=== l2_dary_sdp_arb ===
Fig. 1: l2_dary_sdp_arb, metal layers overlaid
Drawn at 1 px/um.
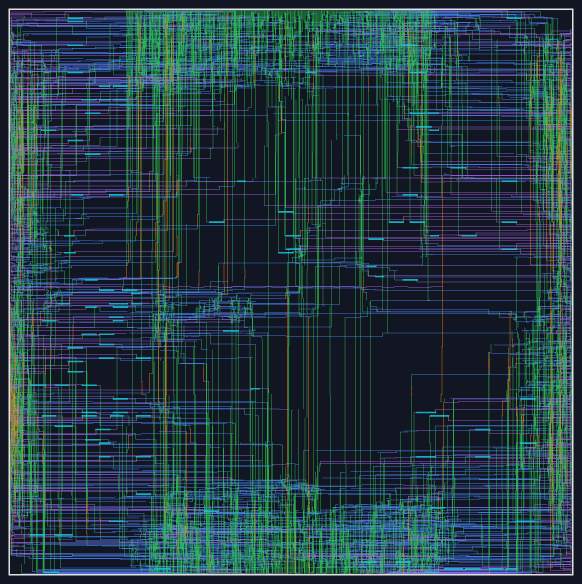

$ cat src/rtl/l2_dary_sdp_arb.sv
// Access controller for one simple-dual-port L2 data-array bank: round-robin
// sharing of the write port (two writers) and read port (two readers), zero-init sweep.
module l2_dary_sdp_arb #(
  parameter int AW      = 9,
  parameter int DW      = 256,
  parameter int SW      = DW / 8,
  parameter bit INIT_EN = 1'b1
) (
  input  logic          clk_i,
  input  logic          rst_n_i,
  input  logic          rd0_req_i,
  input  logic [AW-1:0] rd0_addr_i,
  output logic          rd0_gnt_o,
  input  logic          rd1_req_i,
  input  logic [AW-1:0] rd1_addr_i,
  output logic          rd1_gnt_o,
  output logic          rd_rsp_vld_o,
  output logic          rd_rsp_id_o,
  output logic [DW-1:0] rd_rsp_data_o,
  input  logic          wr0_req_i,
  input  logic [AW-1:0] wr0_addr_i,
  input  logic [DW-1:0] wr0_data_i,
  input  logic [SW-1:0] wr0_strob_i,
  output logic          wr0_gnt_o,
  input  logic          wr1_req_i,
  input  logic [AW-1:0] wr1_addr_i,
  input  logic [DW-1:0] wr1_data_i,
  input  logic [SW-1:0] wr1_strob_i,
  output logic          wr1_gnt_o,
  output logic          init_done_o,
  output logic          ram_we_o,
  output logic [AW-1:0] ram_waddr_o,
  output logic [DW-1:0] ram_wdata_o,
  output logic [SW-1:0] ram_wdata_strob_o,
  output logic          ram_re_o,
  output logic [AW-1:0] ram_raddr_o,
  input  logic [DW-1:0] ram_rdata_i
);

  typedef enum logic {ST_INIT, ST_RUN} state_t;

  state_t        state_reg, state_next;
  logic [AW-1:0] cnt_reg, cnt_next;
  logic          wr_ptr_reg, wr_ptr_next;
  logic          rd_ptr_reg, rd_ptr_next;
  logic          rsp_vld_reg, rsp_id_reg, fwd_match_reg;
  logic [DW-1:0] fwd_data_reg;
  logic [SW-1:0] fwd_strob_reg;

  always_comb begin
    state_next        = state_reg;
    cnt_next          = cnt_reg;
    wr_ptr_next       = wr_ptr_reg;
    rd_ptr_next       = rd_ptr_reg;
    wr0_gnt_o         = 1'b0;
    wr1_gnt_o         = 1'b0;
    rd0_gnt_o         = 1'b0;
    rd1_gnt_o         = 1'b0;
    ram_we_o          = 1'b0;
    ram_waddr_o       = '0;
    ram_wdata_o       = '0;
    ram_wdata_strob_o = '0;
    ram_re_o          = 1'b0;
    ram_raddr_o       = '0;
    if (rst_n_i) begin
      case (state_reg)
        ST_INIT: begin
          ram_we_o          = 1'b1;
          ram_waddr_o       = cnt_reg;
          ram_wdata_strob_o = '1;
          cnt_next          = cnt_reg + {{(AW-1){1'b0}}, 1'b1};
          if (cnt_reg == {AW{1'b1}})
            state_next = ST_RUN;
        end
        default: begin
          // Pointer names the port that wins a tie; it flips to the loser after each grant.
          wr0_gnt_o = wr0_req_i & (~wr1_req_i | ~wr_ptr_reg);
          wr1_gnt_o = wr1_req_i & (~wr0_req_i |  wr_ptr_reg);
          rd0_gnt_o = rd0_req_i & (~rd1_req_i | ~rd_ptr_reg);
          rd1_gnt_o = rd1_req_i & (~rd0_req_i |  rd_ptr_reg);
          if (wr0_gnt_o) begin
            ram_we_o          = 1'b1;
            ram_waddr_o       = wr0_addr_i;
            ram_wdata_o       = wr0_data_i;
            ram_wdata_strob_o = wr0_strob_i;
            wr_ptr_next       = 1'b1;
          end else if (wr1_gnt_o) begin
            ram_we_o          = 1'b1;
            ram_waddr_o       = wr1_addr_i;
            ram_wdata_o       = wr1_data_i;
            ram_wdata_strob_o = wr1_strob_i;
            wr_ptr_next       = 1'b0;
          end
          if (rd0_gnt_o) begin
            ram_re_o    = 1'b1;
            ram_raddr_o = rd0_addr_i;
            rd_ptr_next = 1'b1;
          end else if (rd1_gnt_o) begin
            ram_re_o    = 1'b1;
            ram_raddr_o = rd1_addr_i;
            rd_ptr_next = 1'b0;
          end
        end
      endcase
    end
  end

  always_ff @(posedge clk_i) begin
    if (!rst_n_i) begin
      state_reg     <= INIT_EN ? ST_INIT : ST_RUN;
      cnt_reg       <= '0;
      wr_ptr_reg    <= 1'b0;
      rd_ptr_reg    <= 1'b0;
      rsp_vld_reg   <= 1'b0;
      rsp_id_reg    <= 1'b0;
      fwd_match_reg <= 1'b0;
    end else begin
      state_reg     <= state_next;
      cnt_reg       <= cnt_next;
      wr_ptr_reg    <= wr_ptr_next;
      rd_ptr_reg    <= rd_ptr_next;
      rsp_vld_reg   <= ram_re_o;
      if (ram_re_o)
        rsp_id_reg <= rd1_gnt_o;
      fwd_match_reg <= ram_we_o & ram_re_o & (ram_waddr_o == ram_raddr_o);
    end
  end

  // The RAM returns pre-write data on a same-address collision; these hold the write to patch it.
  always_ff @(posedge clk_i) begin
    fwd_data_reg  <= ram_wdata_o;
    fwd_strob_reg <= ram_wdata_strob_o;
  end

  generate
    for (genvar gi = 0; gi < SW; gi++) begin : g_fwd
      assign rd_rsp_data_o[gi*8 +: 8] = (fwd_match_reg && fwd_strob_reg[gi]) ?
                                        fwd_data_reg[gi*8 +: 8] : ram_rdata_i[gi*8 +: 8];
    end
  endgenerate

  assign rd_rsp_vld_o = rsp_vld_reg;
  assign rd_rsp_id_o  = rsp_id_reg;
  assign init_done_o  = (state_reg == ST_RUN);

endmodule

$ cat config.mk
export PLATFORM = sky130hd
export DESIGN_NAME = l2_dary_sdp_arb
export DESIGN_NICKNAME = d
export VERILOG_FILES = /design/src/rtl/l2_dary_sdp_arb.sv
export SDC_FILE = /design/constraint.sdc
export NUM_CORES = 1
export LEC_CHECK = 0
export ABC_AREA = 1
export ABC_CLOCK_PERIOD_IN_PS = 2310
export CORE_AREA = 2 2 560 562
export CTS_BUF_LIST = sky130_fd_sc_hd__clkbuf_8 sky130_fd_sc_hd__clkbuf_16
export DETAILED_ROUTE_END_ITERATION = 7
export DIE_AREA = 0 0 562 564
export PLACE_DENSITY = 0.3
export SYNTH_ARGS = -nofsm -noshare
export SYNTH_HDL_FRONTEND = slang
export SYNTH_SLANG_ARGS = --single-unit
$ cat constraint.sdc
create_clock -name clk_i -period 2.31 [get_ports clk_i]
set_clock_uncertainty 0.2 [all_clocks]
set_input_delay 0.462 -clock clk_i [delete_from_list [all_inputs] [get_ports clk_i]]
set_output_delay 0.462 -clock clk_i [all_outputs]
set_load 0.02 [all_outputs]
=== regfile_wb_arbiter ===
**src/rtl/regfile_wb_pkg.sv**
```systemverilog
// Shared types and constants for the register-file writeback arbiter slice.
package regfile_wb_pkg;

  localparam int NUM_REGS = 32;

  typedef logic [4:0]  regbits_t;
  typedef logic [31:0] word_t;

  typedef enum logic {
    WB_PIPE = 1'b0,
    WB_LU   = 1'b1
  } wb_src_t;

endpackage

```
**src/rtl/reg_scoreboard.sv**
```systemverilog
// Busy scoreboard: one bit per architectural register marking an outstanding
// long-latency result. Register 0 is never busy. A set and a clear of the same
// bit on the same edge resolves to set, so a newer issue to the same
// destination is not lost when an older result commits.
module reg_scoreboard
  import regfile_wb_pkg::*;
(
  input  logic     CLK,
  input  logic     RST,
  input  logic     set_en,
  input  regbits_t set_sel,
  input  logic     clr_en,
  input  regbits_t clr_sel,
  input  regbits_t rs_sel,
  input  regbits_t rt_sel,
  output logic     rs_busy,
  output logic     rt_busy
);

  logic [NUM_REGS-1:0] r_busy;
  logic [NUM_REGS-1:0] w_set;
  logic [NUM_REGS-1:0] w_clr;
  logic [NUM_REGS-1:0] w_busy_nxt;

  // Decode set/clear requests into one-hot masks; set overrides clear, bit 0 pinned low.
  always_comb begin
    w_set = '0;
    w_clr = '0;
    if (set_en) w_set[set_sel] = 1'b1;
    if (clr_en) w_clr[clr_sel] = 1'b1;
    w_busy_nxt    = (r_busy & ~w_clr) | w_set;
    w_busy_nxt[0] = 1'b0;
  end

  // Busy vector state.
  always_ff @(posedge CLK or posedge RST) begin
    if (RST) r_busy <= '0;
    else     r_busy <= w_busy_nxt;
  end

  assign rs_busy = r_busy[rs_sel];
  assign rt_busy = r_busy[rt_sel];

endmodule

```
**src/rtl/regfile_wb_arbiter.sv**
```systemverilog
// Register-file writeback arbiter: pipeline writeback (source 0) normally wins;
// the long-latency unit (source 1) is accepted when the pipeline is idle.
// Optional anti-starvation guard, enabled by defining WB_STARVE_GUARD_EN:
// after STARVE_MAX cycles of waiting, source 1 preempts source 0.
// The winning write is registered onto rf_*; a busy scoreboard tracks
// outstanding long-latency destinations.
module regfile_wb_arbiter
  import regfile_wb_pkg::*;
#(
  parameter int unsigned STARVE_MAX = 4
) (
  input  logic     CLK,
  input  logic     RST,
  input  logic     pipe_valid,
  input  regbits_t pipe_wsel,
  input  word_t    pipe_wdat,
  output logic     pipe_ready,
  input  logic     lu_valid,
  input  regbits_t lu_wsel,
  input  word_t    lu_wdat,
  output logic     lu_ready,
  input  logic     lu_issue,
  input  regbits_t lu_issue_rd,
  input  regbits_t rs_sel,
  input  regbits_t rt_sel,
  output logic     rs_busy,
  output logic     rt_busy,
  output logic     rf_WEN,
  output regbits_t rf_wsel,
  output word_t    rf_wdat,
  output wb_src_t  rf_src
);

  logic     w_starved;
  logic     w_accept;
  regbits_t w_wsel;
  word_t    w_wdat;
  wb_src_t  w_src;

`ifdef WB_STARVE_GUARD_EN
  localparam int CW = $clog2(STARVE_MAX + 1);
  localparam logic [CW-1:0] CNT_MAX = CW'(STARVE_MAX);

  logic [CW-1:0] r_wait_cnt;

  assign w_starved = lu_valid && (r_wait_cnt == CNT_MAX);

  // Count cycles source 1 waits with valid high; clear on acceptance or idle.
  always_ff @(posedge CLK or posedge RST) begin
    if (RST)                       r_wait_cnt <= '0;
    else if (!lu_valid || lu_ready) r_wait_cnt <= '0;
    else if (r_wait_cnt != CNT_MAX) r_wait_cnt <= r_wait_cnt + 1'b1;
  end
`else
  logic w_unused_starve;
  assign w_unused_starve = (STARVE_MAX == 0);
  assign w_starved       = 1'b0;
`endif

  // Grant one source per cycle and select the winning write.
  always_comb begin
    pipe_ready = pipe_valid && !w_starved;
    lu_ready   = lu_valid && (!pipe_valid || w_starved);
    w_accept   = pipe_ready || lu_ready;
    w_wsel     = pipe_wsel;
    w_wdat     = pipe_wdat;
    w_src      = WB_PIPE;
    if (lu_ready) begin
      w_wsel = lu_wsel;
      w_wdat = lu_wdat;
      w_src  = WB_LU;
    end
  end

  // Register the accepted write; writes to register 0 are consumed without enable.
  always_ff @(posedge CLK or posedge RST) begin
    if (RST) begin
      rf_WEN  <= 1'b0;
      rf_wsel <= '0;
      rf_wdat <= '0;
      rf_src  <= WB_PIPE;
    end else if (w_accept) begin
      rf_WEN  <= (w_wsel != '0);
      rf_wsel <= w_wsel;
      rf_wdat <= w_wdat;
      rf_src  <= w_src;
    end else begin
      rf_WEN  <= 1'b0;
    end
  end

  reg_scoreboard u_scoreboard (
    .CLK     (CLK),
    .RST     (RST),
    .set_en  (lu_issue),
    .set_sel (lu_issue_rd),
    .clr_en  (rf_WEN && (rf_src == WB_LU)),
    .clr_sel (rf_wsel),
    .rs_sel  (rs_sel),
    .rt_sel  (rt_sel),
    .rs_busy (rs_busy),
    .rt_busy (rt_busy)
  );

endmodule

```
**config.mk**
```make
export PLATFORM = sky130hd
export DESIGN_NAME = regfile_wb_arbiter
export DESIGN_NICKNAME = d
export VERILOG_FILES = /design/src/rtl/regfile_wb_pkg.sv /design/src/rtl/reg_scoreboard.sv /design/src/rtl/regfile_wb_arbiter.sv
export SDC_FILE = /design/constraint.sdc
export NUM_CORES = 1
export LEC_CHECK = 0
export ABC_AREA = 0
export CORE_MARGIN = 1.5
export CORE_UTILIZATION = 40
export CTS_CLUSTER_SIZE = 30
export DETAILED_ROUTE_END_ITERATION = 12
export GPL_TIMING_DRIVEN = 0
export PLACE_DENSITY_LB_ADDON = 0.2
export SLEW_MARGIN = 10
export SYNTH_ARGS = -nofsm -noshare
export SYNTH_HDL_FRONTEND = slang
export SYNTH_HIERARCHICAL = 1
export SYNTH_SLANG_ARGS = --single-unit
```
**constraint.sdc**
```tcl
create_clock -name CLK -period 1.9 [get_ports CLK]
set_clock_uncertainty 0.15 [all_clocks]
set_input_delay 0.285 -clock CLK [delete_from_list [all_inputs] [get_ports CLK]]
set_output_delay 0.285 -clock CLK [all_outputs]
set_load 0.02 [all_outputs]
```
=== uart_tx_fifo ===
--- config.mk ---
export PLATFORM = sky130hd
export DESIGN_NAME = uart_tx_fifo
export DESIGN_NICKNAME = d
export VERILOG_FILES = /design/src/rtl/uart_tx_fifo.sv
export SDC_FILE = /design/constraint.sdc
export NUM_CORES = 1
export LEC_CHECK = 0
export CAP_MARGIN = 30
export CORE_ASPECT_RATIO = 1.4
export CORE_UTILIZATION = 25
export DETAILED_ROUTE_END_ITERATION = 12
export GPL_TIMING_DRIVEN = 0
export PLACE_DENSITY_LB_ADDON = 0.3
export SKIP_CTS_REPAIR_TIMING = 1
export SLEW_MARGIN = 20
export SYNTH_ARGS = -nofsm -noshare
export SYNTH_HDL_FRONTEND = slang
export SYNTH_SLANG_ARGS = --single-unit
--- constraint.sdc ---
create_clock -name clk -period 6.05 [get_ports clk]
set_input_delay 1.21 -clock clk [delete_from_list [all_inputs] [get_ports clk]]
set_output_delay 1.21 -clock clk [all_outputs]
set_load 0.1 [all_outputs]
--- src/rtl/uart_tx_fifo.sv ---
// uart_tx_fifo
// Memory-mapped UART transmitter. The CPU pushes bytes into a small
// circular FIFO; a four-state FSM pops them one at a time and serialises
// each as an 8N1 frame (start bit 0, 8 data bits LSB first, stop bit 1)
// on tx. Each bit lasts CLK_DIV clock cycles.
//
// Ports:
//   clk      - system clock, rising edge
//   rst      - asynchronous reset, active-high
//   wr_en    - write strobe, one byte per cycle
//   wr_data  - byte to enqueue
//   ovf_clr  - synchronous clear of the sticky overflow flag
//   tx       - registered serial output, idles high
//   full     - FIFO holds FIFO_DEPTH entries
//   empty    - FIFO holds no entries
//   busy     - FSM not idle, or bytes still queued
//   overflow - sticky: a write arrived while full and was dropped
//   level    - current FIFO occupancy, 0..FIFO_DEPTH
module uart_tx_fifo #(
  parameter int CLK_DIV    = 87,
  parameter int FIFO_DEPTH = 4
) (
  input  logic                        clk,
  input  logic                        rst,
  input  logic                        wr_en,
  input  logic [7:0]                  wr_data,
  input  logic                        ovf_clr,
  output logic                        tx,
  output logic                        full,
  output logic                        empty,
  output logic                        busy,
  output logic                        overflow,
  output logic [$clog2(FIFO_DEPTH):0] level
);

  localparam int PTR_W = $clog2(FIFO_DEPTH);
  localparam int LVL_W = PTR_W + 1;
  localparam int CNT_W = $clog2(CLK_DIV);
  localparam logic [CNT_W-1:0] BAUD_RELOAD = CNT_W'(CLK_DIV - 1);
  localparam logic [LVL_W-1:0] LVL_FULL    = LVL_W'(FIFO_DEPTH);

  typedef enum logic [1:0] {IDLE, START, DATA, STOP} state_t;

  state_t           state, state_nx;
  logic [7:0]       mem [FIFO_DEPTH];
  logic [PTR_W-1:0] wr_ptr, rd_ptr;
  logic [CNT_W-1:0] baud_cnt;
  logic [2:0]       bit_idx;
  logic [7:0]       shift_q;
  logic             push, pop;
  logic             baud_zero;
  logic             baud_load, shift_en, bit_clr, bit_inc;
  logic             tx_d;

  // Status is decoded from the pre-edge level, so a write while full is
  // dropped even if the FSM pops in the same cycle.
  assign full      = (level == LVL_FULL);
  assign empty     = (level == '0);
  assign busy      = (state != IDLE) || !empty;
  assign push      = wr_en && !full;
  assign baud_zero = (baud_cnt == '0);

  // ---- FIFO storage and pointers ----
  always_ff @(posedge clk) begin
    if (push) mem[wr_ptr] <= wr_data;
  end

  // Pointers are PTR_W bits wide and FIFO_DEPTH is a power of two, so
  // the increment wraps modulo FIFO_DEPTH on its own.
  always_ff @(posedge clk or posedge rst) begin
    if (rst) begin
      wr_ptr   <= '0;
      rd_ptr   <= '0;
      level    <= '0;
      overflow <= 1'b0;
    end else begin
      if (push) wr_ptr <= wr_ptr + PTR_W'(1);
      if (pop)  rd_ptr <= rd_ptr + PTR_W'(1);
      unique case ({push, pop})
        2'b10:   level <= level + LVL_W'(1);
        2'b01:   level <= level - LVL_W'(1);
        default: level <= level;
      endcase
      // A dropped write takes priority over a clear in the same cycle.
      if (wr_en && full) overflow <= 1'b1;
      else if (ovf_clr)  overflow <= 1'b0;
    end
  end

  // ---- FSM state register ----
  always_ff @(posedge clk or posedge rst) begin
    if (rst) state <= IDLE;
    else     state <= state_nx;
  end

  // ---- FSM next-state logic ----
  always_comb begin
    state_nx = state;
    unique case (state)
      IDLE:    if (!empty) state_nx = START;
      START:   if (baud_zero) state_nx = DATA;
      DATA:    if (baud_zero && bit_idx == 3'd7) state_nx = STOP;
      STOP:    if (baud_zero) state_nx = IDLE;
      default: state_nx = IDLE;
    endcase
  end

  // ---- FSM output logic ----
  // tx_d is the level for the current state; it is registered below, so
  // the line lags the state by one cycle and has no input-to-output path.
  always_comb begin
    tx_d      = 1'b1;
    pop       = 1'b0;
    baud_load = 1'b0;
    shift_en  = 1'b0;
    bit_clr   = 1'b0;
    bit_inc   = 1'b0;
    unique case (state)
      IDLE: begin
        if (!empty) begin
          pop       = 1'b1;
          baud_load = 1'b1;
        end
      end
      START: begin
        tx_d = 1'b0;
        if (baud_zero) begin
          baud_load = 1'b1;
          bit_clr   = 1'b1;
        end
      end
      DATA: begin
        tx_d = shift_q[0];
        if (baud_zero) begin
          baud_load = 1'b1;
          shift_en  = 1'b1;
          bit_inc   = (bit_idx != 3'd7);
        end
      end
      STOP:    tx_d = 1'b1;
      default: tx_d = 1'b1;
    endcase
  end

  // ---- Baud counter, bit index and serial output ----
  always_ff @(posedge clk or posedge rst) begin
    if (rst) begin
      baud_cnt <= '0;
      bit_idx  <= '0;
      tx       <= 1'b1;
    end else begin
      if (baud_load)       baud_cnt <= BAUD_RELOAD;
      else if (!baud_zero) baud_cnt <= baud_cnt - CNT_W'(1);
      if (bit_clr)      bit_idx <= '0;
      else if (bit_inc) bit_idx <= bit_idx + 3'd1;
      tx <= tx_d;
    end
  end

  // ---- Shift register ----
  always_ff @(posedge clk) begin
    if (pop)           shift_q <= mem[rd_ptr];
    else if (shift_en) shift_q <= {1'b0, shift_q[7:1]};
  end

endmodule

=== pc_sequencer_flat ===
File: src/rtl/pc_sequencer_if.sv
// ============================================================================
// Module   : pc_sequencer_if
// Purpose  : PC, instruction-memory and datapath handshake bundle for the
//            fetch/update sequencer.
// Revision : 1.0 - initial release
// ============================================================================
`default_nettype none

interface pc_sequencer_if #(
  parameter int AW = 12,
  parameter int IW = 16
) ();

  logic          start;
  logic [AW-1:0] pc_in;
  logic          loadPC;
  logic          incPC;
  logic [AW-1:0] pc_load_addr;
  logic          imem_req;
  logic [AW-1:0] imem_addr;
  logic          imem_ack;
  logic [IW-1:0] imem_data;
  logic [IW-1:0] ir;
  logic          exec_start;
  logic          exec_done;
  logic          branch_taken;
  logic [AW-1:0] branch_target;
  logic          halted;
  logic          fault;
  logic          busy;
  logic [15:0]   instr_count;

  modport master (
    input  start, pc_in, imem_ack, imem_data, exec_done, branch_taken, branch_target,
    output loadPC, incPC, pc_load_addr, imem_req, imem_addr, ir, exec_start,
           halted, fault, busy, instr_count
  );

  modport slave (
    output start, pc_in, imem_ack, imem_data, exec_done, branch_taken, branch_target,
    input  loadPC, incPC, pc_load_addr, imem_req, imem_addr, ir, exec_start,
           halted, fault, busy, instr_count
  );

endinterface

`default_nettype wire

File: src/rtl/pc_sequencer.sv
// ============================================================================
// Module   : pc_sequencer
// Purpose  : Fetch -> decode -> execute -> PC-update controller with HALT,
//            memory-timeout fault and retired-instruction counter.
// Revision : 1.0 - initial release
// ============================================================================
`default_nettype none

module pc_sequencer #(
  parameter int         AW       = 12,
  parameter int         IW       = 16,
  parameter logic [3:0] HALT_OP  = 4'hF,
  parameter int         WAIT_MAX = 8
) (
  input  logic           clk,
  input  logic           rstn,
  pc_sequencer_if.master bus
);

  localparam int            CW          = (WAIT_MAX > 2) ? $clog2(WAIT_MAX) : 1;
  localparam logic [CW-1:0] C_WAIT_LAST = CW'(WAIT_MAX - 1);

  typedef enum logic [2:0] {
    S_IDLE   = 3'd0,
    S_FETCH  = 3'd1,
    S_WAIT   = 3'd2,
    S_DECODE = 3'd3,
    S_EXEC   = 3'd4,
    S_UPDATE = 3'd5,
    S_HALT   = 3'd6
  } state_t;

  state_t        r_state;
  logic [CW-1:0] r_wcnt;
  logic          r_imem_req;
  logic [AW-1:0] r_imem_addr;
  logic [IW-1:0] r_ir;
  logic          r_exec_start;
  logic          r_load;
  logic          r_inc;
  logic [AW-1:0] r_load_addr;
  logic          r_fault;
  logic [15:0]   r_instr_count;
  logic          r_no_retire;

  always_ff @(posedge clk or negedge rstn) begin
    if (!rstn) begin
      r_state       <= S_IDLE;
      r_wcnt        <= '0;
      r_imem_req    <= 1'b0;
      r_imem_addr   <= '0;
      r_ir          <= '0;
      r_exec_start  <= 1'b0;
      r_load        <= 1'b0;
      r_inc         <= 1'b0;
      r_load_addr   <= '0;
      r_fault       <= 1'b0;
      r_instr_count <= '0;
      r_no_retire   <= 1'b0;
    end else begin
      // Strobes are single-cycle; only the transitions below raise them.
      r_exec_start <= 1'b0;
      r_load       <= 1'b0;
      r_inc        <= 1'b0;
      r_load_addr  <= '0;
      case (r_state)
        S_IDLE: begin
          if (bus.start) r_state <= S_FETCH;
        end
        S_FETCH: begin
          r_imem_addr <= bus.pc_in;
          r_imem_req  <= 1'b1;
          r_wcnt      <= '0;
          r_state     <= S_WAIT;
        end
        S_WAIT: begin
          if (bus.imem_ack) begin
            r_ir       <= bus.imem_data;
            r_imem_req <= 1'b0;
            r_state    <= S_DECODE;
          end else if (r_wcnt == C_WAIT_LAST) begin
            r_fault    <= 1'b1;
            r_imem_req <= 1'b0;
            r_state    <= S_HALT;
          end else begin
            r_wcnt <= r_wcnt + 1'b1;
          end
        end
        S_DECODE: begin
          if (r_ir[IW-1 -: 4] == HALT_OP) begin
            r_state <= S_HALT;
          end else begin
            r_exec_start <= 1'b1;
            r_state      <= S_EXEC;
          end
        end
        S_EXEC: begin
          if (bus.exec_done) begin
            r_load      <= bus.branch_taken;
            r_inc       <= ~bus.branch_taken;
            r_load_addr <= bus.branch_taken ? bus.branch_target : '0;
            r_no_retire <= 1'b0;
            r_state     <= S_UPDATE;
          end
        end
        S_UPDATE: begin
          if (!r_no_retire) r_instr_count <= r_instr_count + 16'd1;
          r_no_retire <= 1'b0;
          r_state     <= S_FETCH;
        end
        S_HALT: begin
          // Resume steps past the halting word without counting it.
          if (bus.start) begin
            r_inc       <= 1'b1;
            r_fault     <= 1'b0;
            r_no_retire <= 1'b1;
            r_state     <= S_UPDATE;
          end
        end
        default: r_state <= S_IDLE;
      endcase
    end
  end

  assign bus.loadPC       = r_load;
  assign bus.incPC        = r_inc;
  assign bus.pc_load_addr = r_load_addr;
  assign bus.imem_req     = r_imem_req;
  assign bus.imem_addr    = r_imem_addr;
  assign bus.ir           = r_ir;
  assign bus.exec_start   = r_exec_start;
  assign bus.fault        = r_fault;
  assign bus.instr_count  = r_instr_count;
  assign bus.halted       = (r_state == S_HALT);
  assign bus.busy         = (r_state != S_IDLE) && (r_state != S_HALT);

endmodule

`default_nettype wire

File: src/flat_wrapper.sv
// flat-port wrapper written by rule: the top's interface ports become plain ports
module pc_sequencer_flat 
#(
  parameter int         AW       = 12,
  parameter int         IW       = 16,
  parameter logic [3:0] HALT_OP  = 4'hF,
  parameter int         WAIT_MAX = 8
)
  (clk, rstn, bus_start, bus_pc_in, bus_imem_ack, bus_imem_data, bus_exec_done, bus_branch_taken, bus_branch_target, bus_loadPC, bus_incPC, bus_pc_load_addr, bus_imem_req, bus_imem_addr, bus_ir, bus_exec_start, bus_halted, bus_fault, bus_busy, bus_instr_count);
  pc_sequencer_if #(.AW(AW), .IW(IW)) bus_i ();
  input  logic clk;
  input  logic rstn;
  input wire logic [$bits(bus_i.start)-1:0] bus_start;
  input wire logic [$bits(bus_i.pc_in)-1:0] bus_pc_in;
  input wire logic [$bits(bus_i.imem_ack)-1:0] bus_imem_ack;
  input wire logic [$bits(bus_i.imem_data)-1:0] bus_imem_data;
  input wire logic [$bits(bus_i.exec_done)-1:0] bus_exec_done;
  input wire logic [$bits(bus_i.branch_taken)-1:0] bus_branch_taken;
  input wire logic [$bits(bus_i.branch_target)-1:0] bus_branch_target;
  output wire logic [$bits(bus_i.loadPC)-1:0] bus_loadPC;
  output wire logic [$bits(bus_i.incPC)-1:0] bus_incPC;
  output wire logic [$bits(bus_i.pc_load_addr)-1:0] bus_pc_load_addr;
  output wire logic [$bits(bus_i.imem_req)-1:0] bus_imem_req;
  output wire logic [$bits(bus_i.imem_addr)-1:0] bus_imem_addr;
  output wire logic [$bits(bus_i.ir)-1:0] bus_ir;
  output wire logic [$bits(bus_i.exec_start)-1:0] bus_exec_start;
  output wire logic [$bits(bus_i.halted)-1:0] bus_halted;
  output wire logic [$bits(bus_i.fault)-1:0] bus_fault;
  output wire logic [$bits(bus_i.busy)-1:0] bus_busy;
  output wire logic [$bits(bus_i.instr_count)-1:0] bus_instr_count;
  assign bus_i.start = bus_start;
  assign bus_i.pc_in = bus_pc_in;
  assign bus_i.imem_ack = bus_imem_ack;
  assign bus_i.imem_data = bus_imem_data;
  assign bus_i.exec_done = bus_exec_done;
  assign bus_i.branch_taken = bus_branch_taken;
  assign bus_i.branch_target = bus_branch_target;
  assign bus_loadPC = bus_i.loadPC;
  assign bus_incPC = bus_i.incPC;
  assign bus_pc_load_addr = bus_i.pc_load_addr;
  assign bus_imem_req = bus_i.imem_req;
  assign bus_imem_addr = bus_i.imem_addr;
  assign bus_ir = bus_i.ir;
  assign bus_exec_start = bus_i.exec_start;
  assign bus_halted = bus_i.halted;
  assign bus_fault = bus_i.fault;
  assign bus_busy = bus_i.busy;
  assign bus_instr_count = bus_i.instr_count;
  pc_sequencer #(.AW(AW), .IW(IW), .HALT_OP(HALT_OP), .WAIT_MAX(WAIT_MAX)) u_core (.clk(clk), .rstn(rstn), .bus(bus_i));
endmodule
File: config.mk
export PLATFORM = sky130hd
export DESIGN_NAME = pc_sequencer_flat
export DESIGN_NICKNAME = d
export VERILOG_FILES = /design/src/rtl/pc_sequencer_if.sv /design/src/rtl/pc_sequencer.sv /design/src/flat_wrapper.sv
export SDC_FILE = /design/constraint.sdc
export NUM_CORES = 1
export LEC_CHECK = 0
export ABC_AREA = 1
export CAP_MARGIN = 20
export CORE_ASPECT_RATIO = 0.9
export CORE_MARGIN = 8
export CORE_UTILIZATION = 41
export CTS_BUF_LIST = sky130_fd_sc_hd__clkbuf_4 sky130_fd_sc_hd__clkbuf_8
export CTS_CLUSTER_DIAMETER = 60
export DETAILED_ROUTE_END_ITERATION = 12
export PLACE_DENSITY = 0.78
export SYNTH_ARGS = -nofsm -noshare
export SYNTH_HDL_FRONTEND = slang
export SYNTH_SLANG_ARGS = --single-unit
File: constraint.sdc
create_clock -name clk -period 1.4 [get_ports clk]
set_input_delay 0.14 -clock clk [delete_from_list [all_inputs] [get_ports clk]]
set_output_delay 0.14 -clock clk [all_outputs]
set_load 0.005 [all_outputs]
Fig. 2: regfile_wb_arbiter, clock distribution
Drawn at 3 px/um.
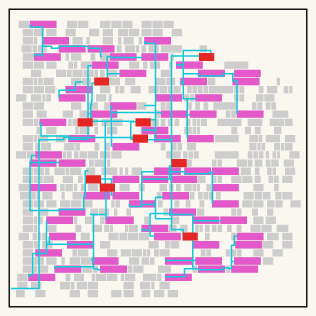
[clock wires] cyan | length: 903 um
[flip-flops] magenta | count: 70
[clock-net drivers] red | count: 9
routed clock nets: 10

==> notes.md, regfile_wb_arbiter <==
Results of the run.

The run finished, with violations left. The checks that failed: setup timing. Summed over all sequential cells, the power is 1910 uW. Summed over all nets, wire length on met3 after detailed routing comes to 987 um. Looking at the critical path, the single cell with the biggest stage delay is sky130_fd_sc_hd__clkdlybuf4s50_1. The layout summary lists the proportion of cells stronger than drive strength 1 as 0.104. The area added between synthesis and finish is 46.8%. The layout report lists the clock-cell share of area as 0.0338. The setup violation total in the final timing report is 2. The area taken by sequential standard cells is reported as 1750 um2.

By startpoint and endpoint, the worst setup path is classified as input port to output port. The net switching component of the power is 1330 uW. The logs give a warning total of 28. The count of cell instances traversed by the critical path is 7.

The last weighted congestion value of the routability-driven placer is 0.846. By area, the class that comes first in the final layout consists of logic gates. The final critical-path setup slack is -0.343 ns. The peak-usage layer in the global routing report is met2. Per the synthesis report, the XOR/XNOR share of the synthesized area is 0.

The first global-routing pass estimated 17.7 mm of wire. Per the layout report, the design carries 155 non-clock buffers. The antenna violation net count after detailed routing is 0. The critical path capture point is rs_busy. The share of synthesized cell area in and-or and or-and compound cells is 0.168. The most common logic cells in the final layout are sky130_fd_sc_hd__clkdlybuf4s50_1, sky130_fd_sc_hd__o21ai_0, sky130_fd_sc_hd__dfrtp_1, sky130_fd_sc_hd__mux2i_1, sky130_fd_sc_hd__nand2_1.
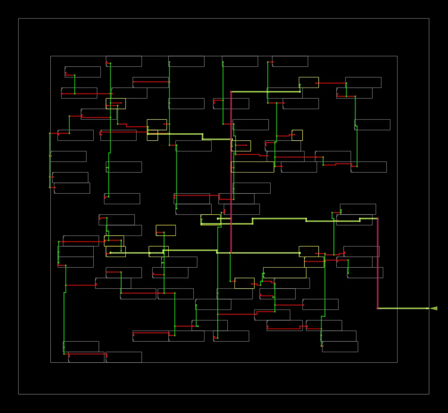
Fig. 3. The clock network (pc_sequencer_flat).
number of flip-flops and latches: 68
number of buffers created by CTS: 9

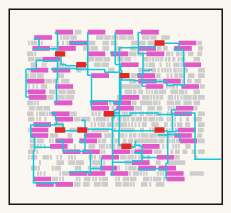
Fig. 4. Clock distribution (pc_sequencer_flat).
Drawn at 2 px/um.
[flip-flops] magenta | count: 68
[clock-net drivers] red | count: 9
[clock wires] cyan | length: 913 um
routed clock nets: 10

==> notes.md, pc_sequencer_flat <==
Results of the run.

Per the summary, power density relative to cell area is 1680 nW/um2. The via count of the first global-routing pass is 2700. The setup violation total in the final timing report is 3.

The total non-filler cell area in the finished layout is 4870 um2. After synthesis, the netlist uses 25 different library cells. Leaving out filler cells and counting taps, the final layout contains 575. The net switching component of the power is 2550 uW. The kind of cell with the highest combined delay along the critical path is simple AND/OR/NAND/NOR gates. The power in combinational cells is 3440 uW. The met3 track demand over resource is 0.0875. Summing over the stages, the warning tally comes to 28. Of all cell types, the one taking the most synthesized area is sky130_fd_sc_hd__dfrtp_1.

Of the cells placed in the final design, the portion with a size suffix greater than 1 is 0.234. Measured against the total synthesized area, the mux share comes to 0.0455. Per the timing report, the most critical flop-to-flop path originates at u_core.r_state[2].

Ranked by power, first place goes to combinational logic. Clock network power for this build is 1900 uW. The filler cell count is 517. From synthesis to final layout, the design area changed by 64.1%.

In the finished design, the share of the clock period the worst path needs comes to 1.01. The placeable core region is 7040 um2. After layout, the worst setup slack is -0.0112 ns.

The H-tree was split into 3 levels. The post-layout net count is 526. The total number of placement rows is 29. For met2 alone, demand over resource in global routing was 0.254. The most repeated cell in the gate-level netlist after synthesis is sky130_fd_sc_hd__nand2_1. The last weighted congestion value of the routability-driven placer is 0.803. The final reports fail on setup timing. The clock buffer count is 13.

The detail route stage leaves a number of antenna-violating nets equal to 0. Dividing the synthesized area by the synthesized cell count gives 9.28 um2. Adding up every negative setup slack in the final design gives -0.0239 ns. The launching element of the worst setup path is u_core.r_state[2]. The master of the slowest instance on the critical path is sky130_fd_sc_hd__dfrtp_1. The clock-cell share of area is 0.0493.

The flow ran to the end, but the final reports show violations. The die is 106 um wide. After detailed routing, the wire length on met1 is 3.12 mm.

The cell count after placement is 525. Among logic cells in the layout, the one with the most instances is sky130_fd_sc_hd__nand2_1. The category of the worst setup path launch point is a flip-flop. The script reports the combined buffer and inverter count of the critical path as 2.

The detailed router reported a total wirelength of 8.23 mm. The share of the Yosys chip area taken by registers is 0.573. The post-synthesis async set-or-reset flop share is 1.00. The buffer share of cell area is 0.296. By area the synthesized netlist is led by sky130_fd_sc_hd__dfrtp_1, sky130_fd_sc_hd__nand2_1, sky130_fd_sc_hd__mux2_2.

The overall die size recorded for this design is 10200 um2. The number of detailed-route iterations in the first pass is 4. The net count after synthesis is 369. Of the post-synthesis cell area, the dominant cell type holds 0.573.

Per the layout report, the design carries 39 non-clock inverters. The count of buffers from port buffering is 108. The start-to-end type of the worst setup path is flip-flop to flip-flop. The time the final worst path needs with I/O delays and setup is 1.41 ns. Of the total power, registers draw 0.346.

The leakage power is 0.00254 uW. In this run the cell area of the synthesized design comes to 2970 um2. The pin closest to its max-slew limit shows a slew of 0.462 ns. Per the run summary, max-cap violations total 0. The tree is rooted in a sky130_fd_sc_hd__clkbuf_8. The worst register-to-register path depth is 9.
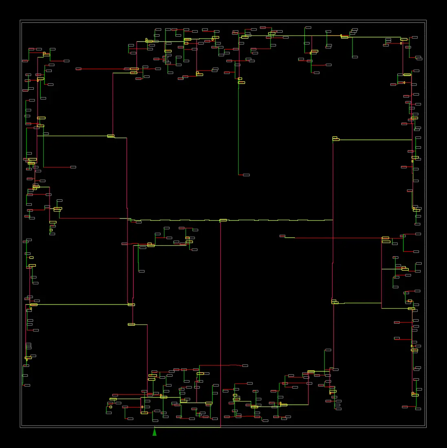
Fig. 5. The clock network (l2_dary_sdp_arb).
number of flip-flops and latches: 303
total number of clock tree sinks: 303

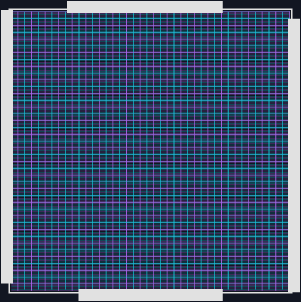
Fig. 6. Supply network (l2_dary_sdp_arb).
Drawn at 0.5 px/um. Pins as bars on the die edge.
| net | color |
|---|---|
| VSS | purple |
| VDD | cyan |
met5 straps: 41
met1 rails: 206

## Picture notes: Fig. 1
| layer | color | wire length |
|---|---|---|
| M5 | cyan | 1390 um |
| M1 | blue | 93.4 mm |
| M4 | orange | 8810 um |
| M3 | purple | 36.2 mm |
| M2 | green | 112 mm |

==> notes.md, l2_dary_sdp_arb <==
Results of the run.

The run finished, with violations left. The checks that failed: setup timing. The cell resize tally after clock tree synthesis is 299. By area, the combinational part of the netlist is dominated by multiplexers. The antenna violation net count after detailed routing is 0.

The met3 track demand over resource is 0.102. The global-route wire length before repair is 283 mm. As logged by OpenROAD, the buffers inserted on ports number 1444. The post-layout net count is 3960. The cell-mix breakdown from Yosys lists the simple-gate area share as 0.0758. The count of pins over their slew limit is 0.

In this run, the synthesized area fraction spent on xor and xnor cells is recorded as 0. The critical path capture point is ram_wdata_o[103]. Of all flip-flops after synthesis, the portion carrying an async set or reset was 0. The sum of negative setup slack is -385.11 ns. For this run, the slowest stage of the critical path takes 0.35 ns. The power report puts the leakage power at 0.0170 uW. The final critical-path setup slack is -0.884 ns. After synthesis, the chip area reported by Yosys is 13100 um2.

Setup repair after global routing could not meet its margin everywhere. The power report attributes to the sequential group a share of 0.295. In the final report, the number of endpoints failing setup comes to 570.

In this run the tightest slew margin relative to its limit is 0.678. Summed over all sequential cells, the power is 5280 uW. Summing all multiplexer cells gives an area fraction of 0.220. The number of detailed-route iterations in the first pass is 5. The placed cell area is 37300 um2.

For the worst flop-to-flop path, the logic depth is 16. Routing resource usage on met2 recorded by global route was 0.230. The highest clock rate is 313 MHz. Per the TritonCTS log, the buffer count is 50. The number of antenna violations at the first check in global routing came to 269. The launching element of the worst setup path is wr_ptr_reg. In the routed layout, each cell is associated on average with a via count of 2.72. The sequential element share of the synthesized area is 0.462.

Synthesis produced 1225 cells. The filler cell count is 35200. The power density normalized to cell area is 415 nW/um2. The number of setup buffers added after CTS is 17. The adder-cell share of the synthesized area is 0.00191. Per the final timing report, the hold violations number 0. The layout report lists the non-clock buffer share of cell area as 0.503. In this run, the number of DRC markers left after iteration 0 of detailed routing was 1209. The flop share of the area is 0.141. The largest cell class by area is non-clock buffers.
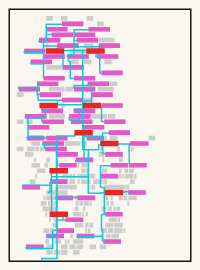
Fig. 7. Clock distribution (uart_tx_fifo).
Drawn at 2 px/um.
[flip-flops] magenta | count: 61
[clock-net drivers] red | count: 9
[clock wires] cyan | length: 819 um
routed clock nets: 10

==> notes.md, uart_tx_fifo <==
Results of the run.

The fraction of final cell area spent on non-clock buffers in this run is 0.0622. In this run, the synthesized area fraction spent on AND-OR/OR-AND gates is recorded as 0.0517. The logs give a warning total of 33. Detailed placement reports a standard cell area of 3080 um2.

The worst setup path is launched from a flip-flop. sky130_fd_sc_hd__edfxtp_1 takes more of the synthesized area than any other cell. In the Yosys report the total cell count is 181. The met3 track demand over resource is 0.0237. In the final timing run, aggregate negative setup slack is 0 ns. Per the run summary, max-cap violations total 0.

The number of cells on the worst hold path is listed as 2. The fraction of the core area occupied by cells at floorplan is 0.259. For this run, the total global-route usage over all layers was measured as 0.0918. The startpoint identified for the worst register-to-register timing path is baud_cnt[0]. The CTS root buffer is sky130_fd_sc_hd__clkbuf_16. The sequential element share of the synthesized area is 0.637. Of the total power, registers draw 0.339. The flow ran to the end, and the final reports show no timing, DRC or antenna violations. The clock H-tree reported by CTS has 3 levels. Of the post-synthesis cell area, the dominant cell type holds 0.443. The synthesis report lists the most area-consuming cells as sky130_fd_sc_hd__edfxtp_1, sky130_fd_sc_hd__dfrtp_1, sky130_fd_sc_hd__mux4_2.

The power in combinational cells is 730 uW. The post-layout net count is 238. The switching portion of total power comes to 0.346. The average wire per cell in the routed design is 12.9 um. The leakage power is 0.00128 uW.

=== branch_tag_allocator ===
[src/rtl/branch_tag_allocator_pkg.sv]
// Shared sizing for the branch tag allocator and its pointer sub-module.
package branch_tag_allocator_pkg;

    localparam int ADDR   = 32;            // instruction address width
    localparam int W_BRID = 2;             // branch tag width
    localparam int N_BR   = 1 << W_BRID;   // in-flight branches
    localparam int W_CNT  = W_BRID + 1;    // occupancy counter width (0..N_BR)

    // Next ring position; the pointer width makes the wrap implicit.
    function automatic logic [W_BRID-1:0] ring_next(input logic [W_BRID-1:0] ptr);
        return ptr + {{(W_BRID-1){1'b0}}, 1'b1};
    endfunction

endpackage

[src/rtl/branch_tag_allocator_tag_ring_ptr.sv]
// Wrapping tag pointer: load has priority over increment.
module tag_ring_ptr
    import branch_tag_allocator_pkg::*;
(
    input  logic              clk,
    input  logic              reset,
    input  logic              incr,
    input  logic              load,
    input  logic [W_BRID-1:0] load_val,
    output logic [W_BRID-1:0] ptr
);

    logic [W_BRID-1:0] ptr_r;
    logic [W_BRID-1:0] ptr_next_s;

    // Next pointer selection: load, advance, or hold.
    always_comb begin
        ptr_next_s = ptr_r;
        if (load) begin
            ptr_next_s = load_val;
        end else if (incr) begin
            ptr_next_s = ring_next(ptr_r);
        end else begin
            ptr_next_s = ptr_r;
        end
    end

    // Pointer register with synchronous active-low reset to slot 0.
    always_ff @(posedge clk) begin
        if (!reset) begin
            ptr_r <= {W_BRID{1'b0}};
        end else begin
            ptr_r <= ptr_next_s;
        end
    end

    assign ptr = ptr_r;

endmodule

[src/rtl/branch_tag_allocator.sv]
// Branch tag allocator: circular queue of branch IDs feeding the BTB.
// Tags are granted at the tail and retired in order from the head; a
// mispredicted head collapses the queue so every younger tag is dropped.
module branch_tag_allocator
    import branch_tag_allocator_pkg::*;
(
    input  logic              clk,
    input  logic              reset,
    input  logic              alloc_v_i,
    input  logic [ADDR-1:0]   alloc_pc_i,
    input  logic [ADDR-1:0]   alloc_target_i,
    output logic              alloc_rdy_o,
    output logic [W_BRID-1:0] alloc_id_o,
    input  logic              resolve_v_i,
    input  logic [W_BRID-1:0] resolve_id_i,
    input  logic              mispredict_i,
    output logic              btb_v_o,
    output logic [W_BRID-1:0] btb_pred_id_o,
    output logic [ADDR-1:0]   btb_pc_o,
    output logic [ADDR-1:0]   btb_addr_o,
    output logic [W_BRID-1:0] btb_branch_id_o,
    output logic              flush_o,
    output logic [W_CNT-1:0]  count_o,
    output logic              err_o
);

    localparam logic [W_CNT-1:0] CNT_FULL = W_CNT'(N_BR);
    localparam logic [W_CNT-1:0] CNT_ZERO = {W_CNT{1'b0}};
    localparam logic [W_CNT-1:0] CNT_ONE  = {{(W_CNT-1){1'b0}}, 1'b1};

    logic [W_BRID-1:0] head_s;
    logic [W_BRID-1:0] tail_s;
    logic [W_CNT-1:0]  count_r;
    logic [W_CNT-1:0]  count_next_s;
    logic              btb_v_r;
    logic [W_BRID-1:0] btb_pred_id_r;
    logic [ADDR-1:0]   btb_pc_r;
    logic [ADDR-1:0]   btb_addr_r;
    logic              flush_r;
    logic              err_r;

    logic              alloc_rdy_s;
    logic              resolve_ok_s;
    logic              mispredict_s;
    logic              correct_s;
    logic              alloc_fire_s;
    logic              bad_resolve_s;

    // Readiness comes only from the registered count, so a same-cycle
    // resolve never bypasses a full queue.
    assign alloc_rdy_s   = (count_r != CNT_FULL);
    assign resolve_ok_s  = resolve_v_i & (count_r != CNT_ZERO) & (resolve_id_i == head_s);
    assign mispredict_s  = resolve_ok_s & mispredict_i;
    assign correct_s     = resolve_ok_s & ~mispredict_i;
    assign alloc_fire_s  = alloc_v_i & alloc_rdy_s & ~mispredict_s;
    assign bad_resolve_s = resolve_v_i & ~resolve_ok_s;

    // Head retires one tag on any accepted resolve.
    tag_ring_ptr u_head (
        .clk      (clk),
        .reset    (reset),
        .incr     (resolve_ok_s),
        .load     (1'b0),
        .load_val ({W_BRID{1'b0}}),
        .ptr      (head_s)
    );

    // Tail advances on a grant; a mispredict snaps it just past the head.
    tag_ring_ptr u_tail (
        .clk      (clk),
        .reset    (reset),
        .incr     (alloc_fire_s),
        .load     (mispredict_s),
        .load_val (ring_next(head_s)),
        .ptr      (tail_s)
    );

    // Occupancy update: flush empties, grant/retire adjust by one.
    always_comb begin
        count_next_s = count_r;
        if (mispredict_s) begin
            count_next_s = CNT_ZERO;
        end else begin
            case ({alloc_fire_s, correct_s})
                2'b10:   count_next_s = count_r + CNT_ONE;
                2'b01:   count_next_s = count_r - CNT_ONE;
                default: count_next_s = count_r;
            endcase
        end
    end

    // Control state: count, flush pulse and sticky protocol error.
    always_ff @(posedge clk) begin
        if (!reset) begin
            count_r <= CNT_ZERO;
            flush_r <= 1'b0;
            err_r   <= 1'b0;
        end else begin
            count_r <= count_next_s;
            flush_r <= mispredict_s;
            err_r   <= err_r | bad_resolve_s;
        end
    end

    // BTB write port: one-cycle registered copy of each granted branch.
    always_ff @(posedge clk) begin
        if (!reset) begin
            btb_v_r       <= 1'b0;
            btb_pred_id_r <= {W_BRID{1'b0}};
            btb_pc_r      <= {ADDR{1'b0}};
            btb_addr_r    <= {ADDR{1'b0}};
        end else begin
            btb_v_r <= alloc_fire_s;
            if (alloc_fire_s) begin
                btb_pred_id_r <= tail_s;
                btb_pc_r      <= alloc_pc_i;
                btb_addr_r    <= alloc_target_i;
            end else begin
                btb_pred_id_r <= btb_pred_id_r;
                btb_pc_r      <= btb_pc_r;
                btb_addr_r    <= btb_addr_r;
            end
        end
    end

    assign alloc_rdy_o     = alloc_rdy_s;
    assign alloc_id_o      = tail_s;
    assign btb_v_o         = btb_v_r;
    assign btb_pred_id_o   = btb_pred_id_r;
    assign btb_pc_o        = btb_pc_r;
    assign btb_addr_o      = btb_addr_r;
    assign btb_branch_id_o = head_s;
    assign flush_o         = flush_r;
    assign count_o         = count_r;
    assign err_o           = err_r;

endmodule

[config.mk]
export PLATFORM = sky130hd
export DESIGN_NAME = branch_tag_allocator
export DESIGN_NICKNAME = d
export VERILOG_FILES = /design/src/rtl/branch_tag_allocator_pkg.sv /design/src/rtl/branch_tag_allocator_tag_ring_ptr.sv /design/src/rtl/branch_tag_allocator.sv
export SDC_FILE = /design/constraint.sdc
export NUM_CORES = 1
export LEC_CHECK = 0
export ABC_AREA = 1
export CAP_MARGIN = 25
export CORE_AREA = 2 2 92 139
export DETAILED_ROUTE_END_ITERATION = 10
export DIE_AREA = 0 0 94 141
export PLACE_DENSITY_LB_ADDON = 0.05
export SYNTH_ARGS = -nofsm -noshare
export SYNTH_HDL_FRONTEND = slang
export SYNTH_SLANG_ARGS = --single-unit
[constraint.sdc]
create_clock -name clk -period 4.4 [get_ports clk]
set_input_delay 0.66 -clock clk [delete_from_list [all_inputs] [get_ports clk]]
set_output_delay 0.66 -clock clk [all_outputs]
set_load 0.02 [all_outputs]
=== seg7_bin_display ===
<file path="src/rtl/seg7_pkg.sv">
// Shared types and segment encodings for the 7-segment display path.
// Segment patterns are {a,b,c,d,e,f,g}, active-low.
package seg7_pkg;

    typedef enum logic [1:0] {
        IDLE  = 2'd0,
        SHIFT = 2'd1,
        DONE  = 2'd2
    } state_e;

    localparam logic [6:0] SEG_0     = 7'b0000001;
    localparam logic [6:0] SEG_1     = 7'b1001111;
    localparam logic [6:0] SEG_2     = 7'b0010010;
    localparam logic [6:0] SEG_3     = 7'b0000110;
    localparam logic [6:0] SEG_4     = 7'b1001100;
    localparam logic [6:0] SEG_5     = 7'b0100100;
    localparam logic [6:0] SEG_6     = 7'b0100000;
    localparam logic [6:0] SEG_7     = 7'b0001111;
    localparam logic [6:0] SEG_8     = 7'b0000000;
    localparam logic [6:0] SEG_9     = 7'b0000100;
    localparam logic [6:0] SEG_BLANK = 7'h7F;
    localparam logic [6:0] SEG_DASH  = 7'b1111110;

    function automatic logic [6:0] seg_encode(logic [3:0] d);
        case (d)
            4'd0:    seg_encode = SEG_0;
            4'd1:    seg_encode = SEG_1;
            4'd2:    seg_encode = SEG_2;
            4'd3:    seg_encode = SEG_3;
            4'd4:    seg_encode = SEG_4;
            4'd5:    seg_encode = SEG_5;
            4'd6:    seg_encode = SEG_6;
            4'd7:    seg_encode = SEG_7;
            4'd8:    seg_encode = SEG_8;
            4'd9:    seg_encode = SEG_9;
            default: seg_encode = SEG_BLANK;
        endcase
    endfunction

endpackage

</file>
<file path="src/rtl/bin2bcd_seq.sv">
// Sequential double-dabble: WIDTH+1 cycles busy per load; done_o pulses with the result.
// Loads arriving while busy are dropped, never queued.
module bin2bcd_seq
    import seg7_pkg::*;
#(
    parameter int WIDTH  = 8,
    parameter int DIGITS = 3
) (
    input  logic                  clk_i,
    input  logic                  rst_ni,
    input  logic [WIDTH-1:0]      binary_i,
    input  logic                  load_i,
    output logic                  busy_o,
    output logic                  overflow_o,
    output logic                  done_o,
    output logic [DIGITS*4-1:0]   bcd_o
);

    localparam int NBCD = WIDTH * 3 / 10 + 1;
    localparam int NEXT = (DIGITS > NBCD) ? DIGITS : NBCD;
    localparam int CW   = $clog2(WIDTH + 1);

    state_e              state_q;
    logic [WIDTH-1:0]    bin_q, bin_d;
    logic [NBCD*4-1:0]   bcd_q, bcd_d;
    logic [CW-1:0]       cnt_q;
    logic                busy_q;
    logic                ovf_q;

    logic [NBCD*4-1:0]   adj;
    logic [NEXT*4-1:0]   bcd_ext;
    logic                ovf_c;

    always_comb begin
        adj = bcd_q;
        for (int i = 0; i < NBCD; i++) begin
            if (bcd_q[i*4 +: 4] >= 4'd5)
                adj[i*4 +: 4] = bcd_q[i*4 +: 4] + 4'd3;
        end
        {bcd_d, bin_d} = {adj[NBCD*4-2:0], bin_q, 1'b0};

        // Zero-extend so the low DIGITS nibbles exist even when DIGITS > NBCD.
        bcd_ext = '0;
        bcd_ext[NBCD*4-1:0] = bcd_q;
        ovf_c = |(bcd_ext >> (DIGITS * 4));
    end

    always_ff @(posedge clk_i) begin
        if (!rst_ni) begin
            state_q <= IDLE;
            bin_q   <= '0;
            bcd_q   <= '0;
            cnt_q   <= '0;
            busy_q  <= 1'b0;
            ovf_q   <= 1'b0;
        end else begin
            case (state_q)
                IDLE: begin
                    if (load_i) begin
                        bin_q   <= binary_i;
                        bcd_q   <= '0;
                        cnt_q   <= '0;
                        busy_q  <= 1'b1;
                        state_q <= SHIFT;
                    end
                end
                SHIFT: begin
                    bin_q <= bin_d;
                    bcd_q <= bcd_d;
                    cnt_q <= cnt_q + 1'b1;
                    if (cnt_q == CW'(WIDTH - 1))
                        state_q <= DONE;
                end
                DONE: begin
                    ovf_q   <= ovf_c;
                    busy_q  <= 1'b0;
                    state_q <= IDLE;
                end
                default: state_q <= IDLE;
            endcase
        end
    end

    assign busy_o     = busy_q;
    assign overflow_o = ovf_q;
    assign done_o     = (state_q == DONE);
    assign bcd_o      = bcd_ext[DIGITS*4-1:0];

endmodule

</file>
<file path="src/rtl/seg7_bin_display.sv">
// Binary to multiplexed 7-segment display; outputs registered, one cycle behind index/display.
// load accepted only while idle (see busy); SEG7_LZB_EN enables leading-zero blanking.
module seg7_bin_display
    import seg7_pkg::*;
#(
    parameter int WIDTH       = 8,
    parameter int DIGITS      = 3,
    parameter int REFRESH_DIV = 100000
) (
    input  logic                clk,
    input  logic                rst_n,
    input  logic [WIDTH-1:0]    binary,
    input  logic                load,
    input  logic [DIGITS-1:0]   dp_mask,
    output logic                busy,
    output logic                overflow,
    output logic [DIGITS-1:0]   E,
    output logic [6:0]          CA2G,
    output logic                dp
);

    localparam int RW = $clog2(REFRESH_DIV);
    localparam int IW = (DIGITS > 1) ? $clog2(DIGITS) : 1;

    logic                 done;
    logic [DIGITS*4-1:0]  bcd;

    logic [RW-1:0]        ref_q, ref_d;
    logic [IW-1:0]        idx_q, idx_d;
    logic [DIGITS*4-1:0]  disp_q, disp_d;
    logic [DIGITS-1:0]    e_q, e_d;
    logic [6:0]           seg_q, seg_d;
    logic                 dp_q, dp_d;
    logic [3:0]           digit;
    logic                 blank;

    bin2bcd_seq #(
        .WIDTH  (WIDTH),
        .DIGITS (DIGITS)
    ) u_bin2bcd (
        .clk_i      (clk),
        .rst_ni     (rst_n),
        .binary_i   (binary),
        .load_i     (load),
        .busy_o     (busy),
        .overflow_o (overflow),
        .done_o     (done),
        .bcd_o      (bcd)
    );

    always_comb begin
        ref_d = ref_q + 1'b1;
        idx_d = idx_q;
        if (ref_q == RW'(REFRESH_DIV - 1)) begin
            ref_d = '0;
            idx_d = (idx_q == IW'(DIGITS - 1)) ? '0 : idx_q + 1'b1;
        end

        disp_d = done ? bcd : disp_q;

        digit = 4'd0;
        dp_d  = 1'b1;
        for (int i = 0; i < DIGITS; i++) begin
            e_d[i] = (idx_q != IW'(i));
            if (idx_q == IW'(i)) begin
                digit = disp_q[i*4 +: 4];
                dp_d  = ~dp_mask[i];
            end
        end

`ifdef SEG7_LZB_EN
        // Blank when this digit and everything above it is zero; digit 0 always shows.
        blank = (idx_q != '0) && ((disp_q >> {idx_q, 2'b00}) == '0);
`else
        blank = 1'b0;
`endif

        if (overflow)
            seg_d = SEG_DASH;
        else if (blank)
            seg_d = SEG_BLANK;
        else
            seg_d = seg_encode(digit);
    end

    always_ff @(posedge clk) begin
        if (!rst_n) begin
            ref_q  <= '0;
            idx_q  <= '0;
            disp_q <= '0;
            e_q    <= '1;
            seg_q  <= SEG_BLANK;
            dp_q   <= 1'b1;
        end else begin
            ref_q  <= ref_d;
            idx_q  <= idx_d;
            disp_q <= disp_d;
            e_q    <= e_d;
            seg_q  <= seg_d;
            dp_q   <= dp_d;
        end
    end

    assign E    = e_q;
    assign CA2G = seg_q;
    assign dp   = dp_q;

endmodule
</file>
<file path="config.mk">
export PLATFORM = sky130hd
export DESIGN_NAME = seg7_bin_display
export DESIGN_NICKNAME = d
export VERILOG_FILES = /design/src/rtl/seg7_pkg.sv /design/src/rtl/bin2bcd_seq.sv /design/src/rtl/seg7_bin_display.sv
export SDC_FILE = /design/constraint.sdc
export NUM_CORES = 1
export LEC_CHECK = 0
export ABC_AREA = 1
export CAP_MARGIN = 20
export CORE_ASPECT_RATIO = 0.6
export CORE_UTILIZATION = 54
export CTS_BUF_LIST = sky130_fd_sc_hd__clkbuf_2 sky130_fd_sc_hd__clkbuf_4 sky130_fd_sc_hd__clkbuf_8
export CTS_CLUSTER_SIZE = 40
export DETAILED_ROUTE_END_ITERATION = 16
export PLACE_DENSITY = 0.82
export SLEW_MARGIN = 10
export SYNTH_ARGS = -nofsm -noshare
export SYNTH_HDL_FRONTEND = slang
export SYNTH_HIERARCHICAL = 1
export SYNTH_SLANG_ARGS = --single-unit
</file>
<file path="constraint.sdc">
create_clock -name clk -period 1.75 [get_ports clk]
set_clock_uncertainty 0.1 [all_clocks]
set_input_delay 0.175 -clock clk [delete_from_list [all_inputs] [get_ports clk]]
set_output_delay 0.175 -clock clk [all_outputs]
set_load 0.05 [all_outputs]
</file>
=== dmem_arbiter ===
### src/rtl/dmem_arb_pkg.sv
// Shared types for the two-requester data-memory arbiter.
package dmem_arb_pkg;

  localparam int unsigned NUM_REQ    = 2;
  localparam int unsigned ADDR_W_MAX = 32;
  localparam int unsigned DATA_W_MAX = 32;

  typedef enum logic [2:0] {
    ST_IDLE     = 3'd0,
    ST_RD       = 3'd1,
    ST_WR_SETUP = 3'd2,
    ST_WR_PULSE = 3'd3,
    ST_WR_DONE  = 3'd4
  } state_e;

  // Command captured from the winning requester at grant time
  typedef struct packed {
    logic                  wr;
    logic [ADDR_W_MAX-1:0] addr;
    logic [DATA_W_MAX-1:0] wdata;
    logic                  id;
  } cmd_t;

  // Requester index to one-hot vector
  function automatic logic [NUM_REQ-1:0] id2oh(input logic id);
    return id ? 2'b10 : 2'b01;
  endfunction

endpackage

### src/rtl/dmem_arbiter_rr_pick2.sv
// Combinational 2-way round-robin picker with optional hold-on-last override.
module rr_pick2
  import dmem_arb_pkg::*;
(
  input  logic [NUM_REQ-1:0] req_i,
  input  logic               last_i,
  input  logic               hold_i,
  output logic [NUM_REQ-1:0] win_c_o
);

  // Hold keeps the last winner; a tie goes to the side not granted last
  always_comb begin
    win_c_o = '0;
    if (hold_i && req_i[last_i]) begin
      win_c_o = id2oh(last_i);
    end else if (req_i == 2'b11) begin
      win_c_o = id2oh(~last_i);
    end else begin
      win_c_o = req_i;
    end
  end

endmodule

### src/rtl/dmem_arbiter.sv
// Two-requester arbiter for a single-port data memory with pulsed write strobe.
// Optional feature: define DMEM_ARB_LOCK_EN to add the lock input and LOCK_MAX.
module dmem_arbiter
  import dmem_arb_pkg::*;
#(
  parameter int unsigned AW = 8,
  parameter int unsigned DW = 8
`ifdef DMEM_ARB_LOCK_EN
  ,
  parameter int unsigned LOCK_MAX = 8
`endif
) (
  input  logic               clk,
  input  logic               rst_n,
  input  logic [NUM_REQ-1:0] req,
  input  logic [NUM_REQ-1:0] wr,
  input  logic [AW-1:0]      addr0,
  input  logic [AW-1:0]      addr1,
  input  logic [DW-1:0]      wdata0,
  input  logic [DW-1:0]      wdata1,
`ifdef DMEM_ARB_LOCK_EN
  input  logic [NUM_REQ-1:0] lock,
`endif
  output logic [NUM_REQ-1:0] gnt,
  output logic [NUM_REQ-1:0] done,
  output logic [DW-1:0]      rdata,
  output logic [AW-1:0]      mem_raddr,
  output logic [AW-1:0]      mem_waddr,
  output logic               mem_we,
  output logic [DW-1:0]      mem_din,
  input  logic [DW-1:0]      mem_dout
);

  state_e              state_q, state_d;
  cmd_t                cmd_q, cmd_d;
  logic                last_q, last_d;
  logic [NUM_REQ-1:0]  gnt_q, gnt_d;
  logic [NUM_REQ-1:0]  done_q, done_d;
  logic [DW-1:0]       rdata_q, rdata_d;
  logic [AW-1:0]       mem_waddr_q, mem_waddr_d;
  logic [DW-1:0]       mem_din_q, mem_din_d;
  logic                mem_we_q, mem_we_d;

  logic [NUM_REQ-1:0]  win_c;
  logic                win_id_c;
  logic                hold_c;
  logic [AW-1:0]       win_addr_c;
  logic [DW-1:0]       win_wdata_c;
  logic                unused_cmd;

`ifdef DMEM_ARB_LOCK_EN
  localparam int unsigned LCW = $clog2(LOCK_MAX + 1);
  logic [LCW-1:0] lock_cnt_q, lock_cnt_d;
  logic           lock_act_q, lock_act_d;

  // Last winner keeps the memory while it was locked and has budget left
  assign hold_c = lock_act_q && (lock_cnt_q < LCW'(LOCK_MAX));
`else
  assign hold_c = 1'b0;
`endif

  rr_pick2 u_pick (
    .req_i   (req),
    .last_i  (last_q),
    .hold_i  (hold_c),
    .win_c_o (win_c)
  );

  assign win_id_c    = win_c[1];
  assign win_addr_c  = win_id_c ? addr1 : addr0;
  assign win_wdata_c = win_id_c ? wdata1 : wdata0;

  assign gnt       = gnt_q;
  assign done      = done_q;
  assign rdata     = rdata_q;
  assign mem_raddr = cmd_q.addr[AW-1:0];
  assign mem_waddr = mem_waddr_q;
  assign mem_din   = mem_din_q;
  assign mem_we    = mem_we_q;

  // Latched command fields not driven to a port are kept for debug visibility
  assign unused_cmd = ^cmd_q;

  // Next-state and next-output computation
  always_comb begin
    state_d     = state_q;
    cmd_d       = cmd_q;
    last_d      = last_q;
    gnt_d       = '0;
    done_d      = '0;
    rdata_d     = rdata_q;
    mem_waddr_d = mem_waddr_q;
    mem_din_d   = mem_din_q;
    mem_we_d    = 1'b0;
`ifdef DMEM_ARB_LOCK_EN
    lock_cnt_d  = lock_cnt_q;
    lock_act_d  = lock_act_q;
`endif
    case (state_q)
      ST_IDLE: begin
        if (|req) begin
          cmd_d.wr    = wr[win_id_c];
          cmd_d.id    = win_id_c;
          cmd_d.addr  = ADDR_W_MAX'(win_addr_c);
          cmd_d.wdata = DATA_W_MAX'(win_wdata_c);
          last_d      = win_id_c;
          gnt_d       = win_c;
`ifdef DMEM_ARB_LOCK_EN
          lock_act_d  = lock[win_id_c];
          if (win_id_c != last_q) begin
            lock_cnt_d = LCW'(1);
          end else if (lock_cnt_q < LCW'(LOCK_MAX)) begin
            lock_cnt_d = lock_cnt_q + LCW'(1);
          end
`endif
          if (wr[win_id_c]) begin
            mem_waddr_d = win_addr_c;
            mem_din_d   = win_wdata_c;
            state_d     = ST_WR_SETUP;
          end else begin
            state_d     = ST_RD;
          end
        end
      end
      ST_RD: begin
        rdata_d = mem_dout;
        done_d  = id2oh(cmd_q.id);
        state_d = ST_IDLE;
      end
      ST_WR_SETUP: begin
        mem_we_d = 1'b1;
        state_d  = ST_WR_PULSE;
      end
      ST_WR_PULSE: begin
        done_d  = id2oh(cmd_q.id);
        state_d = ST_WR_DONE;
      end
      ST_WR_DONE: begin
        state_d = ST_IDLE;
      end
      default: begin
        state_d = ST_IDLE;
      end
    endcase
  end

  // State and output registers; reset aborts any transaction in flight
  always_ff @(posedge clk or negedge rst_n) begin
    if (!rst_n) begin
      state_q     <= ST_IDLE;
      cmd_q       <= '0;
      last_q      <= 1'b1;
      gnt_q       <= '0;
      done_q      <= '0;
      rdata_q     <= '0;
      mem_waddr_q <= '0;
      mem_din_q   <= '0;
      mem_we_q    <= 1'b0;
`ifdef DMEM_ARB_LOCK_EN
      lock_cnt_q  <= '0;
      lock_act_q  <= 1'b0;
`endif
    end else begin
      state_q     <= state_d;
      cmd_q       <= cmd_d;
      last_q      <= last_d;
      gnt_q       <= gnt_d;
      done_q      <= done_d;
      rdata_q     <= rdata_d;
      mem_waddr_q <= mem_waddr_d;
      mem_din_q   <= mem_din_d;
      mem_we_q    <= mem_we_d;
`ifdef DMEM_ARB_LOCK_EN
      lock_cnt_q  <= lock_cnt_d;
      lock_act_q  <= lock_act_d;
`endif
    end
  end

endmodule

### config.mk
export PLATFORM = sky130hd
export DESIGN_NAME = dmem_arbiter
export DESIGN_NICKNAME = d
export VERILOG_FILES = /design/src/rtl/dmem_arb_pkg.sv /design/src/rtl/dmem_arbiter_rr_pick2.sv /design/src/rtl/dmem_arbiter.sv
export SDC_FILE = /design/constraint.sdc
export NUM_CORES = 1
export LEC_CHECK = 0
export CORE_ASPECT_RATIO = 1.2
export CORE_MARGIN = 2
export CORE_UTILIZATION = 56
export CTS_BUF_LIST = sky130_fd_sc_hd__clkbuf_2 sky130_fd_sc_hd__clkbuf_4 sky130_fd_sc_hd__clkbuf_8
export DETAILED_ROUTE_END_ITERATION = 10
export DONT_BUFFER_PORTS = 1
export PLACE_DENSITY = 0.82
export SYNTH_ARGS = -nofsm -noshare
export SYNTH_HDL_FRONTEND = slang
export SYNTH_HIERARCHICAL = 1
export SYNTH_SLANG_ARGS = --single-unit
export TNS_END_PERCENT = 10
### constraint.sdc
create_clock -name clk -period 2.95 [get_ports clk]
set_input_delay 0.295 -clock clk [delete_from_list [all_inputs] [get_ports clk]]
set_output_delay 0.295 -clock clk [all_outputs]
set_load 0.05 [all_outputs]

==> gallery <==
Gate families picked out.
panel A
Drawn at 4 px/um.
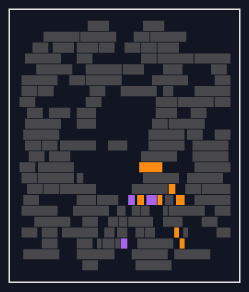
panel B
Drawn at 3 px/um.
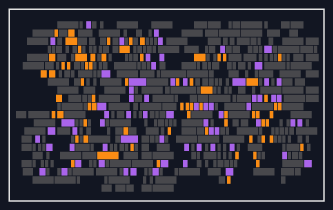
panel C
Drawn at 2 px/um.
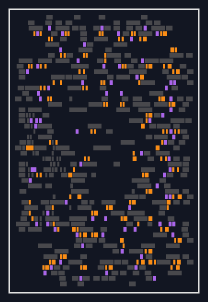
branch_tag_allocator: panel C
seg7_bin_display: panel B
dmem_arbiter: panel A
Of these, smallest die: panel A

Key to panel A:
| family | color | cells |
|---|---|---|
| aoi and oai cells | purple | 3 |
| nor cells | orange | 7 |

Fig. 8: seg7_bin_display, the clock network
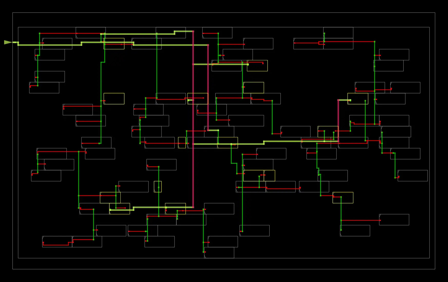
number of buffers created by CTS: 9
total number of clock tree sinks: 69
clock buffer instance count of the final layout: 13

==> notes.md, seg7_bin_display <==
Results of the run.

The run finished with clean final reports. For the worst-skew pair, the clock arrives at the later sink with an insertion delay of 0.34 ns. The final critical-path setup slack is 0.0937 ns. At the floorplan stage, the core utilization is reported as 0.585. For this block, the via count after detailed routing is 2958. The wire length on met1 is 3.49 mm.

In the global route stage, overall resource usage came out at 0.231. The synth_stat.txt file lists the number of cells as 454. The H-tree depth is 3.

The global router reports that the layer with the highest usage is met2. Of the total synthesized cell area, the portion taken by AND-OR and OR-AND cells is 0.120. The global-route wire length before repair is 12.1 mm. The via-per-instance ratio is 5.14.

The arrival time of data at the worst endpoint is listed as 1.77 ns. The average wire per cell in the routed design is 12.1 um.
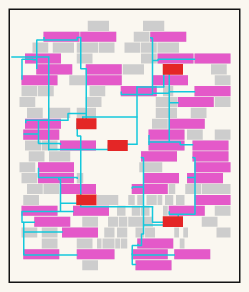
Fig. 9. Clock distribution (dmem_arbiter).
Drawn at 4 px/um.
[flip-flops] magenta | count: 42
[clock wires] cyan | length: 467 um
[clock-net drivers] red | count: 5
flops lie: spread over the die

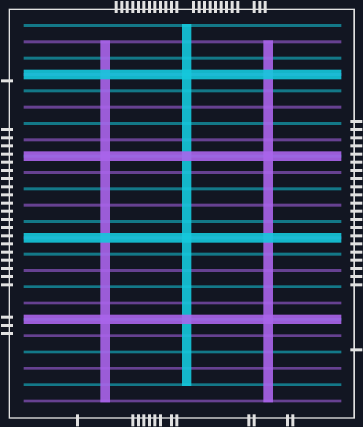
Fig. 10. Supply network (dmem_arbiter).
Drawn at 6 px/um. Pins as bars on the die edge.
| net | color |
|---|---|
| VSS | purple |
| VDD | cyan |
signal pins: 83
met4 straps: 3

==> notes.md, dmem_arbiter <==
Results of the run.

After detailed routing, no signal wire sits above met4. The total I/O pin count is 83. The post-cts hold buffer count is 2. Tracing the worst setup path back leads to its startpoint at last_q. The multi-input logic cell count is 71. Once layout is done, the placed cells without fillers occupy 1990 um2.

After synthesis, the share of flip-flops with an asynchronous set or reset is 1.00. Yosys mapped a number of flops with a built-in enable equal to 0. The area of the die is 3890 um2. The die is 57.2 um wide. The die height is 67.9 um. The biggest area consumer among synthesized cells is sky130_fd_sc_hd__dfrtp_1. The net count after synthesis is 174.

The flow ran to the end, and the final reports show no timing, DRC or antenna violations. The final timing report counts setup violations totalling 0. The number of flip-flops and latches in the synthesized netlist is 42. The number of remaining DRC errors is 0.

The routed length on met2 is 1.72 mm. In this run the most used layer during global routing was met2. The final tally of hold violations is 0. Along the critical path, the tally of buffer and inverter instances is 0.

The clock buffer count is 7. The final layout contains 172 nets. The via count of the first global-routing pass is 1071. The most frequently used flop master after synthesis is sky130_fd_sc_hd__dfrtp_1. From synthesis to final layout, the design area changed by 4.34%.

The highest clock rate is 527 MHz. The area fraction of the largest cell type after synthesis is 0.539. On met1, the global router reports a usage of 0.196. Yosys reports that the most numerous cell types are sky130_fd_sc_hd__dfrtp_1, sky130_fd_sc_hd__mux2_2, sky130_fd_sc_hd__mux2_4, sky130_fd_sc_hd__buf_4. Counting every instance in the synthesized netlist gives 128.

The launch point of the worst register-to-register path is recorded as last_q. The critical path capture point is mem_waddr[4].

Entering global routing, the biggest net connects 43 pins. The average wire per cell in the routed design is 19.0 um. By area the synthesized netlist is led by sky130_fd_sc_hd__dfrtp_1, sky130_fd_sc_hd__mux2_2, sky130_fd_sc_hd__mux2_4.
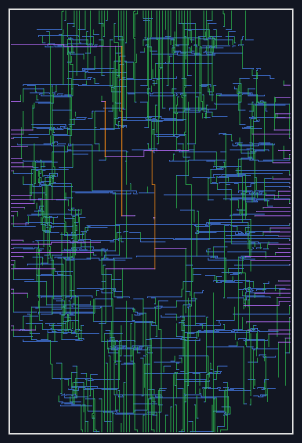
Fig. 11. Metal layers overlaid (branch_tag_allocator).
Drawn at 3 px/um.
| layer | color | wire length |
|---|---|---|
| M1 | blue | 3670 um |
| M3 | purple | 525 um |
| M4 | orange | 115 um |
| M2 | green | 4400 um |

==> notes.md, branch_tag_allocator <==
Results of the run.

The category of the worst setup path launch point is an input port. The number of cells in the finished layout apart from fillers is 661. The number of detailed-route iterations in the first pass is 4. CTS added clock buffers totalling 9. Detailed placement ended at an HPWL of 6.17 mm. The final hold violation count recorded for this run is 0. The via count is 2742. Per the final report, the share of cell area in non-clock buffers is 0.317.

The first global-routing pass estimated 13.7 mm of wire. The simple-gate portion of the synthesized area is 0.265. The number of flip-flops and latches in the synthesized netlist is 76. The endpoint identified for the worst register-to-register timing path is count_o[2]. Yosys shows that the main logic family after synthesis is simple AND/OR/NAND/NOR gates. Along the worst path, the maximum fanout reaches 26. Per the final layout report, the fraction of cells sized above drive strength 1 comes to 0.133. The final core area utilization is 0.390. The met3 track demand over resource is 0.0358. In the final routing, the length of wire on met1 measures 3.67 mm. The end point of the worst hold path is btb_addr_o[30].

The data arrival time of the worst path is 2.97 ns. The detailed placer reported the number of placed instances as 647. The adder-cell share of the synthesized area is 0.0110.

The run finished with clean final reports. The via count of the first global-routing pass is 2621. The setup violation total in the final timing report is 0.

After synthesis, the share of flip-flops with an asynchronous set or reset is 0. The detailed router reports a met2 wire length of 4.40 mm. The number of buffers and inverters on the critical path is 3. The antenna cell count is 0. The worst setup path is captured at a flip-flop. The synthesized netlist was found by Yosys to have 362 cells. The peak-usage layer in the global routing report is met2.

The area recorded from the Yosys report for this design is 2950 um2. The biggest area consumer among synthesized cells is sky130_fd_sc_hd__dfxtp_1. The final critical-path share of the clock period is 0.615. The area taken by multi-input logic gates is 1220 um2. The highest layer used for signal routing is met4.

The cell group occupying the most layout area is sequential cells. The commonest register cell is sky130_fd_sc_hd__dfxtp_1. The setup slack at placement is 1.34 ns. The design has 76 sequential cells. The report gives the cell count of the worst hold path as 2. Of the total synthesized cell area, the portion taken by XOR and XNOR cells is 0.00891. Per the log, the first TritonRoute iteration ended with a DRC count of 66.

=== fp_mul_serial_param ===
**config.mk**
```make
export PLATFORM = sky130hd
export DESIGN_NAME = fp_mul_serial_param
export DESIGN_NICKNAME = d
export VERILOG_FILES = /design/src/rtl/fp_mul_serial_param.sv
export SDC_FILE = /design/constraint.sdc
export NUM_CORES = 1
export LEC_CHECK = 0
export ABC_AREA = 1
export CAP_MARGIN = 20
export CORE_MARGIN = 4
export CORE_UTILIZATION = 60
export CTS_CLUSTER_DIAMETER = 150
export DETAILED_ROUTE_END_ITERATION = 10
export PLACE_DENSITY = 0.85
export SETUP_SLACK_MARGIN = 0.05
export SLEW_MARGIN = 20
export SYNTH_ARGS = -nofsm -noshare
export SYNTH_HDL_FRONTEND = slang
export SYNTH_SLANG_ARGS = --single-unit
export TNS_END_PERCENT = 10
```
**constraint.sdc**
```tcl
create_clock -name CLK -period 5.9 [get_ports CLK]
set_input_delay 0.59 -clock CLK [delete_from_list [all_inputs] [get_ports CLK]]
set_output_delay 0.59 -clock CLK [all_outputs]
set_load 0.01 [all_outputs]
```
**src/rtl/fp_mul_serial_param.sv**
```systemverilog
// Beat-serial IEEE 754 multiplier: one significand bit per cycle, selectable
// rounding, subnormal inputs treated as zero and subnormal results flushed.
module fp_mul_serial_param #(
  parameter int EXP_W  = 11,
  parameter int FRAC_W = 52,
  parameter int IO_W   = 8
) (
  input  logic            CLK,
  input  logic            RESET_N,
  input  logic            ENABLE,
  input  logic [IO_W-1:0] DATA_IN,
  input  logic [1:0]      RM,
  output logic            BUSY,
  output logic [IO_W-1:0] DATA_OUT,
  output logic            READY,
  output logic [4:0]      FLAGS
);
  localparam int W     = 1 + EXP_W + FRAC_W;
  localparam int MAN_W = FRAC_W + 1;
  localparam int NBEAT = W / IO_W;
  localparam int PW    = 2 * MAN_W;
  localparam int EW    = EXP_W + 2;
  localparam int CW_M  = $clog2(MAN_W + 1);
  localparam int CW_B  = $clog2(NBEAT + 1);
  localparam int CW    = (CW_M > CW_B) ? CW_M : CW_B;

  localparam logic signed [EW-1:0] BIAS_S = EW'((2**(EXP_W-1)) - 1);
  localparam logic signed [EW-1:0] EMAX_S = EW'((2**EXP_W) - 1);

  localparam logic [W-1:0]   QNAN  = {1'b0, {EXP_W{1'b1}}, 1'b1, {(FRAC_W-1){1'b0}}};
  localparam logic [W-2:0]   INF_M = {{EXP_W{1'b1}}, {FRAC_W{1'b0}}};
  localparam logic [W-2:0]   MAX_M = {{(EXP_W-1){1'b1}}, 1'b0, {FRAC_W{1'b1}}};

  localparam logic [2:0] S_LOAD_A = 3'd0;
  localparam logic [2:0] S_LOAD_B = 3'd1;
  localparam logic [2:0] S_CLASS  = 3'd2;
  localparam logic [2:0] S_MUL    = 3'd3;
  localparam logic [2:0] S_NORM   = 3'd4;
  localparam logic [2:0] S_ROUND  = 3'd5;
  localparam logic [2:0] S_OUT    = 3'd6;

  logic [2:0]           r_state;
  logic [CW-1:0]        r_cnt;
  logic [W-1:0]         r_a, r_b, r_res;
  logic [1:0]           r_rm;
  logic                 r_sign;
  logic signed [EW-1:0] r_exp;
  logic [PW-1:0]        r_acc, r_ma;
  logic [MAN_W-1:0]     r_mb;
  logic [FRAC_W-1:0]    r_frac;
  logic                 r_g, r_s;
  logic [4:0]           r_flags;
  logic                 r_busy, r_ready;
  logic [IO_W-1:0]      r_dout;

  logic [W-1:0]         w_in_hi;
  logic [EXP_W-1:0]     w_ea, w_eb;
  logic [FRAC_W-1:0]    w_fa, w_fb;
  logic                 w_a_zero, w_b_zero, w_a_nan, w_b_nan, w_a_inf, w_b_inf;
  logic                 w_sign, w_dn, w_nv;
  logic                 w_hi;
  logic [FRAC_W-1:0]    w_kept;
  logic                 w_guard, w_sticky;
  logic                 w_inc, w_inexact, w_ovf, w_unf, w_to_inf;
  logic [FRAC_W:0]      w_man_r;
  logic signed [EW-1:0] w_exp_r;
  logic [W-1:0]         w_round_res;

  assign w_in_hi = W'(DATA_IN) << (W - IO_W);

  assign w_ea     = r_a[W-2:FRAC_W];
  assign w_eb     = r_b[W-2:FRAC_W];
  assign w_fa     = r_a[FRAC_W-1:0];
  assign w_fb     = r_b[FRAC_W-1:0];
  assign w_a_zero = (w_ea == '0);
  assign w_b_zero = (w_eb == '0);
  assign w_a_nan  = (&w_ea) & (|w_fa);
  assign w_b_nan  = (&w_eb) & (|w_fb);
  assign w_a_inf  = (&w_ea) & ~(|w_fa);
  assign w_b_inf  = (&w_eb) & ~(|w_fb);
  assign w_sign   = r_a[W-1] ^ r_b[W-1];
  assign w_dn     = (w_a_zero & (|w_fa)) | (w_b_zero & (|w_fb));
  assign w_nv     = (w_a_nan & ~w_fa[FRAC_W-1]) | (w_b_nan & ~w_fb[FRAC_W-1]) |
                    (~(w_a_nan | w_b_nan) & ((w_a_inf & w_b_zero) | (w_b_inf & w_a_zero)));

  // Kept significand's leading 1 is implicit, so only the fraction is stored.
  assign w_hi     = r_acc[PW-1];
  assign w_kept   = w_hi ? r_acc[PW-2 -: FRAC_W] : r_acc[PW-3 -: FRAC_W];
  assign w_guard  = w_hi ? r_acc[MAN_W-1] : r_acc[MAN_W-2];
  assign w_sticky = w_hi ? (|r_acc[MAN_W-2:0]) : (|r_acc[MAN_W-3:0]);

  always_comb begin
    w_inc = 1'b0;
    case (r_rm)
      2'd0:    w_inc = r_g & (r_s | r_frac[0]);
      2'd1:    w_inc = 1'b0;
      2'd2:    w_inc = (r_g | r_s) & ~r_sign;
      default: w_inc = (r_g | r_s) & r_sign;
    endcase
  end

  assign w_inexact = r_g | r_s;
  assign w_man_r   = {1'b0, r_frac} + (FRAC_W+1)'(w_inc);
  assign w_exp_r   = r_exp + $signed({{(EW-1){1'b0}}, w_man_r[FRAC_W]});
  assign w_ovf     = ~w_exp_r[EW-1] & (w_exp_r >= EMAX_S);
  assign w_unf     = w_exp_r[EW-1] | (w_exp_r == '0);
  assign w_to_inf  = (r_rm == 2'd0) | ((r_rm == 2'd2) & ~r_sign) | ((r_rm == 2'd3) & r_sign);

  always_comb begin
    w_round_res = {r_sign, w_exp_r[EXP_W-1:0], w_man_r[FRAC_W-1:0]};
    if (w_ovf)
      w_round_res = {r_sign, (w_to_inf ? INF_M : MAX_M)};
    else if (w_unf)
      w_round_res = {r_sign, {(W-1){1'b0}}};
  end

  always_ff @(posedge CLK or negedge RESET_N) begin
    if (!RESET_N) begin
      r_state <= S_LOAD_A;
      r_cnt   <= '0;
      r_a     <= '0;
      r_b     <= '0;
      r_res   <= '0;
      r_rm    <= '0;
      r_sign  <= 1'b0;
      r_exp   <= '0;
      r_acc   <= '0;
      r_ma    <= '0;
      r_mb    <= '0;
      r_frac  <= '0;
      r_g     <= 1'b0;
      r_s     <= 1'b0;
      r_flags <= '0;
      r_busy  <= 1'b0;
      r_ready <= 1'b0;
      r_dout  <= '0;
    end else begin
      case (r_state)
        S_LOAD_A: if (ENABLE) begin
          r_a <= (r_a >> IO_W) | w_in_hi;
          if (r_cnt == '0) r_rm <= RM;
          if (r_cnt == CW'(NBEAT-1)) begin
            r_cnt   <= '0;
            r_state <= S_LOAD_B;
          end else begin
            r_cnt <= r_cnt + 1'b1;
          end
        end
        S_LOAD_B: if (ENABLE) begin
          r_b <= (r_b >> IO_W) | w_in_hi;
          if (r_cnt == CW'(NBEAT-1)) begin
            r_cnt   <= '0;
            r_busy  <= 1'b1;
            r_state <= S_CLASS;
          end else begin
            r_cnt <= r_cnt + 1'b1;
          end
        end
        S_CLASS: begin
          r_sign  <= w_sign;
          r_flags <= {w_nv, 3'b000, w_dn};
          r_state <= S_OUT;
          if (w_a_nan | w_b_nan | (w_a_inf & w_b_zero) | (w_b_inf & w_a_zero))
            r_res <= QNAN;
          else if (w_a_inf | w_b_inf)
            r_res <= {w_sign, INF_M};
          else if (w_a_zero | w_b_zero)
            r_res <= {w_sign, {(W-1){1'b0}}};
          else begin
            r_exp   <= $signed({2'b00, w_ea}) + $signed({2'b00, w_eb}) - BIAS_S;
            r_acc   <= '0;
            r_ma    <= PW'({1'b1, w_fa});
            r_mb    <= {1'b1, w_fb};
            r_cnt   <= '0;
            r_state <= S_MUL;
          end
        end
        S_MUL: begin
          if (r_mb[0]) r_acc <= r_acc + r_ma;
          r_ma <= r_ma << 1;
          r_mb <= r_mb >> 1;
          if (r_cnt == CW'(MAN_W-1)) begin
            r_cnt   <= '0;
            r_state <= S_NORM;
          end else begin
            r_cnt <= r_cnt + 1'b1;
          end
        end
        S_NORM: begin
          r_frac  <= w_kept;
          r_g     <= w_guard;
          r_s     <= w_sticky;
          r_exp   <= r_exp + $signed({{(EW-1){1'b0}}, w_hi});
          r_state <= S_ROUND;
        end
        S_ROUND: begin
          r_res   <= w_round_res;
          r_flags <= {1'b0, w_ovf, w_unf & ~w_ovf, w_inexact | w_ovf | w_unf, r_flags[0]};
          r_state <= S_OUT;
        end
        S_OUT: begin
          // First OUT cycle only primes the beat shifter; READY follows one edge later.
          if (!r_ready) begin
            r_ready <= 1'b1;
            r_dout  <= r_res[IO_W-1:0];
            r_res   <= r_res >> IO_W;
            r_cnt   <= CW'(1);
          end else if (r_cnt == CW'(NBEAT)) begin
            r_ready <= 1'b0;
            r_busy  <= 1'b0;
            r_state <= S_LOAD_A;
            r_cnt   <= '0;
            r_a     <= '0;
            r_b     <= '0;
            r_res   <= '0;
            r_rm    <= '0;
            r_sign  <= 1'b0;
            r_exp   <= '0;
            r_acc   <= '0;
            r_ma    <= '0;
            r_mb    <= '0;
            r_frac  <= '0;
            r_g     <= 1'b0;
            r_s     <= 1'b0;
          end else begin
            r_dout <= r_res[IO_W-1:0];
            r_res  <= r_res >> IO_W;
            r_cnt  <= r_cnt + 1'b1;
          end
        end
        default: r_state <= S_LOAD_A;
      endcase
    end
  end

  assign BUSY     = r_busy;
  assign READY    = r_ready;
  assign DATA_OUT = r_dout;
  assign FLAGS    = r_flags;

endmodule
```
==> notes.md <==
Results of the run.

The flow ran to the end, but the final reports show violations. The final reports fail on hold timing. The inverter count is 662.

The clock tree from TritonCTS is yes. The share of Yosys cell area claimed by the top area cell type is 0.381. The antenna cell count is 0. For this run, the number of Yosys warnings is 0. In this run the VDD rail shows a maximum IR drop of 0.302 mV.

The detailed router reported a total wirelength of 117 mm. The net count after synthesis is 5416. The flop count is 551.

The synthesized netlist occupies a cell area of 36200 um2. The worst-case hold slack is -0.0238 ns. The count of pins over their slew limit is 0. The flop share of the area is 0.353. The area of the synthesized netlist per yosys stat is 36200 um2. Per the final timing report, the hold violations number 4.

The total number of placement rows is 89. The chip occupies 64300 um2. The final layout reports a setup TNS of 0 ns. The setup slack at placement is 0.454 ns. The plain and repair buffers instantiated in the layout total 52. STA lists the maximum fanout along the critical path as 51. Measured on the final layout, the clock distribution area share stands at 0.0530.

The worst setup path is of the flip-flop to flip-flop kind. The insertion delay at the late pin of the worst-skew pair is 0.65 ns. For this block, wires on met1 add up to 50.3 mm. The most frequently used library cell after synthesis is sky130_fd_sc_hd__nand2_1. The layout contains a multi-input combinational cell count of 3897. Clock skew on the completed layout was measured at 0.0363 ns. The H-tree depth is 2. The cell resize tally after clock tree synthesis is 0. The registers reported with the highest flop counts are r_acc: 106 flops, r_ma: 106 flops. The largest cell class by area is logic gates. The OpenROAD warning count is 35. The total non-filler cell area in the finished layout is 39000 um2. Dividing the detail-routed via count by the number of cells gives 5.88.
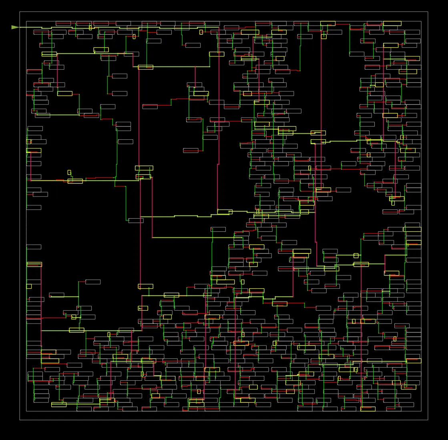
Fig. 12. The clock network (fp_mul_serial_param).
total number of clock tree sinks: 551
clock network power: 3990 uW
number of buffers created by CTS: 58

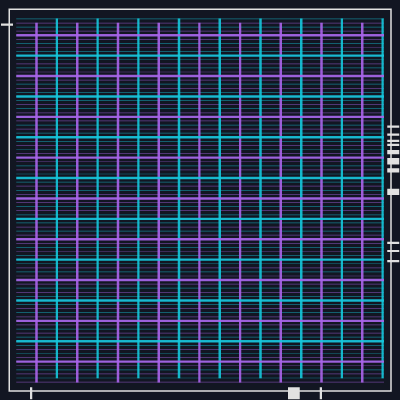
Fig. 13. Supply network (fp_mul_serial_param).
Drawn at 1.5 px/um. Pins as bars on the die edge.
| net | color |
|---|---|
| VSS | purple |
| VDD | cyan |
met1 rails: 90
met5 straps: 17

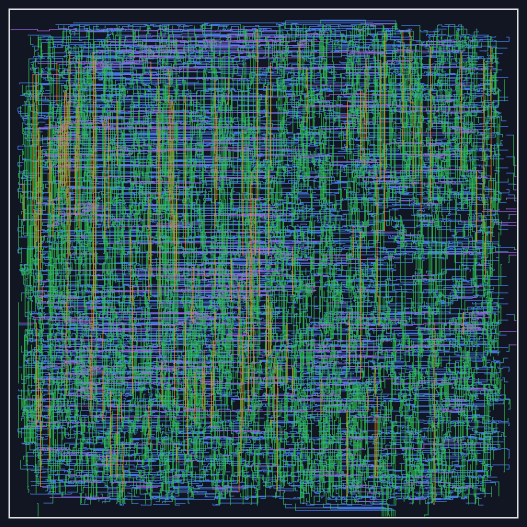
Fig. 14. Metal layers overlaid (fp_mul_serial_param).
Drawn at 2 px/um.
| layer | color | wire length |
|---|---|---|
| M4 | orange | 5420 um |
| M3 | purple | 9290 um |
| M1 | blue | 50.3 mm |
| M2 | green | 52.3 mm |



==> layout pictures side by side <==
Gate families picked out.
image #1
Drawn at 3 px/um.
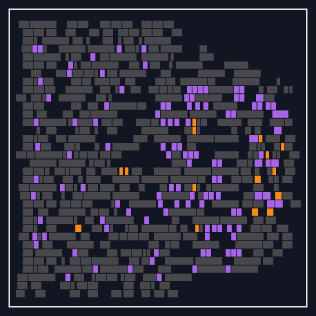
image #2
Drawn at 2 px/um.
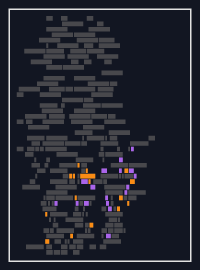
image #3
Drawn at 2 px/um.
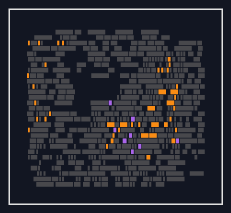
uart_tx_fifo -> image #2
regfile_wb_arbiter -> image #1
pc_sequencer_flat -> image #3

Key to image #2:
| family | color | cells |
|---|---|---|
| aoi and oai cells | purple | 17 |
| nor cells | orange | 16 |


==> notes/layouts.md <==
Pictures saved along the way, in no particular order.

Clock distribution.
shot_01.png
Drawn at 1 px/um.
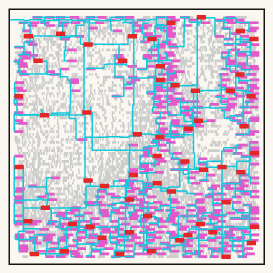
shot_02.png
Drawn at 2 px/um.
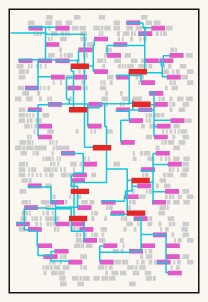
shot_03.png
Drawn at 1 px/um.
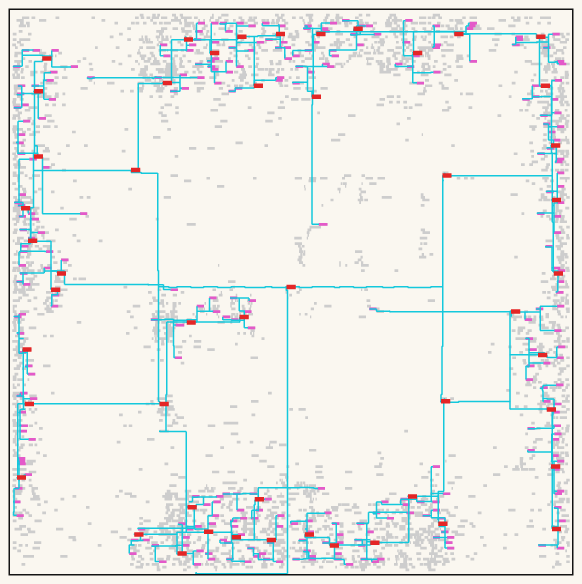
shot_04.png
Drawn at 3 px/um.
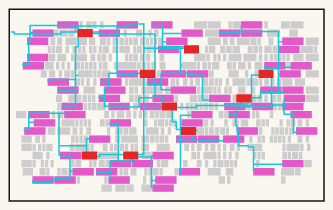
shot_03.png -> l2_dary_sdp_arb
shot_02.png -> branch_tag_allocator
shot_04.png -> seg7_bin_display
shot_01.png -> fp_mul_serial_param
The one with the smallest die is shot_04.png.
The one with the largest die is shot_03.png.

Power figures rest on the tool's default switching activity, not on a simulated workload.
